# clock_alarm_engine

clock_alarm_engine/registers.png
Drawn at 4 px/um.
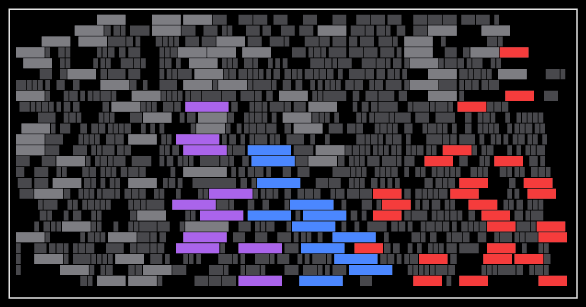

## config.mk

```make
export PLATFORM = sky130hd
export DESIGN_NAME = clock_alarm_engine
export DESIGN_NICKNAME = d
export VERILOG_FILES = /design/src/rtl/clock_alarm_engine.sv
export SDC_FILE = /design/constraint.sdc
export NUM_CORES = 1
export LEC_CHECK = 0
export ABC_AREA = 1
export CORE_ASPECT_RATIO = 0.5
export CORE_UTILIZATION = 60
export CTS_BUF_LIST = sky130_fd_sc_hd__clkbuf_2 sky130_fd_sc_hd__clkbuf_4 sky130_fd_sc_hd__clkbuf_8
export CTS_CLUSTER_SIZE = 16
export DETAILED_ROUTE_END_ITERATION = 10
export PLACE_DENSITY_LB_ADDON = 0.2
export SLEW_MARGIN = 20
export SYNTH_ARGS = -nofsm -noshare
export SYNTH_HDL_FRONTEND = slang
export SYNTH_SLANG_ARGS = --single-unit
```

## constraint.sdc

```tcl
create_clock -name clk -period 6 [get_ports clk]
set_input_delay 1.2 -clock clk [delete_from_list [all_inputs] [get_ports clk]]
set_output_delay 1.2 -clock clk [all_outputs]
set_load 0.005 [all_outputs]
```

## src/rtl/clock_alarm_engine.sv

```systemverilog
// Timekeeping core (prescaler -> s -> min -> h) with BCD digits and NUM_ALARMS ringing/snooze channels.
// Optional 12-hour digit display and pm flag: define TWELVE_HOUR_EN.
module clock_alarm_engine #(
    parameter  int TICK_COUNT_MAX = 50000000,
    parameter  int NUM_ALARMS     = 2,
    parameter  int SNOOZE_MIN     = 5,
    parameter  int RING_MIN       = 3,
    localparam int IW             = (NUM_ALARMS > 1) ? $clog2(NUM_ALARMS) : 1
) (
    input  logic                  clk,
    input  logic                  rst,
    input  logic                  set_valid,
    input  logic [4:0]            set_hours,
    input  logic [5:0]            set_minutes,
    input  logic                  alarm_wr,
    input  logic [IW-1:0]         alarm_idx,
    input  logic [4:0]            alarm_hours,
    input  logic [5:0]            alarm_minutes,
    input  logic                  alarm_en,
    input  logic                  alarm_stop,
    input  logic                  alarm_snooze,
    output logic [5:0]            seconds,
    output logic [5:0]            minutes,
    output logic [4:0]            hours,
    output logic [3:0]            min_unit,
    output logic [3:0]            min_ten,
    output logic [3:0]            hour_unit,
    output logic [3:0]            hour_ten,
    output logic                  pm,
    output logic                  cfg_err,
    output logic [NUM_ALARMS-1:0] alarm_ringing,
    output logic                  alarm_trigger
);

    localparam int PW = $clog2(TICK_COUNT_MAX);

    typedef enum logic [1:0] {IDLE, RINGING, SNOOZED} ch_state_t;

    function automatic logic [3:0] bcd_unit(input logic [5:0] v);
        return 4'(v % 6'd10);
    endfunction

    function automatic logic [3:0] bcd_ten(input logic [5:0] v);
        return 4'(v / 6'd10);
    endfunction

    // Value shown on the hour digits; the hours counter itself stays 24-hour.
    function automatic logic [5:0] hour_disp(input logic [4:0] h);
`ifdef TWELVE_HOUR_EN
        if (h == 5'd0)
            return 6'd12;
        else if (h > 5'd12)
            return {1'b0, h - 5'd12};
        else
            return {1'b0, h};
`else
        return {1'b0, h};
`endif
    endfunction

    logic [PW-1:0] presc_q, presc_nx;
    logic [5:0]    sec_nx, min_nx;
    logic [4:0]    hr_nx;
    logic          strobe_nx, min_strobe, pm_nx;
    logic          tick, set_ok, wr_ok;
    logic [5:0]    hr_shown;

    assign tick   = (presc_q == PW'(TICK_COUNT_MAX - 1));
    assign set_ok = set_valid && (set_hours < 5'd24) && (set_minutes < 6'd60);
    assign wr_ok  = alarm_wr && (32'(alarm_idx) < 32'(NUM_ALARMS))
                    && (alarm_hours < 5'd24) && (alarm_minutes < 6'd60);

    // A valid set overrides the tick on the same edge and restarts the second.
    always_comb begin
        presc_nx  = presc_q;
        sec_nx    = seconds;
        min_nx    = minutes;
        hr_nx     = hours;
        strobe_nx = 1'b0;
        if (set_ok) begin
            presc_nx = '0;
            sec_nx   = '0;
            min_nx   = set_minutes;
            hr_nx    = set_hours;
        end else if (tick) begin
            presc_nx = '0;
            if (seconds == 6'd59) begin
                sec_nx    = '0;
                strobe_nx = 1'b1;
                if (minutes == 6'd59) begin
                    min_nx = '0;
                    hr_nx  = (hours == 5'd23) ? 5'd0 : hours + 5'd1;
                end else begin
                    min_nx = minutes + 6'd1;
                end
            end else begin
                sec_nx = seconds + 6'd1;
            end
        end else begin
            presc_nx = presc_q + PW'(1);
        end
    end

    assign hr_shown = hour_disp(hr_nx);
`ifdef TWELVE_HOUR_EN
    assign pm_nx = (hr_nx >= 5'd12);
`else
    assign pm_nx = 1'b0;
`endif

    always_ff @(posedge clk) begin
        if (rst) begin
            presc_q    <= '0;
            seconds    <= '0;
            minutes    <= '0;
            hours      <= '0;
            min_unit   <= '0;
            min_ten    <= '0;
            hour_unit  <= '0;
            hour_ten   <= '0;
            pm         <= 1'b0;
            cfg_err    <= 1'b0;
            min_strobe <= 1'b0;
        end else begin
            presc_q    <= presc_nx;
            seconds    <= sec_nx;
            minutes    <= min_nx;
            hours      <= hr_nx;
            min_unit   <= bcd_unit(min_nx);
            min_ten    <= bcd_ten(min_nx);
            hour_unit  <= bcd_unit(hr_shown);
            hour_ten   <= bcd_ten(hr_shown);
            pm         <= pm_nx;
            cfg_err    <= (set_valid && !set_ok) || (alarm_wr && !wr_ok);
            min_strobe <= strobe_nx;
        end
    end

    ch_state_t             state_q [NUM_ALARMS];
    ch_state_t             state_d [NUM_ALARMS];
    logic [5:0]            ring_q  [NUM_ALARMS];
    logic [5:0]            ring_d  [NUM_ALARMS];
    logic [5:0]            snz_q   [NUM_ALARMS];
    logic [5:0]            snz_d   [NUM_ALARMS];
    logic                  en_q    [NUM_ALARMS];
    logic [4:0]            ahr_q   [NUM_ALARMS];
    logic [5:0]            amin_q  [NUM_ALARMS];
    logic [NUM_ALARMS-1:0] wr_hit;

    always_comb begin
        wr_hit = '0;
        for (int i = 0; i < NUM_ALARMS; i++)
            if (wr_ok && (alarm_idx == IW'(i)))
                wr_hit[i] = 1'b1;
    end

    always_ff @(posedge clk) begin
        for (int i = 0; i < NUM_ALARMS; i++) begin
            if (rst) begin
                en_q[i]   <= 1'b0;
                ahr_q[i]  <= '0;
                amin_q[i] <= '0;
            end else if (wr_hit[i]) begin
                en_q[i]   <= alarm_en;
                ahr_q[i]  <= alarm_hours;
                amin_q[i] <= alarm_minutes;
            end
        end
    end

    // Any accepted write to a channel parks it in IDLE, which also covers disabling it mid-ring.
    always_comb begin
        for (int i = 0; i < NUM_ALARMS; i++) begin
            state_d[i] = state_q[i];
            ring_d[i]  = ring_q[i];
            snz_d[i]   = snz_q[i];
            if (wr_hit[i]) begin
                state_d[i] = IDLE;
                ring_d[i]  = '0;
                snz_d[i]   = '0;
            end else begin
                case (state_q[i])
                    IDLE: begin
                        if (min_strobe && en_q[i] && (hours == ahr_q[i]) && (minutes == amin_q[i])) begin
                            state_d[i] = RINGING;
                            ring_d[i]  = '0;
                        end
                    end
                    RINGING: begin
                        if (alarm_stop) begin
                            state_d[i] = IDLE;
                        end else if (alarm_snooze) begin
                            state_d[i] = SNOOZED;
                            snz_d[i]   = 6'(SNOOZE_MIN);
                        end else if (min_strobe) begin
                            if (ring_q[i] + 6'd1 >= 6'(RING_MIN))
                                state_d[i] = IDLE;
                            else
                                ring_d[i] = ring_q[i] + 6'd1;
                        end
                    end
                    SNOOZED: begin
                        if (alarm_stop) begin
                            state_d[i] = IDLE;
                        end else if (min_strobe) begin
                            snz_d[i] = snz_q[i] - 6'd1;
                            if (snz_q[i] == 6'd1) begin
                                state_d[i] = RINGING;
                                ring_d[i]  = '0;
                            end
                        end
                    end
                    default: state_d[i] = IDLE;
                endcase
            end
        end
    end

    always_ff @(posedge clk) begin
        for (int i = 0; i < NUM_ALARMS; i++) begin
            if (rst) begin
                state_q[i]       <= IDLE;
                ring_q[i]        <= '0;
                snz_q[i]         <= '0;
                alarm_ringing[i] <= 1'b0;
            end else begin
                state_q[i]       <= state_d[i];
                ring_q[i]        <= ring_d[i];
                snz_q[i]         <= snz_d[i];
                alarm_ringing[i] <= (state_d[i] == RINGING);
            end
        end
    end

    assign alarm_trigger = |alarm_ringing;

endmodule

```

# winner_policy_scan

File: config.mk
export PLATFORM = sky130hd
export DESIGN_NAME = winner_policy_scan
export DESIGN_NICKNAME = d
export VERILOG_FILES = /design/src/rtl/winner_policy_scan_pkg.sv /design/src/rtl/winner_policy_scan_lfsr16.sv /design/src/rtl/winner_policy_scan.sv
export SDC_FILE = /design/constraint.sdc
export NUM_CORES = 1
export LEC_CHECK = 0
export ABC_CLOCK_PERIOD_IN_PS = 3200
export CORE_ASPECT_RATIO = 0.6
export CORE_MARGIN = 3
export CORE_UTILIZATION = 55
export CTS_BUF_LIST = sky130_fd_sc_hd__clkbuf_4
export DETAILED_ROUTE_END_ITERATION = 10
export PLACE_DENSITY = 0.91
export SLEW_MARGIN = 25
export SYNTH_ARGS = -nofsm -noshare
export SYNTH_HDL_FRONTEND = slang
export SYNTH_SLANG_ARGS = --single-unit
File: constraint.sdc
create_clock -name clock -period 3.2 [get_ports clock]
set_input_delay 0.48 -clock clock [delete_from_list [all_inputs] [get_ports clock]]
set_output_delay 0.48 -clock clock [all_outputs]
set_load 0.03 [all_outputs]
File: src/rtl/winner_policy_scan_pkg.sv
// winner_policy_scan_pkg: shared widths, FSM encoding, entry offsets and LFSR constants
package winner_policy_scan_pkg;
    localparam int DEF_WORD_WIDTH = 16;
    localparam int DEF_ADDR_WIDTH = 11;
    localparam int OFS_ID = 0;
    localparam int OFS_Q = 1;
    localparam int OFS_HOP = 2;
    localparam logic [15:0] LFSR_DEFAULT_SEED = 16'hACE1;
    // taps 16,14,13,11 map to bits 15,13,12,10
    localparam logic [15:0] LFSR_TAPS = 16'hB400;
    typedef enum logic [4:0] {
        S_IDLE = 5'd0,
        S_RD_CNT = 5'd1,
        S_LD_CNT = 5'd2,
        S_RD_ID = 5'd3,
        S_LD_ID = 5'd4,
        S_RD_Q = 5'd5,
        S_LD_Q = 5'd6,
        S_RD_HOP = 5'd7,
        S_LD_HOP = 5'd8,
        S_CMP = 5'd9,
        S_WR_ID = 5'd10,
        S_WR_HOP = 5'd11,
        S_DONE = 5'd12
    } state_t;
endpackage

File: src/rtl/winner_policy_scan_lfsr16.sv
// lfsr16: 16-bit Fibonacci LFSR, zero seed replaced by the default seed
module lfsr16
    import winner_policy_scan_pkg::*;
(
    input  logic        clock,
    input  logic        nrst,
    input  logic        en,
    input  logic [15:0] seed,
    output logic [15:0] state
);
    // shift every enabled cycle, feedback enters at bit 0
    always_ff @(posedge clock) begin
        if (!nrst) state <= (seed == 16'h0) ? LFSR_DEFAULT_SEED : seed;
        else if (en) state <= {state[14:0], ^(state & LFSR_TAPS)};
    end
endmodule

File: src/rtl/winner_policy_scan.sv
// winner_policy_scan: scans a neighbour table in memory and writes back the best next hop
// Optional random tie-break on full ties enabled by defining WINNER_RNG_TIEBREAK_EN.
module winner_policy_scan
    import winner_policy_scan_pkg::*;
#(
    parameter int WORD_WIDTH = DEF_WORD_WIDTH,
    parameter int ADDR_WIDTH = DEF_ADDR_WIDTH,
    parameter int MAX_NEIGHBORS = 16,
    parameter logic [ADDR_WIDTH-1:0] CNT_ADDR = 11'h010,
    parameter logic [ADDR_WIDTH-1:0] TABLE_BASE = 11'h020,
    parameter int ENTRY_STRIDE = 4,
    parameter logic [ADDR_WIDTH-1:0] RESULT_ADDR = 11'h008,
    parameter logic [15:0] LFSR_SEED = 16'hACE1
) (
    input  logic                  clock,
    input  logic                  nrst,
    input  logic                  en,
    input  logic                  start,
    input  logic [WORD_WIDTH-1:0] data_in,
    output logic [ADDR_WIDTH-1:0] address,
    output logic                  wr_en,
    output logic [WORD_WIDTH-1:0] data_out,
    output logic                  done,
    output logic                  found,
    output logic [WORD_WIDTH-1:0] winner_id,
    output logic [WORD_WIDTH-1:0] winner_hops
);
    localparam int CW = $clog2(MAX_NEIGHBORS + 1);

    state_t state, next;
    logic [CW-1:0] index, count, count_clamped;
    logic [WORD_WIDTH-1:0] cur_id, cur_q, cur_hops, best_id, best_q, best_hops;
    logic [ADDR_WIDTH-1:0] row;
    logic last, better, tie, tie_take, take;

`ifdef WINNER_RNG_TIEBREAK_EN
    logic [15:0] lfsr;
    lfsr16 u_lfsr (.clock(clock), .nrst(nrst), .en(en), .seed(LFSR_SEED), .state(lfsr));
    assign tie_take = lfsr[0];
`else
    logic unused_seed;
    assign unused_seed = ^LFSR_SEED;
    assign tie_take = 1'b0;
`endif

    assign row = TABLE_BASE + ADDR_WIDTH'(32'(index) * 32'(ENTRY_STRIDE));
    assign last = index == count - CW'(1);
    assign count_clamped = (data_in > WORD_WIDTH'(MAX_NEIGHBORS)) ? CW'(MAX_NEIGHBORS) : CW'(data_in);
    assign better = cur_q > best_q || (cur_q == best_q && cur_hops < best_hops);
    assign tie = cur_q == best_q && cur_hops == best_hops;
    assign take = index == '0 || better || (tie && tie_take);

    // next-state decode and combinational memory interface
    always_comb begin
        next = state;
        address = '0;
        wr_en = 1'b0;
        data_out = '0;
        done = 1'b0;
        case (state)
            S_IDLE: next = start ? S_RD_CNT : S_IDLE;
            S_RD_CNT: begin
                address = CNT_ADDR;
                next = S_LD_CNT;
            end
            S_LD_CNT: next = (data_in == '0) ? S_DONE : S_RD_ID;
            S_RD_ID: begin
                address = row + ADDR_WIDTH'(OFS_ID);
                next = S_LD_ID;
            end
            S_LD_ID: next = S_RD_Q;
            S_RD_Q: begin
                address = row + ADDR_WIDTH'(OFS_Q);
                next = S_LD_Q;
            end
            S_LD_Q: next = S_RD_HOP;
            S_RD_HOP: begin
                address = row + ADDR_WIDTH'(OFS_HOP);
                next = S_LD_HOP;
            end
            S_LD_HOP: next = S_CMP;
            S_CMP: next = last ? S_WR_ID : S_RD_ID;
            S_WR_ID: begin
                address = RESULT_ADDR;
                data_out = best_id;
                wr_en = en;
                next = S_WR_HOP;
            end
            S_WR_HOP: begin
                address = RESULT_ADDR + ADDR_WIDTH'(1);
                data_out = best_hops;
                wr_en = en;
                next = S_DONE;
            end
            S_DONE: begin
                done = en;
                next = S_IDLE;
            end
            default: next = S_IDLE;
        endcase
    end

    // state register and scan datapath; results publish on entry to DONE so found is valid with done
    always_ff @(posedge clock) begin
        if (!nrst) begin
            state <= S_IDLE;
            index <= '0;
            count <= '0;
            cur_id <= '0;
            cur_q <= '0;
            cur_hops <= '0;
            best_id <= '0;
            best_q <= '0;
            best_hops <= '0;
            found <= 1'b0;
            winner_id <= '0;
            winner_hops <= '0;
        end else if (en) begin
            state <= next;
            case (state)
                S_IDLE: if (start) begin
                    index <= '0;
                    best_id <= '0;
                    best_q <= '0;
                    best_hops <= '0;
                    found <= 1'b0;
                    winner_id <= '0;
                    winner_hops <= '0;
                end
                S_LD_CNT: count <= count_clamped;
                S_LD_ID: cur_id <= data_in;
                S_LD_Q: cur_q <= data_in;
                S_LD_HOP: cur_hops <= data_in;
                S_CMP: begin
                    if (take) begin
                        best_id <= cur_id;
                        best_q <= cur_q;
                        best_hops <= cur_hops;
                    end
                    if (!last) index <= index + CW'(1);
                end
                S_WR_HOP: begin
                    found <= 1'b1;
                    winner_id <= best_id;
                    winner_hops <= best_hops;
                end
                default: ;
            endcase
        end
    end
endmodule

# image_buffer_rd_arbiter

<file path="src/rtl/image_buffer_rd_arbiter.sv">
// Round-robin read arbiter for the frame image buffer: two fetchers share
// one read port, one read in flight, one-entry tagged response register.
module image_buffer_rd_arbiter #(
  parameter int PIXEL_SIZE     = 8,
  parameter int BUF_ADDR_WIDTH = 16
) (
  input  logic                      clk,
  input  logic                      rst_n,
  input  logic                      req0_valid,
  input  logic [BUF_ADDR_WIDTH-1:0] req0_addr,
  output logic                      req0_ready,
  input  logic                      req1_valid,
  input  logic [BUF_ADDR_WIDTH-1:0] req1_addr,
  output logic                      req1_ready,
  output logic                      rsp_valid,
  output logic                      rsp_id,
  output logic [PIXEL_SIZE-1:0]     rsp_data,
  input  logic                      rsp_ready,
  output logic [BUF_ADDR_WIDTH-1:0] buf_raddr,
  output logic                      buf_rvalid,
  input  logic                      buf_rready,
  input  logic [PIXEL_SIZE-1:0]     buf_rdata
);

  localparam logic [1:0] IDLE  = 2'd0;
  localparam logic [1:0] ISSUE = 2'd1;
  localparam logic [1:0] WAIT  = 2'd2;

  logic [1:0] state;
  logic       rr_ptr;
  logic       id_q;
  logic       grant;
  logic       can_issue;
  logic       accept;

  always_comb begin
    grant = rr_ptr;
    if (req0_valid && !req1_valid)
      grant = 1'b0;
    else if (req1_valid && !req0_valid)
      grant = 1'b1;
  end

  // A free response slot includes one being drained this cycle.
  assign can_issue = (state == IDLE) && buf_rready &&
                     (!rsp_valid || rsp_ready);
  assign req0_ready = can_issue && req0_valid && !grant;
  assign req1_ready = can_issue && req1_valid && grant;
  assign accept     = req0_ready || req1_ready;

  always_ff @(posedge clk or negedge rst_n) begin
    if (!rst_n) begin
      state      <= IDLE;
      rr_ptr     <= 1'b0;
      id_q       <= 1'b0;
      buf_raddr  <= '0;
      buf_rvalid <= 1'b0;
      rsp_valid  <= 1'b0;
      rsp_id     <= 1'b0;
      rsp_data   <= '0;
    end else begin
      if (rsp_valid && rsp_ready)
        rsp_valid <= 1'b0;
      case (state)
        IDLE: begin
          if (accept) begin
            buf_raddr  <= grant ? req1_addr : req0_addr;
            buf_rvalid <= 1'b1;
            id_q       <= grant;
            rr_ptr     <= ~grant;
            state      <= ISSUE;
          end
        end
        ISSUE: begin
          buf_rvalid <= 1'b0;
          state      <= WAIT;
        end
        WAIT: begin
          rsp_data  <= buf_rdata;
          rsp_id    <= id_q;
          rsp_valid <= 1'b1;
          state     <= IDLE;
        end
        default: begin
          buf_rvalid <= 1'b0;
          state      <= IDLE;
        end
      endcase
    end
  end

endmodule

</file>
<file path="config.mk">
export PLATFORM = sky130hd
export DESIGN_NAME = image_buffer_rd_arbiter
export DESIGN_NICKNAME = d
export VERILOG_FILES = /design/src/rtl/image_buffer_rd_arbiter.sv
export SDC_FILE = /design/constraint.sdc
export NUM_CORES = 1
export LEC_CHECK = 0
export CAP_MARGIN = 20
export CORE_ASPECT_RATIO = 1.75
export CORE_UTILIZATION = 38
export DETAILED_ROUTE_END_ITERATION = 16
export PLACE_DENSITY = 0.79
export SLEW_MARGIN = 20
export SYNTH_ARGS = -nofsm -noshare
export SYNTH_HDL_FRONTEND = slang
export SYNTH_SLANG_ARGS = --single-unit
</file>
<file path="constraint.sdc">
create_clock -name clk -period 1.6 [get_ports clk]
set_input_delay 0.16 -clock clk [delete_from_list [all_inputs] [get_ports clk]]
set_output_delay 0.16 -clock clk [all_outputs]
set_load 0.03 [all_outputs]
</file>
# wb_scoreboard

==> src/rtl/wb_scoreboard.sv <==
// Write-back stage register and per-register pending-write scoreboard.
// Drives the register-file write port and the decode hazard stall.
module wb_scoreboard #(
  parameter int unsigned CNT_W = 2
) (
  input  logic        clk,
  input  logic        reset,
  input  logic [4:0]  dec_rs,
  input  logic [4:0]  dec_rt,
  input  logic [4:0]  dec_rp,
  input  logic        dec_use_rs,
  input  logic        dec_use_rt,
  input  logic        dec_use_rp,
  input  logic        issue_valid,
  input  logic        issue_regw,
  input  logic [4:0]  dec_rd,
  input  logic        mem_valid,
  input  logic        mem_regw,
  input  logic [4:0]  mem_rd,
  input  logic [4:0]  mem_rp,
  input  logic [31:0] mem_pred_val,
  input  logic [1:0]  mem_wbsel,
  input  logic [31:0] mem_alu_res,
  input  logic [31:0] mem_load_data,
  input  logic [31:0] mem_link_pc,
  output logic        stall,
  output logic        RegW,
  output logic [4:0]  Rd,
  output logic [4:0]  Rp,
  output logic        RegPRes,
  output logic [31:0] BusW
);

  localparam int unsigned REG_W    = 5;
  localparam int unsigned DATA_W   = 32;
  localparam int unsigned NREG     = 32;
  localparam int unsigned LINK_REG = 30;
  localparam logic [CNT_W-1:0] CNT_MAX = '1;

  // Write-back payload captured from MEM every cycle.
  typedef struct packed {
    logic              we;
    logic [REG_W-1:0]  rd;
    logic [REG_W-1:0]  rp;
    logic              pres;
    logic [DATA_W-1:0] data;
  } wb_reg_t;

  // R0 and the link register are protected by the register file; never tracked.
  function automatic logic f_tracked(input logic [REG_W-1:0] r);
    return (r != REG_W'(0)) && (r != REG_W'(LINK_REG));
  endfunction

  wb_reg_t r_wb;
  wb_reg_t w_wb_nxt;

  logic [NREG-1:0][CNT_W-1:0] w_cnt;
  logic w_rs_busy;
  logic w_rt_busy;
  logic w_rp_busy;
  logic w_rd_full;
  logic w_issue_acc;
  logic w_retire;

  // Result select and predicate resolution for the retiring instruction.
  always_comb begin
    w_wb_nxt      = '0;
    w_wb_nxt.we   = mem_valid & mem_regw;
    w_wb_nxt.rd   = mem_rd;
    w_wb_nxt.rp   = mem_rp;
    w_wb_nxt.pres = (mem_pred_val != '0);
    unique case (mem_wbsel)
      2'd1:    w_wb_nxt.data = mem_load_data;
      2'd2:    w_wb_nxt.data = mem_link_pc;
      default: w_wb_nxt.data = mem_alu_res;
    endcase
  end

  always_ff @(posedge clk or negedge reset) begin
    if (!reset) begin
      r_wb <= '0;
    end else begin
      r_wb <= w_wb_nxt;
    end
  end

  assign RegW    = r_wb.we;
  assign Rd      = r_wb.rd;
  assign Rp      = r_wb.rp;
  assign RegPRes = r_wb.pres;
  assign BusW    = r_wb.data;

  // Hazard detection: pending source, or destination already at max in-flight writes.
  assign w_rs_busy = dec_use_rs && (w_cnt[dec_rs] != '0);
  assign w_rt_busy = dec_use_rt && (w_cnt[dec_rt] != '0);
  assign w_rp_busy = dec_use_rp && (w_cnt[dec_rp] != '0);
  assign w_rd_full = issue_valid && issue_regw && (w_cnt[dec_rd] == CNT_MAX);
  assign stall     = w_rs_busy | w_rt_busy | w_rp_busy | w_rd_full;

  assign w_issue_acc = issue_valid && issue_regw && !stall && f_tracked(dec_rd);
  assign w_retire    = r_wb.we && f_tracked(r_wb.rd);

  for (genvar g = 0; g < NREG; g++) begin : g_cnt
    if ((g == 0) || (g == LINK_REG)) begin : g_untracked
      assign w_cnt[g] = '0;
    end else begin : g_tracked
      logic [CNT_W-1:0] r_cnt;
      logic             w_inc;
      logic             w_dec;

      assign w_inc = w_issue_acc && (dec_rd == REG_W'(g));
      assign w_dec = w_retire && (r_wb.rd == REG_W'(g));

      // Issue and retire on the same edge cancel; both ends saturate.
      always_ff @(posedge clk or negedge reset) begin
        if (!reset) begin
          r_cnt <= '0;
        end else if (w_inc && !w_dec && (r_cnt != CNT_MAX)) begin
          r_cnt <= r_cnt + CNT_W'(1);
        end else if (w_dec && !w_inc && (r_cnt != '0)) begin
          r_cnt <= r_cnt - CNT_W'(1);
        end
      end

      assign w_cnt[g] = r_cnt;
    end
  end

  // A retire with nothing pending means the pipeline lost track of an issue.
  a_no_underflow : assert property (@(posedge clk) disable iff (!reset)
    !(w_retire && (w_cnt[r_wb.rd] == '0)));

endmodule

==> config.mk <==
export PLATFORM = sky130hd
export DESIGN_NAME = wb_scoreboard
export DESIGN_NICKNAME = d
export VERILOG_FILES = /design/src/rtl/wb_scoreboard.sv
export SDC_FILE = /design/constraint.sdc
export NUM_CORES = 1
export LEC_CHECK = 0
export CAP_MARGIN = 5
export CORE_UTILIZATION = 39
export DETAILED_ROUTE_END_ITERATION = 6
export PLACE_DENSITY = 0.79
export SETUP_SLACK_MARGIN = 0.2
export SYNTH_ARGS = -nofsm -noshare
export SYNTH_HDL_FRONTEND = slang
export SYNTH_SLANG_ARGS = --single-unit
==> constraint.sdc <==
create_clock -name clk -period 3.5 [get_ports clk]
set_input_delay 0.525 -clock clk [delete_from_list [all_inputs] [get_ports clk]]
set_output_delay 0.525 -clock clk [all_outputs]
set_load 0.1 [all_outputs]
# inst_fetch_unit

[src/rtl/inst_fetch_unit_pkg.sv]
// inst_fetch_unit_pkg: opcode constants, fetch FSM states and reset defaults for the fetch unit.
package inst_fetch_unit_pkg;

    typedef enum logic [1:0] {
        FETCH = 2'd0,
        WAIT  = 2'd1,
        ISSUE = 2'd2
    } state_t;

    localparam logic [5:0] OP_RTYPE = 6'h00;
    localparam logic [5:0] OP_J     = 6'h02;
    localparam logic [5:0] OP_JAL   = 6'h03;
    localparam logic [5:0] OP_BEQ   = 6'h04;
    localparam logic [5:0] OP_BNE   = 6'h05;
    localparam logic [5:0] OP_LW    = 6'h23;
    localparam logic [5:0] OP_SW    = 6'h2B;

    localparam logic [31:0] PC_RESET_DEFAULT = 32'h0000_0000;

    function automatic logic [31:0] branch_offset(input logic [15:0] imm);
        return {{14{imm[15]}}, imm, 2'b00};
    endfunction

endpackage

[src/rtl/inst_fetch_unit_pc_next_sel.sv]
// pc_next_sel: next-PC mux; jump beats a taken branch, otherwise fall through to pc+4.
module pc_next_sel
    import inst_fetch_unit_pkg::*;
(
    input  logic [31:0] pc_plus4,
    input  logic [31:0] instr,
    input  logic        pcsrc,
    input  logic        jump,
    output logic [31:0] next_pc
);

    always_comb
        next_pc = jump  ? {pc_plus4[31:28], instr[25:0], 2'b00} :
                  pcsrc ? pc_plus4 + branch_offset(instr[15:0]) :
                          pc_plus4;

endmodule

[src/rtl/inst_fetch_unit.sv]
// inst_fetch_unit: PC owner and FETCH/WAIT/ISSUE fetch FSM for a variable-latency imem.
// FETCH_TIMEOUT_EN adds a WAIT watchdog that reissues the fetch and sets sticky fetch_err.
module inst_fetch_unit
    import inst_fetch_unit_pkg::*;
#(
    parameter logic [31:0] PC_RESET = PC_RESET_DEFAULT
`ifdef FETCH_TIMEOUT_EN
    , parameter int TIMEOUT_CYC = 16
`endif
) (
    input  logic        clk,
    input  logic        rst,
    output logic        imem_req,
    output logic [31:0] imem_addr,
    input  logic [31:0] imem_rdata,
    input  logic        imem_rvalid,
    input  logic        stall,
    input  logic        pcsrc,
    input  logic        jump,
    output logic [31:0] instr,
    output logic [5:0]  op,
    output logic [5:0]  funct,
    output logic        instr_valid,
    output logic [31:0] pc,
    output logic [31:0] pc_plus4,
    output logic        fetch_err
);

    state_t      state;
    logic [31:0] next_pc;

    // Gated by rst so no request escapes while the reset is still held.
    assign imem_req  = (state == FETCH) && !rst;
    assign imem_addr = pc;
    assign op        = instr[31:26];
    assign funct     = instr[5:0];
    assign pc_plus4  = pc + 32'd4;

    pc_next_sel u_pc_next_sel (
        .pc_plus4 (pc_plus4),
        .instr    (instr),
        .pcsrc    (pcsrc),
        .jump     (jump),
        .next_pc  (next_pc)
    );

`ifdef FETCH_TIMEOUT_EN
    localparam int CW = $clog2(TIMEOUT_CYC + 1);
    logic [CW-1:0] cnt;
`else
    assign fetch_err = 1'b0;
`endif

    always_ff @(posedge clk or posedge rst) begin
        if (rst) begin
            state       <= FETCH;
            pc          <= PC_RESET;
            instr       <= 32'd0;
            instr_valid <= 1'b0;
`ifdef FETCH_TIMEOUT_EN
            cnt         <= '0;
            fetch_err   <= 1'b0;
`endif
        end else begin
            case (state)
                FETCH: state <= WAIT;
                WAIT: begin
                    if (imem_rvalid) begin
                        instr       <= imem_rdata;
                        instr_valid <= 1'b1;
                        state       <= ISSUE;
`ifdef FETCH_TIMEOUT_EN
                        cnt         <= '0;
                    end else if (cnt == CW'(TIMEOUT_CYC - 1)) begin
                        fetch_err   <= 1'b1;
                        cnt         <= '0;
                        state       <= FETCH;
                    end else begin
                        cnt         <= cnt + 1'b1;
`endif
                    end
                end
                ISSUE: begin
                    if (!stall) begin
                        pc          <= next_pc;
                        instr_valid <= 1'b0;
                        state       <= FETCH;
                    end
                end
                default: state <= FETCH;
            endcase
        end
    end

endmodule

[config.mk]
export PLATFORM = sky130hd
export DESIGN_NAME = inst_fetch_unit
export DESIGN_NICKNAME = d
export VERILOG_FILES = /design/src/rtl/inst_fetch_unit_pkg.sv /design/src/rtl/inst_fetch_unit_pc_next_sel.sv /design/src/rtl/inst_fetch_unit.sv
export SDC_FILE = /design/constraint.sdc
export NUM_CORES = 1
export LEC_CHECK = 0
export CORE_AREA = 2 2 154 156
export DETAILED_ROUTE_END_ITERATION = 8
export DIE_AREA = 0 0 156 158
export DONT_BUFFER_PORTS = 1
export HOLD_SLACK_MARGIN = 0.15
export PLACE_DENSITY = 0.39
export SYNTH_ARGS = -nofsm -noshare
export SYNTH_HDL_FRONTEND = slang
export SYNTH_HIERARCHICAL = 1
export SYNTH_SLANG_ARGS = --single-unit
[constraint.sdc]
create_clock -name clk -period 7.2 [get_ports clk]
set_clock_uncertainty 0.15 [all_clocks]
set_input_delay 1.8 -clock clk [delete_from_list [all_inputs] [get_ports clk]]
set_output_delay 1.8 -clock clk [all_outputs]
set_load 0.05 [all_outputs]

==> screenshots <==
Signal wires by layer.
panel A
Drawn at 4 px/um. Only two layers are drawn.
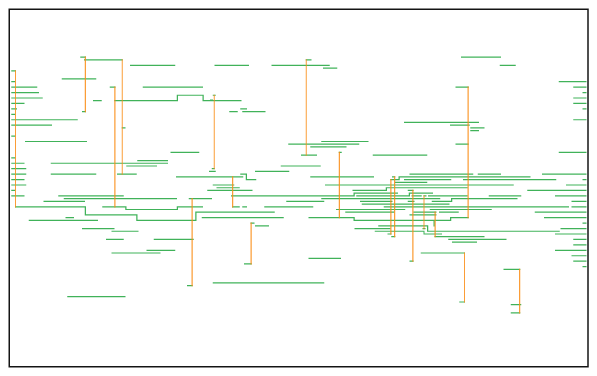
panel B
Drawn at 4 px/um. Only two layers are drawn.
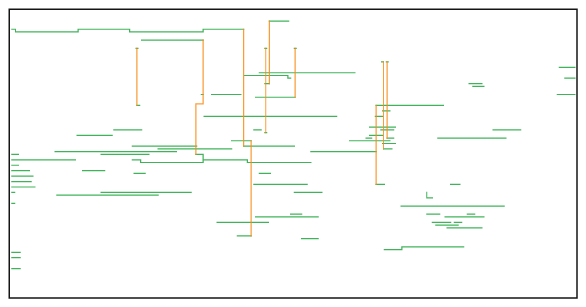
panel C
Drawn at 8 px/um. Only two layers are drawn.
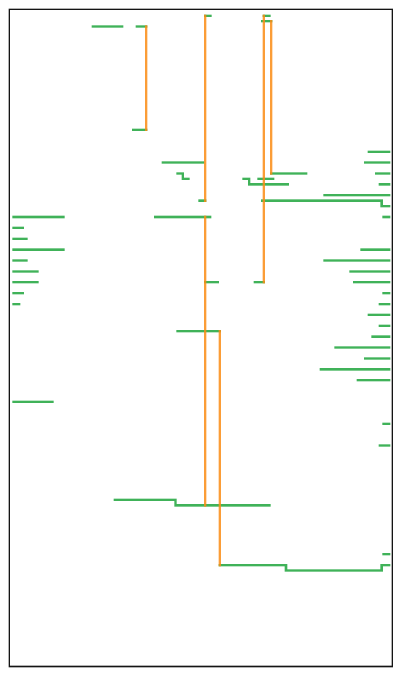
panel D
Drawn at 3 px/um. Only two layers are drawn.
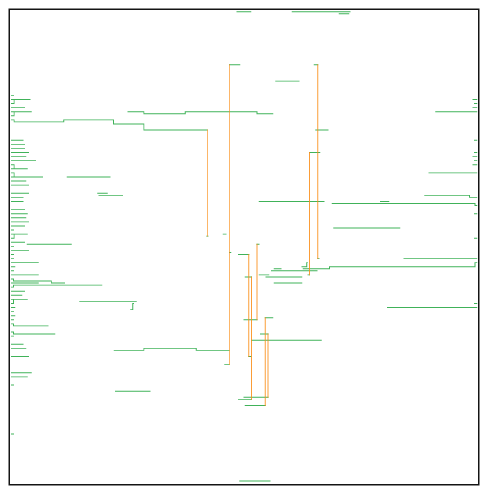
panel E
Drawn at 3 px/um. Only two layers are drawn.
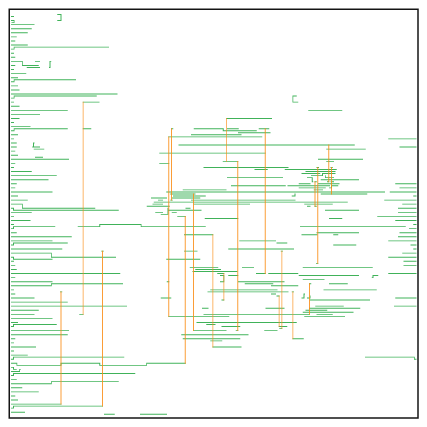
Panel E comes from wb_scoreboard.
Panel B comes from clock_alarm_engine.
Panel D comes from inst_fetch_unit.
Panel C comes from image_buffer_rd_arbiter.
Panel A comes from winner_policy_scan.
The one with the smallest die is panel C.
The one with the least wire is panel C.

Key to panel E:
[met3] green | wire length: 2,670 um
[met4] orange | wire length: 626 um

wb_scoreboard/registers.png
Drawn at 3 px/um.
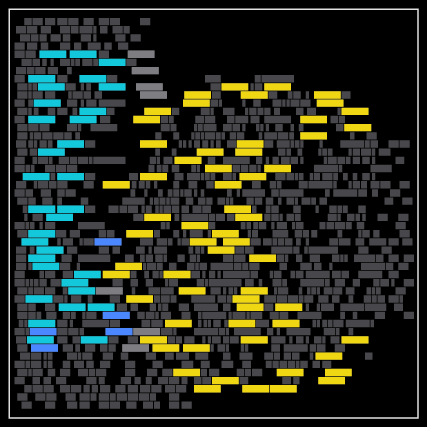
[BusW] cyan | sequential cells: 32
[g_cnt.g_tracked.r_cnt] yellow | sequential cells: 60
[Rp] blue | sequential cells: 5 | where: south-west
Reg area: 2600 sq um
post-layout util: 56.8%

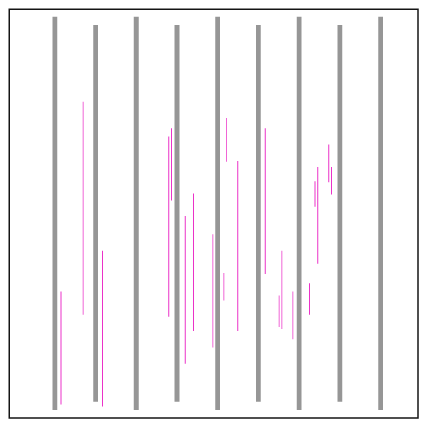
wb_scoreboard/met4.png
Drawn at 3 px/um. Supply wires on this layer in grey.
main direction: vertical
share of all routed wire: 2.6%
longest straight run: 70.7 um
wire length on this layer: 626 um
nets with wire on the layer: 18
Post-Route WL: 23,800 um
routed vias: 7,077

==> run summary, wb_scoreboard <==
post-synthesis async set-or-reset flop share -> 100%
met2 wire len -> 11,200 um
final instance area -> 9880 sq um
Clk Latency, worst-skew pair -> 360 ps
worst hold slack -> 328 ps
Worst R2R Start -> g_cnt[7].g_tracked.r_cnt[0]$_DFFE_PN0P_
Top cell excl fill/tap -> clkdlybuf4s50_1
DRC violations left -> 0
Most flops, register -> g_cnt.g_tracked.r_cnt
clock sinks -> 104
syn_nets -> 913
routability congestion estimate -> 0.903
initial DRC count -> 628
I/O Pins -> 214
Synth top cell by count -> dfrtp_1
Hold WC Path Type -> in -> async
status -> finished clean
Setup Crit Path Kind -> in -> out
clock tree buffer depth -> 2
CP endpoint -> stall
[wb_scoreboard: worst reg2reg max path, stage by stage (launching register included)]
cell and delay (ps):
dfrtp_1 420, nor2_1 350, mux4_2 330, a221oi_1 100, a311o_1 400, a32oi_4 250, nand3_2 130, buf_4 200
buf_4 140, nor4_1 430, o21a_1 170, nor2_1 40
[wb_scoreboard: logic make-up after synthesis]
| family | synth area share, % |
|---|---|
| compound gates | 25.1 |
| flops | 37.3 |
| simple gates | 22.7 |
| mux | 8.05 |
| fa+ha+maj | 0.358 |
| xor+xnor | 1.76 |
| buf+inv | 4.79 |
[wb_scoreboard: cell type report]
cell class | instances | area [sq um]
inverter | 17 | 63.8
fill | 1524 | 7530
sequential | 104 | 2600
tap | 225 | 282
multi-input combinational | 572 | 4060
clock buffer | 10 | 229
timing repair buffer | 261 | 2520
clock inverter | 5 | 129
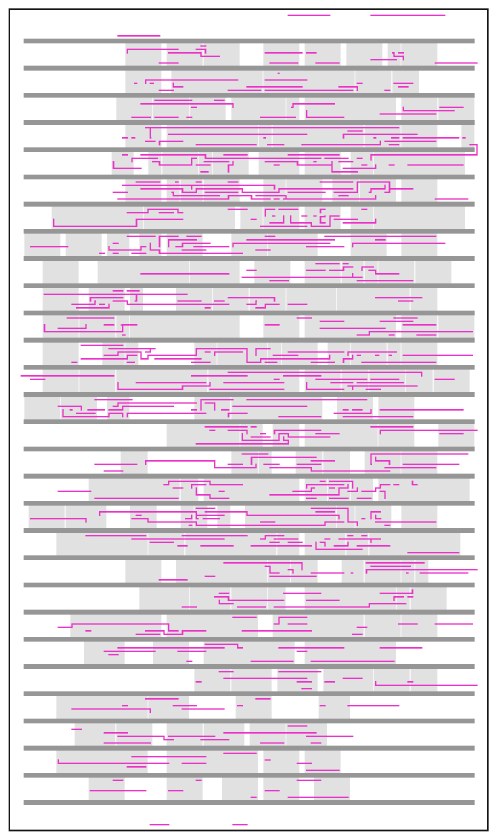
image_buffer_rd_arbiter/met1.png
Drawn at 10 px/um. Supply wires on this layer in grey. Cells faint in the background.
main direction: horizontal
share of all routed wire: 37%
nets with wire on the layer: 220
wire length on this layer: 1,630 um
longest straight run: 25.3 um

==> run summary, image_buffer_rd_arbiter <==
status -> finished clean
post-DR vias/cell -> 5.26
Distinct cells, synth -> 20
Setup Crit Path Kind -> reg -> out
n_taps -> 45
clock sinks -> 31
DRC violations left -> 0
fraction of area in multi-input gates -> 19.8%
I/O Pins -> 75
Max Used Layer -> met4
routed vias -> 1,295
syn_nets -> 163
Cells after Synth -> 117
setup ws final -> 27.3 ps
multi-input gates -> 56
WL met1 -> 1630 um
final setup fails -> 0
Avg Inst Size Synth -> 11.9 sq um
initial DRC count -> 18
chip area in the Yosys report -> 1390 sq um
WL per Instance -> 17.7 um
crit-path leading delay family -> simple AND/OR/NAND/NOR gates
Met3 Wirelength -> 202 um
Slew headroom -> 73.3%
image_buffer_rd_arbiter: through the flow:
| step | cells | util (%) | instance area [sq um] |
|---|---|---|---|
| 6_report | 246 | 69.1 | 2370 |
| 5_1_grt | 246 | 69.1 | 2370 |
| 4_1_cts | 242 | 68.0 | 2340 |
| 3_5_place_dp | 234 | 64.4 | 2210 |
| 3_3_place_gp | 234 | 64.4 | 2210 |
| 2_1_floorplan | 117 | - | 1390 |
image_buffer_rd_arbiter: cell usage after synthesis:
cell type	count	share of area, %
a21boi_0	1	0.54
a21o_1	2	1.1
a221o_1	16	12
a31oi_1	16	7.2
and4_1	1	0.63
and4b_1	1	0.72
buf_1	1	0.27
buf_2	5	1.8
buf_6	4	3.2
clkbuf_1	1	0.27
dfrtp_1	31	56
inv_1	19	5.1
mux2_1	5	4.1
mux2_2	4	3.2
nand2_1	1	0.27
nand2b_1	2	0.90
nand3_1	1	0.36
nor2b_1	4	1.8
o21ai_1	1	0.36
o21ba_1	1	0.72
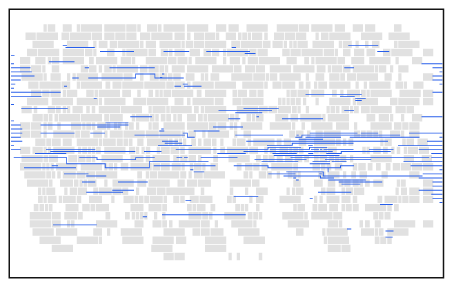
winner_policy_scan/met3.png
Drawn at 3 px/um. Cells faint in the background.
longest straight run: 46.9 um
share of all routed wire: 8.9%

==> run summary, winner_policy_scan <==
I/O Pins -> 82
Clk Latency, worst-skew pair -> 550 ps
clock sinks -> 143
Max H-tree Level -> 4
status -> finished clean
crit-path leading delay family -> buffers and inverters
Hold Startpoint -> cur_id[7]$_SDFFE_PN0P_
post-DR vias/cell -> 6.02
fill count -> 850
CTS tree -> done
leading area contributor after synthesis -> dfxtp_1
synthesized cell area -> 6310 sq um
Synth flops -> 143
routed vias -> 5,752
post-synthesis sequential area ratio -> 45.4%
width of the die -> 144 um
Met3 Wirelength -> 1530 um
grt met1 use -> 37.6%
fin cells -> 955
GR Overflow Total -> 0
winner_policy_scan: cell type report:
| class | instances | area, sq um | area share [%] |
|---|---|---|---|
| multi-input combinational | 501 | 3100 | 41.3 |
| clock buffer | 17 | 128 | 1.70 |
| antenna | 1 | 2.50 | 0.0333 |
| timing repair buffer | 96 | 928 | 12.4 |
| sequential | 143 | 2860 | 38.2 |
| clock inverter | 15 | 148 | 1.97 |
| inverter | 43 | 161 | 2.15 |
| tap | 139 | 174 | 2.32 |
winner_policy_scan: layout by cell type (no fill, tap or decap), drive strengths merged, types with 18 or more instances in the layout:
| master | instances |
|---|---|
| nand2 | 108 |
| a22oi | 36 |
| inv | 52 |
| a22o | 48 |
| nor2 | 74 |
| a21oi | 72 |
| ha | 35 |
| clkdlybuf4s50 | 78 |
| buf | 18 |
| dfxtp | 143 |
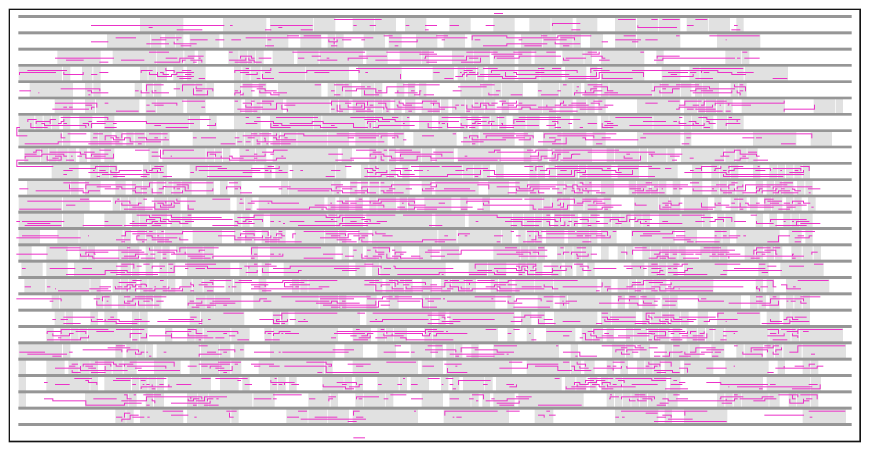
clock_alarm_engine/met1.png
Drawn at 6 px/um. Supply wires on this layer in grey. Cells faint in the background.
share of all routed wire: 44%
main direction: horizontal
nets with wire on the layer: 846

Notes on clock_alarm_engine/registers.png above:
[ahr_q] purple | sequential cells: 10
[presc_q] red | sequential cells: 26
[amin_q] blue | sequential cells: 12
post-layout util: 71.5%
Reg area: 2440 sq um
sequential cell area share: 36.2%

==> run summary, clock_alarm_engine <==
comb area leader -> simple AND/OR/NAND/NOR gates
I/O Pins -> 68
cell row count -> 25
Synth top cell by count -> nand2_1
# Cells Yosys -> 799
critical path depth -> 10
CP endpoint kind -> flip-flop
core area -> 9450 sq um
post-place setup slack -> 1690 ps
post_cts resized -> 0
initial DRC count -> 361
post-synthesis async set-or-reset flop share -> 0%
hold path endpoint -> presc_q[0]$_SDFF_PP0_
max-cap violation count -> 0
All-Layer GR Usage -> 27.0%
tool warnings -> 30
Setup Crit Path Kind -> in -> reg
Fin. Hold Viols -> 0
Cell area leaders -> dfxtp_1 29%, edfxtp_1 12%, nand2_1 8.7%
Final Max Tran Viols -> 0
post-DR vias/cell -> 5.28
CTS Root Cell -> clkbuf_8
status -> finished clean
Least-Margin Pin Slew -> 926 ps
startpoint types -> input port
Post-CTS Hold Buffers -> 0
Layout area overhead -> 15.6%
CTS clk-pin slew, worst paths -> 100 ps
Hold Startpoint -> presc_q[0]$_SDFF_PP0_
routed vias -> 5,268
total die area -> 10,200 sq um
Worst Skew -> 10.5 ps
number of enable flip-flop cells -> 24
-- clock_alarm_engine: area by class of cell --
cell class                      instances  area [sq um]  share of cell area (%)
Clock inverter                          7          72.6                    1.07
Tap cell                              135           169                    2.50
Clock buffer                            9           124                    1.83
Inverter                              130           488                    7.22
Sequential cell                       110          2440                    36.2
Multi-Input combinational cell        544          2830                    41.9
Timing Repair Buffer                   63           631                    9.34
-- clock_alarm_engine: stage by stage --
stage / hold WS (ps) / cells
finish: 459 / 998
global route: 496 / 998
CTS: 461 / 998
detailed placement: 443 / 982
global placement: 423 / 982
floorplan: 418 / 802
-- clock_alarm_engine: flip-flops by register name, indices dropped and copies added, names as in the netlist, 2 cells and up --
name and count:
ahr_q 10, alarm_ringing 2, amin_q 12, en_q 2, hour_ten 2, hour_unit 3, hours 5, min_ten 3
min_unit 3, minutes 6, presc_q 26, ring_q 12, seconds 6, snz_q 12, state_q 4
-- clock_alarm_engine: layer usage --
metal,track usage (%),wire length [um],vias up
met3,5.88,694,22
li1,-,-,2679
met2,48.0,6180,140
met4,8.24,207,0
met1,33.1,5650,2427
met5,0,0,-
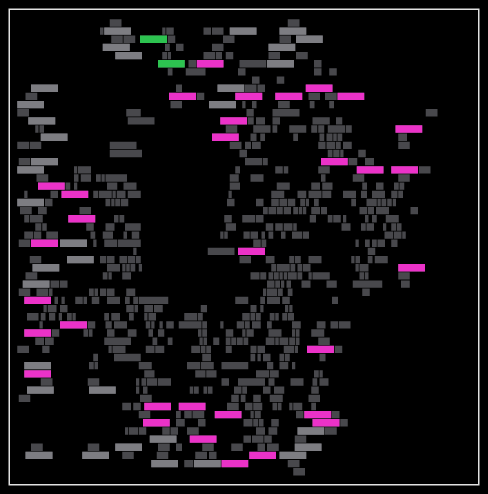
inst_fetch_unit/registers.png
Drawn at 3 px/um.
[state] green | sequential cells: 2
[imem_addr] magenta | sequential cells: 32 | where: widely spread
not coloured: 33

==> run summary, inst_fetch_unit <==
worst hold slack -> 361 ps
status -> finished clean
multi-input gates -> 459
Reg area -> 1680 sq um
Cell area leaders -> dfrtp_1 30%, mux2_2 12%, ha_1 6.6%
CTS tree -> done
met3 GRT Util -> 3.56%
WP data arrival -> 5300 ps
I/O Pins -> 181
Distinct cells, synth -> 73
sequential cell area share -> 26.9%
DP Area -> 5940 sq um
R2R depth -> 14
antenna cell count -> 0
crit-path leading delay family -> AND-OR/OR-AND gates
FF-to-FF setup slack -> 1980 ps
Pre-antenna DRT Iters -> 5
Cells after Synth -> 612
registers -> 67
routed vias -> 4,542
Met3 Wirelength -> 962 um
Final #Nets -> 661
number of enable flip-flop cells -> 0
most used cell, CP -> nand3_1
Hold Crit Depth -> 1
Synth top cell by count -> dfrtp_1
Max Clk Rate -> 191 MHz
Logic cell area -> 3530 sq um
# Cells Yosys -> 612
nonclk buf count -> 42
setup ws final -> 1980 ps
tool warnings -> 26
Reg-to-Reg End -> imem_addr[27]$_DFFE_PP0P_
Biggest Area Class -> combinational gates
n_taps -> 290
synthesized cell area -> 5680 sq um
met2 usage -> 23.9%
routability congestion estimate -> 0.839
IO Port Bufs -> 0
[inst_fetch_unit: how the worst max path moves through the flow]
| stage | from | slack, ps | endpoint |
|---|---|---|---|
| 4_1_cts | imem_addr[4]$_DFFE_PP0P_ | 1990 | imem_addr[27]$_DFFE_PP0P_ |
| 6_report | imem_addr[4]$_DFFE_PP0P_ | 1980 | imem_addr[27]$_DFFE_PP0P_ |
| 3_3_place_gp | imem_addr[4]$_DFFE_PP0P_ | 2120 | imem_addr[27]$_DFFE_PP0P_ |
| 5_1_grt | imem_addr[4]$_DFFE_PP0P_ | 1580 | imem_addr[29]$_DFFE_PP0P_ |
| 3_5_place_dp | imem_addr[4]$_DFFE_PP0P_ | 2030 | imem_addr[29]$_DFFE_PP0P_ |
| 2_1_floorplan | imem_addr[3]$_DFFE_PP0P_ | 2370 | imem_addr[31]$_DFFE_PP0P_ |
[inst_fetch_unit: cells by family after synthesis]
family | count (synthesis) | synth area share (%)
muxes | 71 | 13.9
and+or+nand+nor | 158 | 15.0
xor gates and xnor gates | 48 | 7.40
adders and majority gates | 31 | 6.96
AOI/OAI and AO/OA | 150 | 18.1
DFF | 67 | 29.5
buffers and inverters | 86 | 9.18
other | 1 | 0.0660

# weight_packer

weight_packer/final_congestion.png
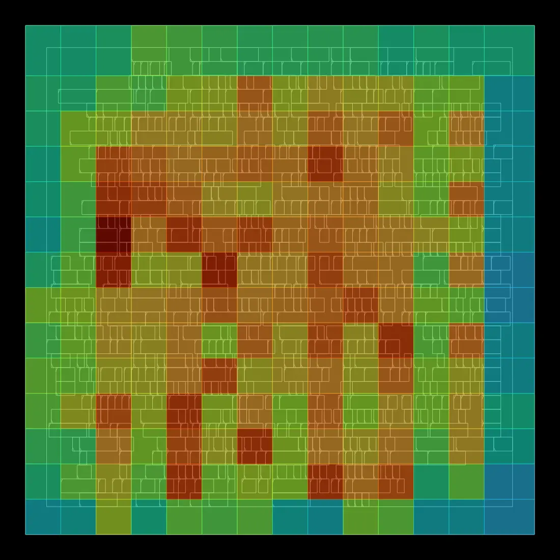

--- config.mk ---
export PLATFORM = sky130hd
export DESIGN_NAME = weight_packer
export DESIGN_NICKNAME = d
export VERILOG_FILES = /design/src/rtl/mlp_conv_pkg.sv /design/src/rtl/weight_word_accum.sv /design/src/rtl/weight_packer.sv
export SDC_FILE = /design/constraint.sdc
export NUM_CORES = 1
export LEC_CHECK = 0
export ABC_AREA = 1
export CORE_MARGIN = 4
export CORE_UTILIZATION = 55
export CTS_CLUSTER_DIAMETER = 200
export DETAILED_ROUTE_END_ITERATION = 10
export GPL_ROUTABILITY_DRIVEN = 0
export PLACE_DENSITY = 0.8
export SLEW_MARGIN = 15
export SYNTH_ARGS = -nofsm -noshare
export SYNTH_HDL_FRONTEND = slang
export SYNTH_SLANG_ARGS = --single-unit
export TNS_END_PERCENT = 1
--- constraint.sdc ---
create_clock -name CLK -period 2.29 [get_ports CLK]
set_input_delay 0.687 -clock CLK [delete_from_list [all_inputs] [get_ports CLK]]
set_output_delay 0.687 -clock CLK [all_outputs]
set_load 0.02 [all_outputs]
--- src/rtl/mlp_conv_pkg.sv ---
// ---------------------------------------------------------------------------
// mlp_conv_pkg
// Shared types and constants for the mlp_conv datapath.
//   weight_t    : one weight at the default weight width
//   WORD_BYTES  : weights per packed word at the default widths
//   pk_state_t  : weight_packer FSM state encoding
// ---------------------------------------------------------------------------
package mlp_conv_pkg;

  localparam int DEF_INPUT_WIDTH  = 32;
  localparam int DEF_WEIGHT_WIDTH = 8;
  localparam int WORD_BYTES       = DEF_INPUT_WIDTH / DEF_WEIGHT_WIDTH;

  typedef logic [DEF_WEIGHT_WIDTH-1:0] weight_t;

  typedef enum logic [1:0] {
    PK_IDLE  = 2'd0,
    PK_FILL  = 2'd1,
    PK_DRAIN = 2'd2
  } pk_state_t;

endpackage

--- src/rtl/weight_word_accum.sv ---
// ---------------------------------------------------------------------------
// weight_word_accum
// Builds one packed word from consecutive weights, left-justified from the
// MSB. A word completes after WORD_BYTES weights or early when flush is high
// with the accepted weight (unused low bytes stay zero).
//
// A completing word is offered combinationally on word/complete in the same
// cycle as its last weight so the output register can load with latency 1.
// If take is low at that edge the word is parked here (held=1) until take.
//
// Ports:
//   clk, reset   : clock, synchronous active-high reset
//   clear        : drop any partial or held word
//   load         : accept data this edge
//   flush        : the accepted weight ends the word early
//   take         : whatever word is complete this cycle is consumed
//   data         : incoming weight
//   word         : held word if any, else the word completing now
//   complete     : a word is available (held or completing now)
//   held         : a completed word is parked in the accumulator
// ---------------------------------------------------------------------------
module weight_word_accum #(
  parameter int INPUT_WIDTH  = 32,
  parameter int WEIGHT_WIDTH = 8
) (
  input  logic                    clk,
  input  logic                    reset,
  input  logic                    clear,
  input  logic                    load,
  input  logic                    flush,
  input  logic                    take,
  input  logic [WEIGHT_WIDTH-1:0] data,
  output logic [INPUT_WIDTH-1:0]  word,
  output logic                    complete,
  output logic                    held
);

  localparam int WB = INPUT_WIDTH / WEIGHT_WIDTH;
  localparam int CW = (WB > 1) ? $clog2(WB) : 1;

  logic [INPUT_WIDTH-1:0] acc_q;
  logic [CW-1:0]          cnt_q;
  logic                   held_q;

  logic [INPUT_WIDTH-1:0] placed;
  logic [INPUT_WIDTH-1:0] cand;
  logic                   ends;

  always_comb begin
    placed   = {data, {(INPUT_WIDTH-WEIGHT_WIDTH){1'b0}}} >> (WEIGHT_WIDTH * int'(cnt_q));
    // A held word is never a base for new weights: new weights only arrive
    // while it is being taken, so they start a fresh word.
    cand     = (held_q ? '0 : acc_q) | placed;
    ends     = load & (flush | (cnt_q == CW'(WB-1)));
    word     = held_q ? acc_q : cand;
    complete = held_q | ends;
    held     = held_q;
  end

  always_ff @(posedge clk) begin
    if (reset || clear) begin
      acc_q  <= '0;
      cnt_q  <= '0;
      held_q <= 1'b0;
    end else begin
      if (held_q && take) begin
        held_q <= 1'b0;
        acc_q  <= '0;
      end
      if (load) begin
        if (ends) begin
          cnt_q <= '0;
          // Park the new word unless it goes straight to the output register
          // (only possible when nothing was already parked).
          if (held_q || !take) begin
            acc_q  <= cand;
            held_q <= 1'b1;
          end else begin
            acc_q <= '0;
          end
        end else begin
          acc_q <= cand;
          cnt_q <= cnt_q + CW'(1);
        end
      end
    end
  end

endmodule

--- src/rtl/weight_packer.sv ---
// ---------------------------------------------------------------------------
// weight_packer
// Packs an R x S filter of weights (row-major, MSB weight first) into
// INPUT_WIDTH-bit words in the layout weight_buffer unpacks.
//   Row mode   (S*WEIGHT_WIDTH <= INPUT_WIDTH): one left-justified word per row.
//   Dense mode (otherwise): one MSB-first bitstream cut into words, last word
//              zero-padded.
//
// Handshakes (valid/ready): a weight transfers on an edge with
// IN_VALID & IN_READY; a word transfers on an edge with WR_VALID & WR_EN,
// where WR_EN = WR_VALID & ~FULL. WR_DATA is stable while WR_VALID is high
// and the word has not transferred. Neither side may retract valid.
//
// Optional feature: define WEIGHT_PACKER_STALL_CNT_EN to add STALL_CNT, a
// saturating count of cycles with WR_VALID & FULL.
//
// Ports:
//   CLK, RESET        : clock, synchronous active-high reset
//   START             : begin a filter (IDLE only), latches PARAM_R/PARAM_S
//   PARAM_R, PARAM_S  : filter height / width, legal 1..MAX_R / 1..MAX_S
//   IN_VALID/IN_READY/IN_DATA : weight stream
//   FULL              : backpressure from weight_buffer
//   WR_EN/WR_VALID/WR_DATA    : packed word output
//   BUSY              : not IDLE
//   DONE              : one-cycle pulse after the final word transfers
//   ERR               : sticky, set by an illegal START
//   STALL_CNT         : optional stall counter
//   STATE_DBG         : current FSM state (pk_state_t encoding)
// ---------------------------------------------------------------------------
module weight_packer
  import mlp_conv_pkg::*;
#(
  parameter int INPUT_WIDTH  = DEF_INPUT_WIDTH,
  parameter int WEIGHT_WIDTH = DEF_WEIGHT_WIDTH,
  parameter int MAX_R        = 5,
  parameter int MAX_S        = 5
) (
  input  logic                    CLK,
  input  logic                    RESET,
  input  logic                    START,
  input  logic [3:0]              PARAM_R,
  input  logic [3:0]              PARAM_S,
  input  logic                    IN_VALID,
  output logic                    IN_READY,
  input  logic [WEIGHT_WIDTH-1:0] IN_DATA,
  input  logic                    FULL,
  output logic                    WR_EN,
  output logic                    WR_VALID,
  output logic [INPUT_WIDTH-1:0]  WR_DATA,
  output logic                    BUSY,
  output logic                    DONE,
  output logic                    ERR,
`ifdef WEIGHT_PACKER_STALL_CNT_EN
  output logic [15:0]             STALL_CNT,
`endif
  output logic [1:0]              STATE_DBG
);

  localparam logic [3:0] MAX_R4 = 4'(MAX_R);
  localparam logic [3:0] MAX_S4 = 4'(MAX_S);

  pk_state_t              state_q;
  logic [3:0]             r_q, s_q, col_q, row_q;
  logic                   wr_valid_q;
  logic [INPUT_WIDTH-1:0] wr_data_q;
  logic                   done_q, err_q;

  logic                   start_legal, start_go;
  logic                   out_avail, wr_xfer, accept;
  logic                   row_mode, last_in_row, last_weight, flush;
  logic [31:0]            s_bits;
  logic [INPUT_WIDTH-1:0] acc_word;
  logic                   acc_complete, acc_held;

  always_comb begin
    start_legal = (PARAM_R != 4'd0) && (PARAM_R <= MAX_R4) &&
                  (PARAM_S != 4'd0) && (PARAM_S <= MAX_S4);
    start_go    = START && (state_q == PK_IDLE) && start_legal;
    // The output register can take a word if empty or emptying this edge.
    out_avail   = !wr_valid_q || !FULL;
    wr_xfer     = wr_valid_q && !FULL;
    IN_READY    = (state_q == PK_FILL) && (!acc_held || out_avail);
    accept      = IN_VALID && IN_READY;
    s_bits      = 32'(s_q) * 32'(WEIGHT_WIDTH);
    row_mode    = s_bits <= 32'(INPUT_WIDTH);
    last_in_row = (col_q == s_q - 4'd1);
    last_weight = last_in_row && (row_q == r_q - 4'd1);
    flush       = last_weight || (row_mode && last_in_row);
  end

  weight_word_accum #(
    .INPUT_WIDTH (INPUT_WIDTH),
    .WEIGHT_WIDTH(WEIGHT_WIDTH)
  ) u_accum (
    .clk     (CLK),
    .reset   (RESET),
    .clear   (start_go),
    .load    (accept),
    .flush   (flush),
    .take    (out_avail),
    .data    (IN_DATA),
    .word    (acc_word),
    .complete(acc_complete),
    .held    (acc_held)
  );

  always_ff @(posedge CLK) begin
    if (RESET) begin
      state_q    <= PK_IDLE;
      r_q        <= 4'd0;
      s_q        <= 4'd0;
      col_q      <= 4'd0;
      row_q      <= 4'd0;
      wr_valid_q <= 1'b0;
      wr_data_q  <= '0;
      done_q     <= 1'b0;
      err_q      <= 1'b0;
    end else begin
      done_q <= 1'b0;

      if (out_avail && acc_complete) begin
        wr_valid_q <= 1'b1;
        wr_data_q  <= acc_word;
      end else if (wr_xfer) begin
        wr_valid_q <= 1'b0;
      end

      case (state_q)
        PK_IDLE: begin
          if (START) begin
            if (start_legal) begin
              r_q     <= PARAM_R;
              s_q     <= PARAM_S;
              col_q   <= 4'd0;
              row_q   <= 4'd0;
              err_q   <= 1'b0;
              state_q <= PK_FILL;
            end else begin
              err_q <= 1'b1;
            end
          end
        end
        PK_FILL: begin
          if (accept) begin
            if (last_in_row) begin
              col_q <= 4'd0;
              if (last_weight) begin
                row_q   <= 4'd0;
                state_q <= PK_DRAIN;
              end else begin
                row_q <= row_q + 4'd1;
              end
            end else begin
              col_q <= col_q + 4'd1;
            end
          end
        end
        PK_DRAIN: begin
          // Final transfer: output register empties with nothing parked.
          if (wr_xfer && !acc_held) begin
            state_q <= PK_IDLE;
            done_q  <= 1'b1;
          end
        end
        default: state_q <= PK_IDLE;
      endcase
    end
  end

`ifdef WEIGHT_PACKER_STALL_CNT_EN
  logic [15:0] stall_q;
  always_ff @(posedge CLK) begin
    if (RESET || start_go) begin
      stall_q <= 16'd0;
    end else if (wr_valid_q && FULL && (stall_q != 16'hFFFF)) begin
      stall_q <= stall_q + 16'd1;
    end
  end
  assign STALL_CNT = stall_q;
`endif

  assign WR_EN     = wr_valid_q && !FULL;
  assign WR_VALID  = wr_valid_q;
  assign WR_DATA   = wr_data_q;
  assign BUSY      = (state_q != PK_IDLE);
  assign DONE      = done_q;
  assign ERR       = err_q;
  assign STATE_DBG = state_q;

endmodule

# frame_buffer_reader_flat

`src/rtl/frame_buffer_reader_pkg.sv`:
```
// Shared types and constants for the frame buffer reader: FSM states, custom-instruction
// command codes, status layout and the burst-length rule.
package frame_buffer_reader_pkg;

    typedef enum logic [2:0] {
        IDLE,
        REQUEST_BUS,
        INIT_BURST,
        RECEIVE,
        ERROR
    } state_e;

    typedef enum logic [3:0] {
        CMD_GET_BASE  = 4'd0,
        CMD_SET_BASE  = 4'd1,
        CMD_SET_COUNT = 4'd2,
        CMD_START     = 4'd3,
        CMD_STATUS    = 4'd4
    } cmd_e;

    localparam int unsigned MAX_BURST = 16;
    localparam int unsigned COUNT_W   = 20;

    // Bit order matches the status word returned to software: {error, running, done}.
    typedef struct packed {
        logic error;
        logic running;
        logic done;
    } status_t;

    function automatic logic [7:0] burst_len(input logic [COUNT_W-1:0] remaining);
        return (remaining >= COUNT_W'(MAX_BURST)) ? 8'(MAX_BURST) : remaining[7:0];
    endfunction

endpackage

```
`src/rtl/frame_buffer_reader_if.sv`:
```
// Bus-side signals of the frame buffer reader; the reader is the master, the memory
// responder/arbiter is the slave.
interface frame_buffer_reader_if;

    logic        requestBus;
    logic        busGrant;
    logic        beginTransactionOut;
    logic        endTransactionOut;
    logic        readNotWriteOut;
    logic [3:0]  byteEnablesOut;
    logic [7:0]  burstSizeOut;
    logic [31:0] addressDataOut;
    logic [31:0] addressDataIn;
    logic        dataValidIn;
    logic        endTransactionIn;
    logic        busyIn;
    logic        busErrorIn;

    modport master (
        output requestBus, beginTransactionOut, endTransactionOut, readNotWriteOut,
               byteEnablesOut, burstSizeOut, addressDataOut,
        input  busGrant, addressDataIn, dataValidIn, endTransactionIn, busyIn, busErrorIn
    );

    modport slave (
        input  requestBus, beginTransactionOut, endTransactionOut, readNotWriteOut,
               byteEnablesOut, burstSizeOut, addressDataOut,
        output busGrant, addressDataIn, dataValidIn, endTransactionIn, busyIn, busErrorIn
    );

endinterface

```
`src/rtl/frame_buffer_reader_fifo.sv`:
```
// Single-clock first-word-fall-through word FIFO with flush and free-space count.
module sync_word_fifo #(
    parameter int unsigned DEPTH = 32,
    parameter int unsigned WIDTH = 32
) (
    input  logic                       clock,
    input  logic                       reset,
    input  logic                       flush_i,
    input  logic                       push_i,
    input  logic [WIDTH-1:0]           push_data_i,
    input  logic                       pop_i,
    output logic [WIDTH-1:0]           head_o,
    output logic                       full_o,
    output logic                       empty_o,
    output logic [$clog2(DEPTH):0]     free_o
);

    localparam int unsigned AW = $clog2(DEPTH);

    logic [AW:0]      wr_ptr_q, rd_ptr_q;
    logic [AW:0]      count;
    logic             do_push, do_pop;
    logic [WIDTH-1:0] mem_q [DEPTH];

    // Pointers carry one extra wrap bit so full and empty are distinguishable.
    assign count   = wr_ptr_q - rd_ptr_q;
    assign full_o  = (count == (AW+1)'(DEPTH));
    assign empty_o = (wr_ptr_q == rd_ptr_q);
    assign free_o  = (AW+1)'(DEPTH) - count;
    assign do_push = push_i && !full_o;
    assign do_pop  = pop_i && !empty_o;
    assign head_o  = mem_q[rd_ptr_q[AW-1:0]];

    // NOTE: sequential state uses <= so every flop samples pre-edge values of its peers.
    always_ff @(posedge clock) begin
        if (reset || flush_i) begin
            wr_ptr_q <= '0;
            rd_ptr_q <= '0;
        end else begin
            if (do_push) wr_ptr_q <= wr_ptr_q + 1'b1;
            if (do_pop)  rd_ptr_q <= rd_ptr_q + 1'b1;
        end
    end

    // NOTE: storage is not reset; the pointers define which entries are valid, so the
    // array stays free to map onto RAM.
    always_ff @(posedge clock) begin
        if (do_push) mem_q[wr_ptr_q[AW-1:0]] <= push_data_i;
    end

endmodule

```
`src/rtl/frame_buffer_reader.sv`:
```
// Custom-instruction controlled frame reader: bursts words from memory into a FIFO
// that a pixel consumer drains.
module frame_buffer_reader
    import frame_buffer_reader_pkg::*;
#(
    parameter logic [7:0]  customInstructionId = 8'd0,
    parameter int unsigned fifoDepth           = 32
) (
    input  logic                  clock,
    input  logic                  reset,
    input  logic                  ciStart,
    input  logic                  ciCke,
    input  logic [7:0]            ciN,
    input  logic [31:0]           ciValueA,
    input  logic [31:0]           ciValueB,
    output logic [31:0]           ciResult,
    output logic                  ciDone,
    frame_buffer_reader_if.master bus,
    input  logic                  pixelRead,
    output logic [31:0]           pixelData,
    output logic                  pixelEmpty
);

    localparam int unsigned FREE_W = $clog2(fifoDepth) + 1;

    state_e             state_q;
    logic [31:0]        base_q, base_d;
    logic [31:0]        address_q, address_d;
    logic [COUNT_W-1:0] word_count_q, word_count_d;
    logic [COUNT_W-1:0] remaining_q, remaining_d;
    status_t            status_q, status_d;

    logic               begin_q, end_q, rnw_q;
    logic [3:0]         be_q;
    logic [7:0]         burst_q;
    logic [31:0]        addr_out_q;

    logic               selected, start_frame, status_read, beat;
    logic [3:0]         cmd;
    logic               fifo_full;
    logic [FREE_W-1:0]  fifo_free;
    logic               unused_inputs;

    assign unused_inputs = ^{bus.busyIn, ciValueA[31:4]};

    assign selected    = ciStart && ciCke && (ciN == customInstructionId);
    assign cmd         = ciValueA[3:0];
    assign ciDone      = selected;
    assign start_frame = selected && (cmd == CMD_START) && ciValueB[0] && !status_q.running;
    assign status_read = selected && (cmd == CMD_STATUS);
    // A beat flagged with a bus error carries no valid data; beats past the frame end are dropped.
    assign beat = (state_q == RECEIVE) && bus.dataValidIn && !bus.busErrorIn &&
                  (remaining_q != '0);

    always_comb begin
        ciResult = '0;
        if (selected) begin
            case (cmd)
                CMD_GET_BASE: ciResult = base_q;
                CMD_STATUS:   ciResult = {29'd0, status_q};
                default:      ciResult = '0;
            endcase
        end
    end

    assign bus.requestBus          = (state_q == REQUEST_BUS);
    assign bus.beginTransactionOut = begin_q;
    assign bus.endTransactionOut   = end_q;
    assign bus.readNotWriteOut     = rnw_q;
    assign bus.byteEnablesOut      = be_q;
    assign bus.burstSizeOut        = burst_q;
    assign bus.addressDataOut      = addr_out_q;

    // NOTE: every _d is given its hold value first, so no path through this block infers a latch.
    always_comb begin
        base_d       = base_q;
        word_count_d = word_count_q;
        address_d    = address_q;
        remaining_d  = remaining_q;
        status_d     = status_q;

        if (selected && cmd == CMD_SET_BASE)  base_d       = {ciValueB[31:2], 2'b00};
        if (selected && cmd == CMD_SET_COUNT) word_count_d = ciValueB[COUNT_W-1:0];

        // Events later in this block override the read-to-clear so none are lost.
        if (status_read) begin
            status_d.done  = 1'b0;
            status_d.error = 1'b0;
        end

        if (beat) begin
            address_d   = address_q + 32'd4;
            remaining_d = remaining_q - 1'b1;
            if (fifo_full) status_d.error = 1'b1;
            if (remaining_q == COUNT_W'(1)) begin
                status_d.running = 1'b0;
                status_d.done    = 1'b1;
            end
        end

        if (state_q == ERROR) begin
            status_d.error   = 1'b1;
            status_d.running = 1'b0;
        end

        if (start_frame) begin
            address_d        = base_q;
            remaining_d      = word_count_q;
            status_d.running = (word_count_q != '0);
            status_d.done    = (word_count_q == '0);
        end
    end

    always_ff @(posedge clock) begin
        if (reset) begin
            base_q       <= '0;
            word_count_q <= '0;
            address_q    <= '0;
            remaining_q  <= '0;
            status_q     <= '0;
        end else begin
            base_q       <= base_d;
            word_count_q <= word_count_d;
            address_q    <= address_d;
            remaining_q  <= remaining_d;
            status_q     <= status_d;
        end
    end

    // Bus framing outputs default to 0 every cycle and pulse only from INIT_BURST / ERROR.
    always_ff @(posedge clock) begin
        if (reset) begin
            state_q    <= IDLE;
            begin_q    <= 1'b0;
            end_q      <= 1'b0;
            rnw_q      <= 1'b0;
            be_q       <= '0;
            burst_q    <= '0;
            addr_out_q <= '0;
        end else begin
            begin_q    <= 1'b0;
            end_q      <= 1'b0;
            rnw_q      <= 1'b0;
            be_q       <= '0;
            burst_q    <= '0;
            addr_out_q <= '0;
            unique case (state_q)
                IDLE: begin
                    if (status_q.running && remaining_q != '0 &&
                        fifo_free >= FREE_W'(MAX_BURST))
                        state_q <= REQUEST_BUS;
                end
                REQUEST_BUS: begin
                    if (bus.busGrant) state_q <= INIT_BURST;
                end
                INIT_BURST: begin
                    begin_q    <= 1'b1;
                    rnw_q      <= 1'b1;
                    be_q       <= 4'hF;
                    burst_q    <= burst_len(remaining_q) - 8'd1;
                    addr_out_q <= address_q;
                    state_q    <= RECEIVE;
                end
                RECEIVE: begin
                    if (bus.busErrorIn)            state_q <= ERROR;
                    else if (bus.endTransactionIn) state_q <= IDLE;
                end
                ERROR: begin
                    end_q   <= 1'b1;
                    state_q <= IDLE;
                end
                default: state_q <= IDLE;
            endcase
        end
    end

    sync_word_fifo #(
        .DEPTH (fifoDepth),
        .WIDTH (32)
    ) u_fifo (
        .clock       (clock),
        .reset       (reset),
        .flush_i     (start_frame),
        .push_i      (beat),
        .push_data_i (bus.addressDataIn),
        .pop_i       (pixelRead),
        .head_o      (pixelData),
        .full_o      (fifo_full),
        .empty_o     (pixelEmpty),
        .free_o      (fifo_free)
    );

endmodule

```
`src/flat_wrapper.sv`:
```
// flat-port wrapper written by rule: the top's interface ports become plain ports
module frame_buffer_reader_flat import frame_buffer_reader_pkg::*;
#(
    parameter logic [7:0]  customInstructionId = 8'd0,
    parameter int unsigned fifoDepth           = 32
)
  (clock, reset, ciStart, ciCke, ciN, ciValueA, ciValueB, ciResult, ciDone, pixelRead, pixelData, pixelEmpty, bus_requestBus, bus_beginTransactionOut, bus_endTransactionOut, bus_readNotWriteOut, bus_byteEnablesOut, bus_burstSizeOut, bus_addressDataOut, bus_busGrant, bus_addressDataIn, bus_dataValidIn, bus_endTransactionIn, bus_busyIn, bus_busErrorIn);
  frame_buffer_reader_if bus_i ();
  input  logic clock;
  input  logic reset;
  input  logic ciStart;
  input  logic ciCke;
  input  logic [7:0] ciN;
  input  logic [31:0] ciValueA;
  input  logic [31:0] ciValueB;
  output logic [31:0] ciResult;
  output logic ciDone;
  input  logic pixelRead;
  output logic [31:0] pixelData;
  output logic pixelEmpty;
  output wire logic [$bits(bus_i.requestBus)-1:0] bus_requestBus;
  output wire logic [$bits(bus_i.beginTransactionOut)-1:0] bus_beginTransactionOut;
  output wire logic [$bits(bus_i.endTransactionOut)-1:0] bus_endTransactionOut;
  output wire logic [$bits(bus_i.readNotWriteOut)-1:0] bus_readNotWriteOut;
  output wire logic [$bits(bus_i.byteEnablesOut)-1:0] bus_byteEnablesOut;
  output wire logic [$bits(bus_i.burstSizeOut)-1:0] bus_burstSizeOut;
  output wire logic [$bits(bus_i.addressDataOut)-1:0] bus_addressDataOut;
  input wire logic [$bits(bus_i.busGrant)-1:0] bus_busGrant;
  input wire logic [$bits(bus_i.addressDataIn)-1:0] bus_addressDataIn;
  input wire logic [$bits(bus_i.dataValidIn)-1:0] bus_dataValidIn;
  input wire logic [$bits(bus_i.endTransactionIn)-1:0] bus_endTransactionIn;
  input wire logic [$bits(bus_i.busyIn)-1:0] bus_busyIn;
  input wire logic [$bits(bus_i.busErrorIn)-1:0] bus_busErrorIn;
  assign bus_requestBus = bus_i.requestBus;
  assign bus_beginTransactionOut = bus_i.beginTransactionOut;
  assign bus_endTransactionOut = bus_i.endTransactionOut;
  assign bus_readNotWriteOut = bus_i.readNotWriteOut;
  assign bus_byteEnablesOut = bus_i.byteEnablesOut;
  assign bus_burstSizeOut = bus_i.burstSizeOut;
  assign bus_addressDataOut = bus_i.addressDataOut;
  assign bus_i.busGrant = bus_busGrant;
  assign bus_i.addressDataIn = bus_addressDataIn;
  assign bus_i.dataValidIn = bus_dataValidIn;
  assign bus_i.endTransactionIn = bus_endTransactionIn;
  assign bus_i.busyIn = bus_busyIn;
  assign bus_i.busErrorIn = bus_busErrorIn;
  frame_buffer_reader #(.customInstructionId(customInstructionId), .fifoDepth(fifoDepth)) u_core (.clock(clock), .reset(reset), .ciStart(ciStart), .ciCke(ciCke), .ciN(ciN), .ciValueA(ciValueA), .ciValueB(ciValueB), .ciResult(ciResult), .ciDone(ciDone), .bus(bus_i), .pixelRead(pixelRead), .pixelData(pixelData), .pixelEmpty(pixelEmpty));
endmodule
```
`config.mk`:
```
export PLATFORM = sky130hd
export DESIGN_NAME = frame_buffer_reader_flat
export DESIGN_NICKNAME = d
export VERILOG_FILES = /design/src/rtl/frame_buffer_reader_pkg.sv /design/src/rtl/frame_buffer_reader_if.sv /design/src/rtl/frame_buffer_reader_fifo.sv /design/src/rtl/frame_buffer_reader.sv /design/src/flat_wrapper.sv
export SDC_FILE = /design/constraint.sdc
export NUM_CORES = 1
export LEC_CHECK = 0
export CAP_MARGIN = 20
export CORE_AREA = 10 10 315 317
export CTS_CLUSTER_DIAMETER = 80
export DETAILED_ROUTE_END_ITERATION = 8
export DIE_AREA = 0 0 325 327
export PLACE_DENSITY = 0.68
export SYNTH_ARGS = -nofsm -noshare
export SYNTH_HDL_FRONTEND = slang
export SYNTH_SLANG_ARGS = --single-unit
export TNS_END_PERCENT = 20
```
`constraint.sdc`:
```
create_clock -name clock -period 4.6 [get_ports clock]
set_input_delay 0.46 -clock clock [delete_from_list [all_inputs] [get_ports clock]]
set_output_delay 0.46 -clock clock [all_outputs]
set_load 0.02 [all_outputs]
```
# prog_counter

<file path="src/rtl/prog_counter.sv">
`default_nettype none
// ============================================================================
//  Module      : prog_counter
//  Description : Programmable counter with runtime modulus, up/down direction,
//                synchronous load/clear, wrap or saturate at terminal, enable
//                prescaler, terminal-count pulse and sticky overflow flag.
//  Revision    : 1.0 - initial release
// ============================================================================
module prog_counter #(
    parameter int WIDTH     = 8,
    parameter int PRESCALE  = 1,
    parameter int RST_VALUE = 0
) (
    input  logic             FPGA_clk,
    input  logic             rst,
    input  logic             enable,
    input  logic             clear,
    input  logic             load,
    input  logic [WIDTH-1:0] load_value,
    input  logic             up_down,
    input  logic [WIDTH-1:0] limit,
    input  logic             sat_mode,
    output logic [WIDTH-1:0] count,
    output logic             tick,
    output logic             tc,
    output logic             at_term,
    output logic             overflow
);

    // Prescaler needs at least one bit even when it never leaves zero.
    localparam int               c_ps_w      = (PRESCALE > 1) ? $clog2(PRESCALE) : 1;
    localparam logic [c_ps_w-1:0] c_ps_last  = c_ps_w'(PRESCALE - 1);
    localparam logic [WIDTH-1:0]  c_rst_value = WIDTH'(RST_VALUE);

    logic [c_ps_w-1:0] r_pre;
    logic [WIDTH-1:0]  r_count;
    logic              r_tick;
    logic              r_tc;
    logic              r_overflow;

    logic              w_expire;
    logic              w_term;
    logic [WIDTH-1:0]  w_next_count;

    // Step decision and next count value; limit/direction/mode sampled live.
    always_comb begin
        w_expire     = enable && (r_pre == c_ps_last);
        w_term       = 1'b0;
        w_next_count = r_count;
        if (up_down) begin
            // ">=" so an out-of-range loaded value is pulled back on the next step.
            w_term = (r_count >= limit);
            if (w_term) begin
                w_next_count = sat_mode ? limit : '0;
            end else begin
                w_next_count = r_count + 1'b1;
            end
        end else begin
            w_term = (r_count == '0);
            if (w_term) begin
                w_next_count = sat_mode ? '0 : limit;
            end else begin
                w_next_count = r_count - 1'b1;
            end
        end
    end

    // Prescaler, count and flag registers with rst > clear > load > step priority.
    always_ff @(posedge FPGA_clk) begin
        if (rst) begin
            r_pre      <= '0;
            r_count    <= c_rst_value;
            r_tick     <= 1'b0;
            r_tc       <= 1'b0;
            r_overflow <= 1'b0;
        end else if (clear) begin
            r_pre      <= '0;
            r_count    <= c_rst_value;
            r_tick     <= 1'b0;
            r_tc       <= 1'b0;
            r_overflow <= 1'b0;
        end else if (load) begin
            r_pre      <= '0;
            r_count    <= load_value;
            r_tick     <= 1'b0;
            r_tc       <= 1'b0;
        end else begin
            r_tick <= w_expire;
            r_tc   <= w_expire && w_term;
            if (w_expire) begin
                r_pre   <= '0;
                r_count <= w_next_count;
                if (w_term) begin
                    r_overflow <= 1'b1;
                end
            end else if (enable) begin
                r_pre <= r_pre + 1'b1;
            end
        end
    end

    assign count    = r_count;
    assign tick     = r_tick;
    assign tc       = r_tc;
    assign overflow = r_overflow;
    assign at_term  = (up_down && (r_count == limit)) || (!up_down && (r_count == '0));

endmodule
`default_nettype wire

</file>
<file path="config.mk">
export PLATFORM = sky130hd
export DESIGN_NAME = prog_counter
export DESIGN_NICKNAME = d
export VERILOG_FILES = /design/src/rtl/prog_counter.sv
export SDC_FILE = /design/constraint.sdc
export NUM_CORES = 1
export LEC_CHECK = 0
export ABC_AREA = 1
export CAP_MARGIN = 5
export CORE_UTILIZATION = 56
export CTS_BUF_LIST = sky130_fd_sc_hd__clkbuf_8
export DETAILED_ROUTE_END_ITERATION = 8
export PLACE_DENSITY_LB_ADDON = 0.15
export SLEW_MARGIN = 30
export SYNTH_ARGS = -nofsm -noshare
export SYNTH_HDL_FRONTEND = slang
export SYNTH_SLANG_ARGS = --single-unit
</file>
<file path="constraint.sdc">
create_clock -name FPGA_clk -period 3.35 [get_ports FPGA_clk]
set_input_delay 0.67 -clock FPGA_clk [delete_from_list [all_inputs] [get_ports FPGA_clk]]
set_output_delay 0.67 -clock FPGA_clk [all_outputs]
set_load 0.02 [all_outputs]
</file>
# operand_fetch

### src/rtl/fetch_pkg.sv
// Shared types and constants for the operand-fetch stage and its shifter.
package fetch_pkg;
  localparam int WIDTH_DEF = 16;
  localparam int NREGS_DEF = 8;
  localparam int RSEL_DEF  = 3;

  typedef enum logic [1:0] {IDLE, RD_A, RD_B, VALID} state_t;

  localparam logic [1:0] SH_NONE = 2'b00;
  localparam logic [1:0] SH_LSL  = 2'b01;
  localparam logic [1:0] SH_LSR  = 2'b10;
  localparam logic [1:0] SH_ASR  = 2'b11;
endpackage

### src/rtl/operand_shifter.sv
// Combinational one-bit shifter for the B operand: none, LSL1, LSR1 or ASR1.
module operand_shifter
  import fetch_pkg::*;
#(
  parameter int WIDTH = WIDTH_DEF
) (
  input  logic [WIDTH-1:0] x_i,
  input  logic [1:0]       sh_i,
  output logic [WIDTH-1:0] y_o
);

  always_comb begin
    y_o = x_i;
    unique case (sh_i)
      SH_NONE: y_o = x_i;
      SH_LSL:  y_o = {x_i[WIDTH-2:0], 1'b0};
      SH_LSR:  y_o = {1'b0, x_i[WIDTH-1:1]};
      SH_ASR:  y_o = {x_i[WIDTH-1], x_i[WIDTH-1:1]};
    endcase
  end

endmodule

### src/rtl/operand_fetch.sv
// Operand-fetch stage: register file plus IDLE/RD_A/RD_B/VALID read sequencer.
// Define FETCH_BYPASS_EN to forward a same-cycle write into the captured operand.
module operand_fetch
  import fetch_pkg::*;
#(
  parameter int WIDTH = WIDTH_DEF,
  parameter int NREGS = NREGS_DEF,
  parameter int RSEL  = RSEL_DEF
) (
  input  logic             clk,
  input  logic             reset,
  input  logic             start,
  input  logic [RSEL-1:0]  readnum_a,
  input  logic [RSEL-1:0]  readnum_b,
  input  logic [1:0]       shift,
  input  logic             write,
  input  logic [RSEL-1:0]  writenum,
  input  logic [WIDTH-1:0] data_in,
  output logic             busy,
  output logic             out_valid,
  input  logic             out_ready,
  output logic [WIDTH-1:0] Ain,
  output logic [WIDTH-1:0] Bin
);

  logic [WIDTH-1:0] regs_q [NREGS];
  state_t           state_q;
  logic [RSEL-1:0]  a_idx_q, b_idx_q;
  logic [1:0]       sh_q;
  logic [WIDTH-1:0] ain_q, bin_q;
  logic             valid_q, busy_q;

  logic [WIDTH-1:0] rd_a_d, rd_b_d, b_shift_d;

  always_comb begin
    rd_a_d = regs_q[a_idx_q];
    rd_b_d = regs_q[b_idx_q];
`ifdef FETCH_BYPASS_EN
    if (write && (writenum == a_idx_q)) rd_a_d = data_in;
    if (write && (writenum == b_idx_q)) rd_b_d = data_in;
`endif
  end

  operand_shifter #(.WIDTH(WIDTH)) u_shifter (
    .x_i  (rd_b_d),
    .sh_i (sh_q),
    .y_o  (b_shift_d)
  );

  always_ff @(posedge clk) begin
    if (reset) begin
      state_q <= IDLE;
      a_idx_q <= '0;
      b_idx_q <= '0;
      sh_q    <= SH_NONE;
      ain_q   <= '0;
      bin_q   <= '0;
      valid_q <= 1'b0;
      busy_q  <= 1'b0;
      for (int i = 0; i < NREGS; i++) regs_q[i] <= '0;
    end else begin
      // Writeback runs independently of the read sequencer.
      if (write) regs_q[writenum] <= data_in;
      unique case (state_q)
        IDLE: if (start) begin
          a_idx_q <= readnum_a;
          b_idx_q <= readnum_b;
          sh_q    <= shift;
          busy_q  <= 1'b1;
          state_q <= RD_A;
        end
        RD_A: begin
          ain_q   <= rd_a_d;
          state_q <= RD_B;
        end
        RD_B: begin
          bin_q   <= b_shift_d;
          valid_q <= 1'b1;
          state_q <= VALID;
        end
        VALID: if (out_ready) begin
          valid_q <= 1'b0;
          busy_q  <= 1'b0;
          state_q <= IDLE;
        end
      endcase
    end
  end

  assign busy      = busy_q;
  assign out_valid = valid_q;
  assign Ain       = ain_q;
  assign Bin       = bin_q;

endmodule

### config.mk
export PLATFORM = sky130hd
export DESIGN_NAME = operand_fetch
export DESIGN_NICKNAME = d
export VERILOG_FILES = /design/src/rtl/fetch_pkg.sv /design/src/rtl/operand_shifter.sv /design/src/rtl/operand_fetch.sv
export SDC_FILE = /design/constraint.sdc
export NUM_CORES = 1
export LEC_CHECK = 0
export ABC_AREA = 1
export CORE_MARGIN = 4
export CORE_UTILIZATION = 52
export CTS_BUF_LIST = sky130_fd_sc_hd__clkbuf_8 sky130_fd_sc_hd__clkbuf_16
export CTS_CLUSTER_DIAMETER = 200
export DETAILED_ROUTE_END_ITERATION = 7
export HOLD_SLACK_MARGIN = 0.05
export PLACE_DENSITY = 0.72
export SLEW_MARGIN = 20
export SYNTH_ARGS = -nofsm -noshare
export SYNTH_HDL_FRONTEND = slang
export SYNTH_SLANG_ARGS = --single-unit
export TNS_END_PERCENT = 50
### constraint.sdc
create_clock -name clk -period 2.5 [get_ports clk]
set_clock_uncertainty 0.05 [all_clocks]
set_input_delay 0.5 -clock clk [delete_from_list [all_inputs] [get_ports clk]]
set_output_delay 0.5 -clock clk [all_outputs]
set_load 0.01 [all_outputs]
weight_packer/met4.png
Drawn at 4 px/um. Supply wires on this layer in grey.
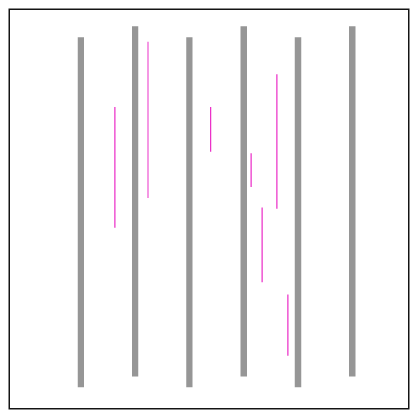
nets with wire on the layer: 5
share of all routed wire: 1.3%
routed vias: 4,825
Post-Route WL: 12,200 um

Notes on weight_packer/final_congestion.png above:
met2 usage: 40.5%
grt met1 use: 33.1%
met3 GRT Util: 4.42%
post-layout util: 69.5%
All-Layer GR Usage: 24.7%

==> run summary, weight_packer <==
Synth top cell by count -> nand2_1
first-pass GRT wire length -> 20,000 um
GRT Max-Usage Layer -> met2
n_taps -> 105
Tot Pwr -> 2.84 mW
Reg area -> 1760 sq um
Cell area leaders -> dfxtp_1 38%, nand2_1 16%, a21oi_1 12%
Seq pwr share -> 54.4%
minimum clock period after layout -> 2130 ps
Distinct cells, synth -> 27
chip area in the Yosys report -> 4610 sq um
Final Max Tran Viols -> 0
final instance area -> 5680 sq um
Max Clk Rate -> 469 MHz
comb area leader -> simple AND/OR/NAND/NOR gates
CTS Root Cell -> clkbuf_8
Clk Latency, worst-skew pair -> 370 ps
clock sinks -> 88
Post-Synth Adder-Cell Area -> 1.36%
most common logic cells in the final layout -> 195 x nand2_1, 111 x a21oi_1, 87 x dfxtp_1, 78 x nand3_1, 62 x inv_1
vias in the first global route -> 4,315
status -> finished clean
Primary FF master, synth -> dfxtp_1
leading area contributor after synthesis -> dfxtp_1
number of enable flip-flop cells -> 0
cell leakage power -> 2.32 nW
Least-Margin Pin Slew -> 535 ps
met2 wire len -> 5760 um
antenna-violating nets left -> 0
cell row count -> 33
Die H -> 99.5 um
==> weight_packer: worst max-delay path, cell delays in order, from the launching register on <==
cell     delay, ps
dfxtp_1        350
inv_2           60
ha_1           300
inv_1           50
nand2_1         60
nand2_1         60
nor2_2         120
nand2_1        110
nor2_4         140
nand2_1        100
nand3_2        110
nand3_4        100
buf_12         190
a21oi_1        190
nor2_1          70
==> weight_packer: sequential cells by signal (all words and copies together), names as in the netlist <==
register / flops
r_q: 4
u_accum.cnt_q: 2
u_accum.acc_q: 32
WR_DATA: 32
row_q: 4
u_accum.held: 1
DONE: 1
s_q: 4
STATE_DBG: 2
ERR: 1
WR_VALID: 1
col_q: 4
==> weight_packer: power by group through the flow <==
stage | Sequential, mW | Combinational, mW | Clock [mW]
2_1_floorplan | 1.58 | 0.105 | 0
3_3_place_gp | 1.58 | 0.207 | 0
3_5_place_dp | 1.58 | 0.213 | 0
4_1_cts | 1.54 | 0.213 | 1.08
5_1_grt | 1.55 | 0.239 | 1.14
6_report | 1.54 | 0.217 | 1.08
==> weight_packer: repair_timing <==
item                                    CTS  global route
endpoints found under the setup margin    2            27
pin swaps                                 0             1
hold buffers                              0             0
gates resized                             8            11
gates cloned                              0             0
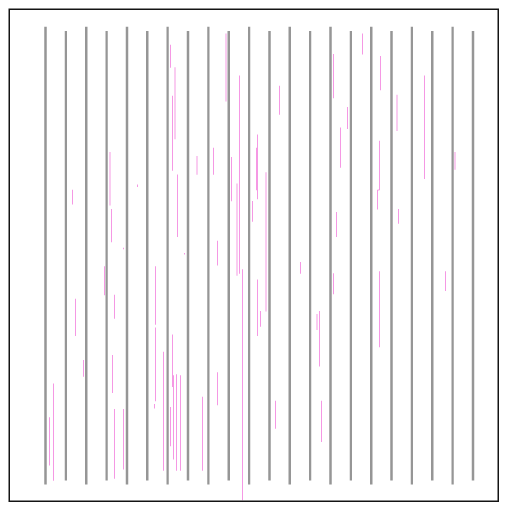
frame_buffer_reader_flat/met4.png
Drawn at 1.5 px/um. Supply wires on this layer in grey.
wire length on this layer: 2,150 um
main direction: vertical
share of all routed wire: 1.9%
nets with wire on the layer: 31
longest straight run: 154 um

==> run summary, frame_buffer_reader_flat <==
met2 usage -> 35.0%
Worst EP required -> 4140 ps
hold path endpoint -> u_core.status_q[1]$_SDFFE_PP0P_
fraction of synthesized area in multiplexers -> 16.5%
DP Area -> 49,900 sq um
area share, top type -> 66.6%
Post-Synth Adder-Cell Area -> 0.450%
worst hold slack -> 138 ps
comb area leader -> multiplexers
internal power -> 17.0 mW
Avg Inst Size Synth -> 19.5 sq um
CTS Root Cell -> clkbuf_16
Synth top cell by count -> edfxtp_1
largest net degree at the start of global routing -> 76
post-place setup slack -> 406 ps
Hold WC Path Type -> in -> reg
Hold Startpoint -> reset
status -> finished clean
post-DR vias/cell -> 5.98
Max H-tree Level -> 3
Cells after Synth -> 2,368
TritonCTS Buffers -> 116
DRC violations left -> 0
width of the die -> 325 um
## frame_buffer_reader_flat: flip-flops by register name (all words and copies together), names as in the netlist, named ones only
register	count
u_core.u_fifo.mem_q	1024
u_core.address_q	30
u_core.base_q	30
u_core.bus.addressDataOut	30
u_core.remaining_q	20
u_core.word_count_q	20
u_core.bus.burstSizeOut	8
u_core.u_fifo.rd_ptr_q	6
u_core.u_fifo.wr_ptr_q	6
u_core.state_q	3
u_core.status_q	3
u_core.bus.byteEnablesOut	1
u_core.bus.endTransactionOut	1
## frame_buffer_reader_flat: area by class of cell
cell class | instances | area [sq um]
Tap cell | 1254 | 1570
Clock inverter | 63 | 567
Sequential cell | 1187 | 34000
Multi-Input combinational cell | 1023 | 11700
Antenna cell | 1 | 2.50
Timing Repair Buffer | 274 | 2870
Inverter | 22 | 82.6
Fill cell | 6775 | 38800
Clock buffer | 154 | 3120
## frame_buffer_reader_flat: cells by family (layout without fill, tap and decap cells)
kind of cell,Yosys count,after routing
AND-OR/OR-AND,145,145
adder cells (fa/ha/maj),16,16
multiplexers,357,357
flip-flops,1187,1187
XOR/XNOR,46,46
buffers and inverters,159,513
other,1,3
AND/OR/NAND/NOR,457,457
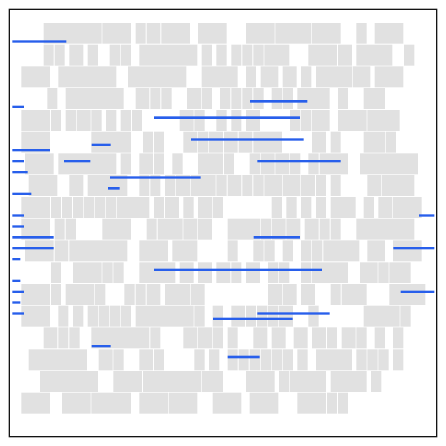
prog_counter/met3.png
Drawn at 8 px/um. Cells faint in the background.
wire length on this layer: 160 um
longest straight run: 20.7 um
share of all routed wire: 4.5%
main direction: horizontal
met3 GRT Util: 0.862%
routed vias: 1,574
Post-Route WL: 3560 um

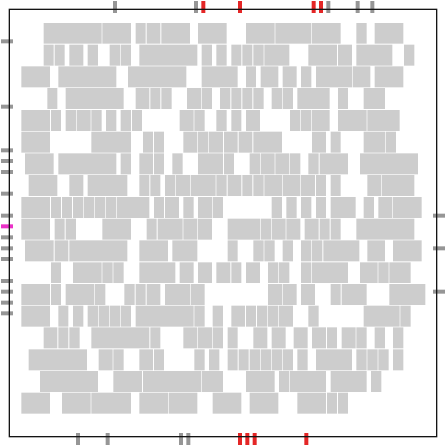
prog_counter/pins.png
Drawn at 8 px/um. Pins as bars across the die edge, other pins in grey.
[limit] red | pins: 8 | direction: input | edge: 4 south, 4 north
[rst] magenta | pins: 1 | direction: input | edge: west
width of the die: 53.2 um
Die H: 53.2 um

==> run summary, prog_counter <==
Max Used Layer -> met4
Logic power comb -> 0.238 mW
antenna cell count -> 0
CP bufs+invs -> 3
CTS clk-pin slew, worst paths -> 50 ps
Final #Nets -> 314
cell leakage power -> 0.898 nW
P_clk -> 0.126 mW
DP HPWL -> 2820 um
fin cells -> 308
TritonCTS Buffers -> 3
final setup fails -> 0
WL met1 -> 1680 um
DRC violations left -> 0
Distinct cells, synth -> 28
status -> finished clean
Synth flops -> 12
initial DRC count -> 72
Top cell excl fill/tap -> nand2_1
cell area power density -> 286 nW/um^2
DP Area -> 1800 sq um
P_sw -> 0.197 mW
chip area in the Yosys report -> 1470 sq um
Met3 Wirelength -> 159 um
post-DR vias/cell -> 5.11
clock group share of total power -> 24.0%
layout cell share with drive strength beyond 1 -> 9.35%
post-synthesis sequential area ratio -> 16.3%
Hold WC Path Type -> reg -> reg
Least-Margin Pin Slew -> 555 ps
clock tree buffer depth -> 2
prog_counter: state kept, by name (all words and copies together), names as in the netlist:
name and cells:
count 8, overflow 1, r_pre 1, tc 1, tick 1
prog_counter: path summary, 6_finish.rpt:
check | startpoint | endpoint | slack (ps) | cells after the start
setup / recovery | limit[7] | at_term | 440 | 8
hold / removal | r_pre$_SDFFE_PP0P_ | r_pre$_SDFFE_PP0P_ | 450 | 2
setup reg to reg | count[2]$_SDFFE_PP0P_ | count[6]$_SDFFE_PP0P_ | 1140 | 13
hold reg to reg | r_pre$_SDFFE_PP0P_ | r_pre$_SDFFE_PP0P_ | 450 | 2
prog_counter: synthesized netlist by cell type (3+ instances only):
master	instances	area share, %
nand3_1	27	9.2
nand3_2	3	2.0
nand2_1	78	20
xor2_1	5	3.0
inv_1	24	6.1
nor2_1	31	7.9
buf_6	3	2.3
nand2_2	4	1.7
ha_1	11	9.4
nor3_1	3	1.0
dfxtp_1	12	16
a21oi_1	15	5.1
o21ai_0	5	1.7
nor2_4	3	2.3
prog_counter: layout make-up:
type                       count  area, sq um
inverter                      28          105
timing repair buffer          38          373
fill                         231          633
tap                           30         37.5
sequential                    12          240
clock buffer                   3         41.3
multi-input combinational    197         1050
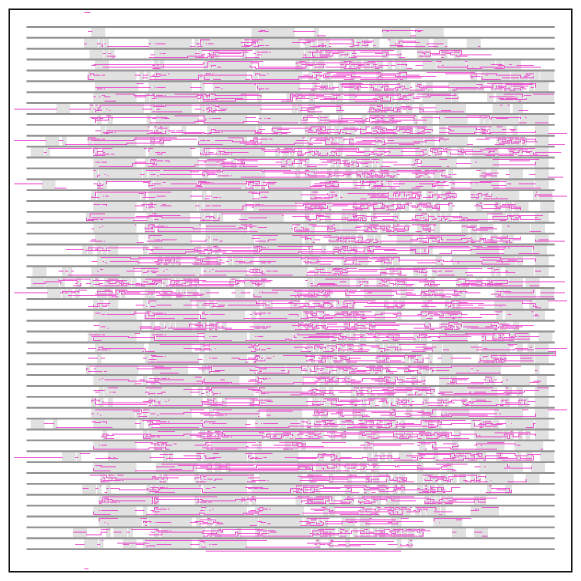
operand_fetch/met1.png
Drawn at 4 px/um. Supply wires on this layer in grey. Cells faint in the background.
longest straight run: 54.3 um
main direction: horizontal
grt met1 use: 38.2%
routed vias: 7,774
Post-Route WL: 24,300 um

==> run summary, operand_fetch <==
routability congestion estimate -> 0.847
R2R depth -> 5
Worst path slowest cell -> nor2_1
Cells after Synth -> 1,157
Hold Startpoint -> b_idx_q[1]$_SDFFE_PP0N_
width of the die -> 140 um
Hold WC Path Type -> reg -> reg
post-layout util -> 61.0%
final instance area -> 10,500 sq um
crit-path cells -> nor2_1 -> nand3_1 -> nand2_1 -> nor2_1 -> nor2_1
minimum clock period after layout -> 1990 ps
tool warnings -> 30
startpoint types -> flip-flop
status -> finished clean
CTS clk-pin slew, worst paths -> 70 ps
initial antenna violation count -> 0
clock tree buffer depth -> 2
total die area -> 19,700 sq um
Yosys warning count -> 0
CTS tree -> done
XOR/XNOR Fraction of Synth Area -> 0.0963%
setup repair bufs after CTS -> 0
fraction of synthesized area in multiplexers -> 0%
comb area leader -> simple AND/OR/NAND/NOR gates
Post-CTS Hold Buffers -> 0
critical path depth -> 5
max-cap violation count -> 0
Worst R2R Start -> sh_q[1]$_SDFFE_PP0N_
antenna-violating nets left -> 0
crit-path leading delay family -> simple AND/OR/NAND/NOR gates
Reg area -> 4790 sq um
met2 wire len -> 10,300 um
# Cells Yosys -> 1,157
synthesized cell area -> 9090 sq um
setup TNS -> 0 ps
post-DR vias/cell -> 5.41
Fin. Hold Viols -> 0
GRT Max-Usage Layer -> met1
most common logic cells in the final layout -> 211 x nand2_1, 211 x nor2_1, 144 x inv_1, 140 x nand3_1, 128 x edfxtp_1
Max Clk Rate -> 501 MHz
met2 usage -> 35.4%
post_cts resized -> 0
first-pass GRT wire length -> 38,200 um
cell leakage power -> 4.51 nW
Synth flops -> 175
operand_fetch: cells in the mapped netlist (all sizes together):
master    n
inv     145
xnor2     1
nand2   211
a211oi    2
clkbuf   21
edfxtp  128
nand3   144
buf      50
dfxtp    47
ha        5
nor3      1
a21oi    69
nor2    211
clkinv    1
o21ai   105
o211ai   16
operand_fetch: where the power goes:
part	switching, mW	leakage [nW]	internal [mW]
logic	2.19	2.60	1.33
clock network	1.18	0.287	1.41
registers	0.351	1.62	3.55
operand_fetch: final cells by class:
type,count,share of cell area (%)
flip-flops and latches,175,45.6
multi-input cells,765,32.4
repair buffers,95,8.57
inverters,146,5.22
clock buffers,17,4.05
well taps,225,2.68
clock inverters,15,1.46
operand_fetch: tightest hold or removal path, stage by stage, from the launching register on:
cell and delay (ps):
dfxtp_1 300, nor2_1 90, nor2_1 60
operand_fetch: sequential cells by signal, summed over array words and instances, names as in the netlist, named ones only:
signal     flops
out_valid      1
busy           1
state_q        2
a_idx_q        3
regs_q       128
Bin           16
b_idx_q        3
sh_q           2
Ain           16

==> screenshots <==
Signal wires by layer.
image #1
Drawn at 4 px/um. Only two layers are drawn.
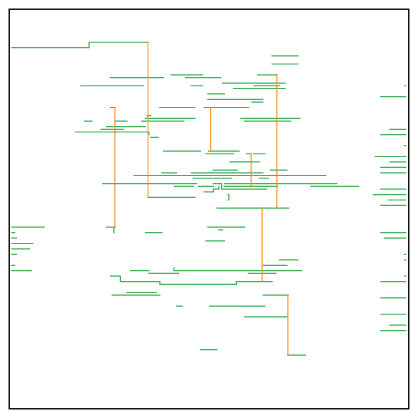
image #2
Drawn at 3 px/um. Only two layers are drawn.
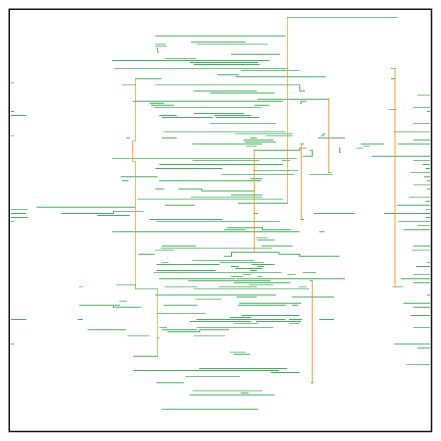
image #3
Drawn at 1.5 px/um. Only two layers are drawn.
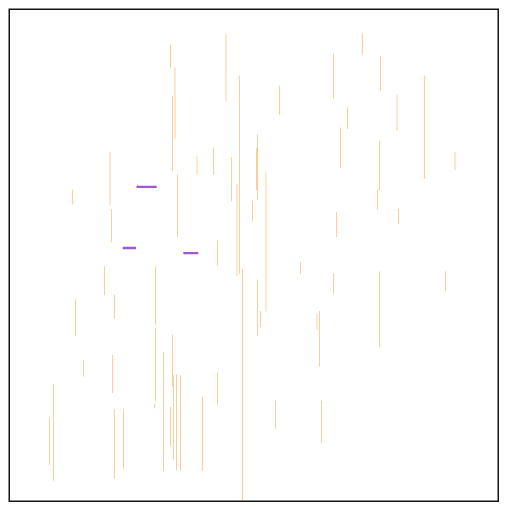
image #4
Drawn at 10 px/um. Only two layers are drawn.
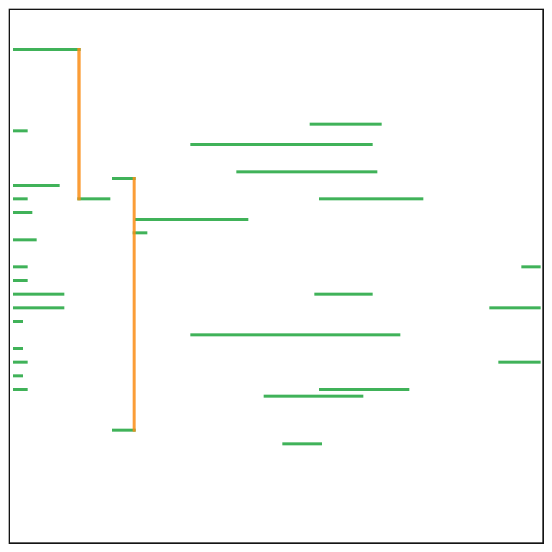
- most wire: image #3
- smallest die: image #4
For frame_buffer_reader_flat, see image #3.
For operand_fetch, see image #2.
For prog_counter, see image #4.
For weight_packer, see image #1.



==> screenshots <==
Where the registers sit.
(a)
Drawn at 4 px/um.
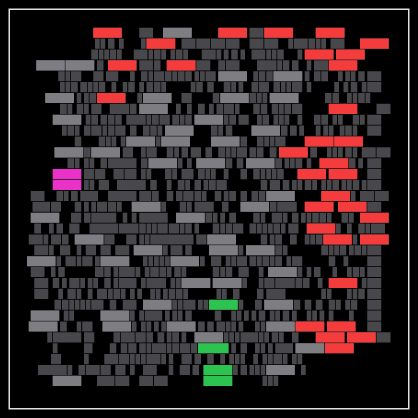
(b)
Drawn at 8 px/um.
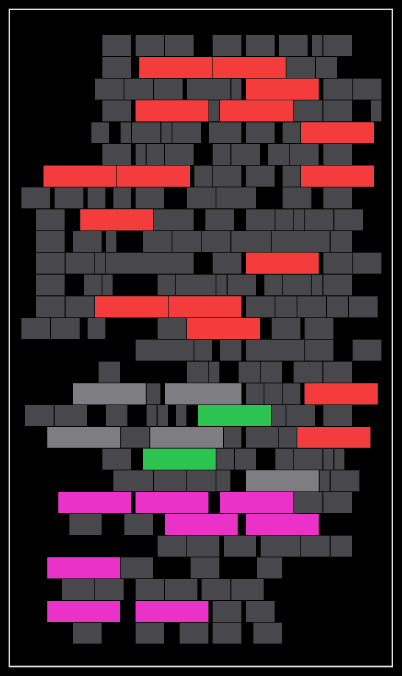
(c)
Drawn at 3 px/um.
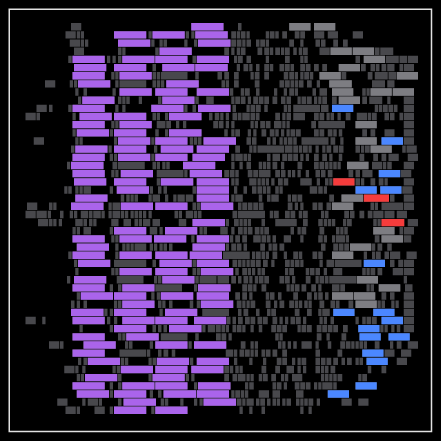
(d)
Drawn at 1.5 px/um.
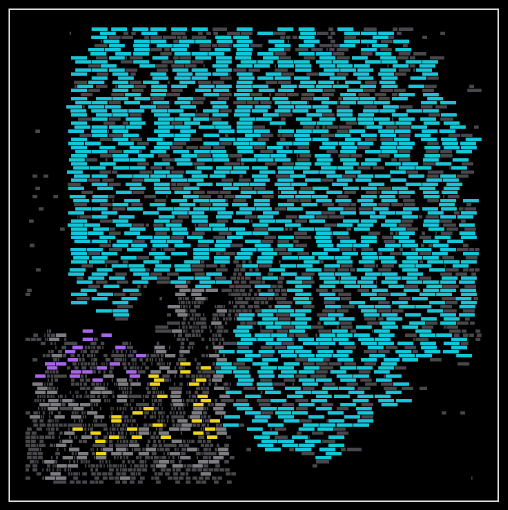
(d): frame_buffer_reader_flat
(c): operand_fetch
(b): image_buffer_rd_arbiter
(a): weight_packer

Key to (d):
[u_core.address_q] yellow | sequential cells: 30
[u_core.u_fifo.mem_q] cyan | sequential cells: 1,024
[u_core.remaining_q] purple | sequential cells: 20 | where: south-west


==> notes/layouts.md <==
Pictures saved along the way, in no particular order.

The metal 4 layer.
Plate I
Drawn at 4 px/um. Supply wires on this layer in grey.
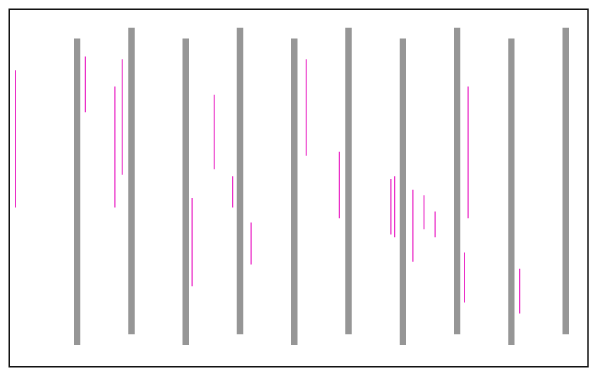
Plate II
Drawn at 3 px/um. Supply wires on this layer in grey.
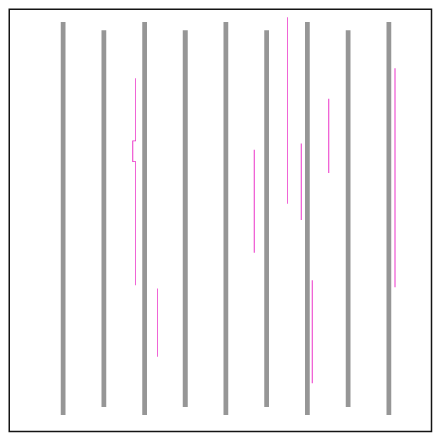
Plate III
Drawn at 4 px/um. Supply wires on this layer in grey.
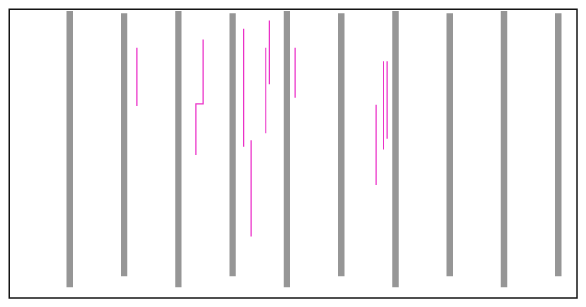
Plate IV
Drawn at 3 px/um. Supply wires on this layer in grey.
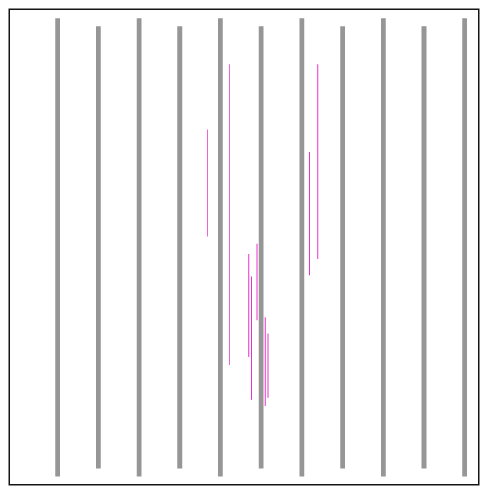
Of these, largest die: Plate IV
Of these, smallest die: Plate III
clock_alarm_engine is Plate III.
operand_fetch is Plate II.
inst_fetch_unit is Plate IV.
winner_policy_scan is Plate I.

Key to Plate IV:
longest straight run: 100 um
main direction: vertical
wire length on this layer: 391 um
nets with wire on the layer: 9
share of all routed wire: 2.2%

Power figures rest on the tool's default switching activity, not on a simulated workload.
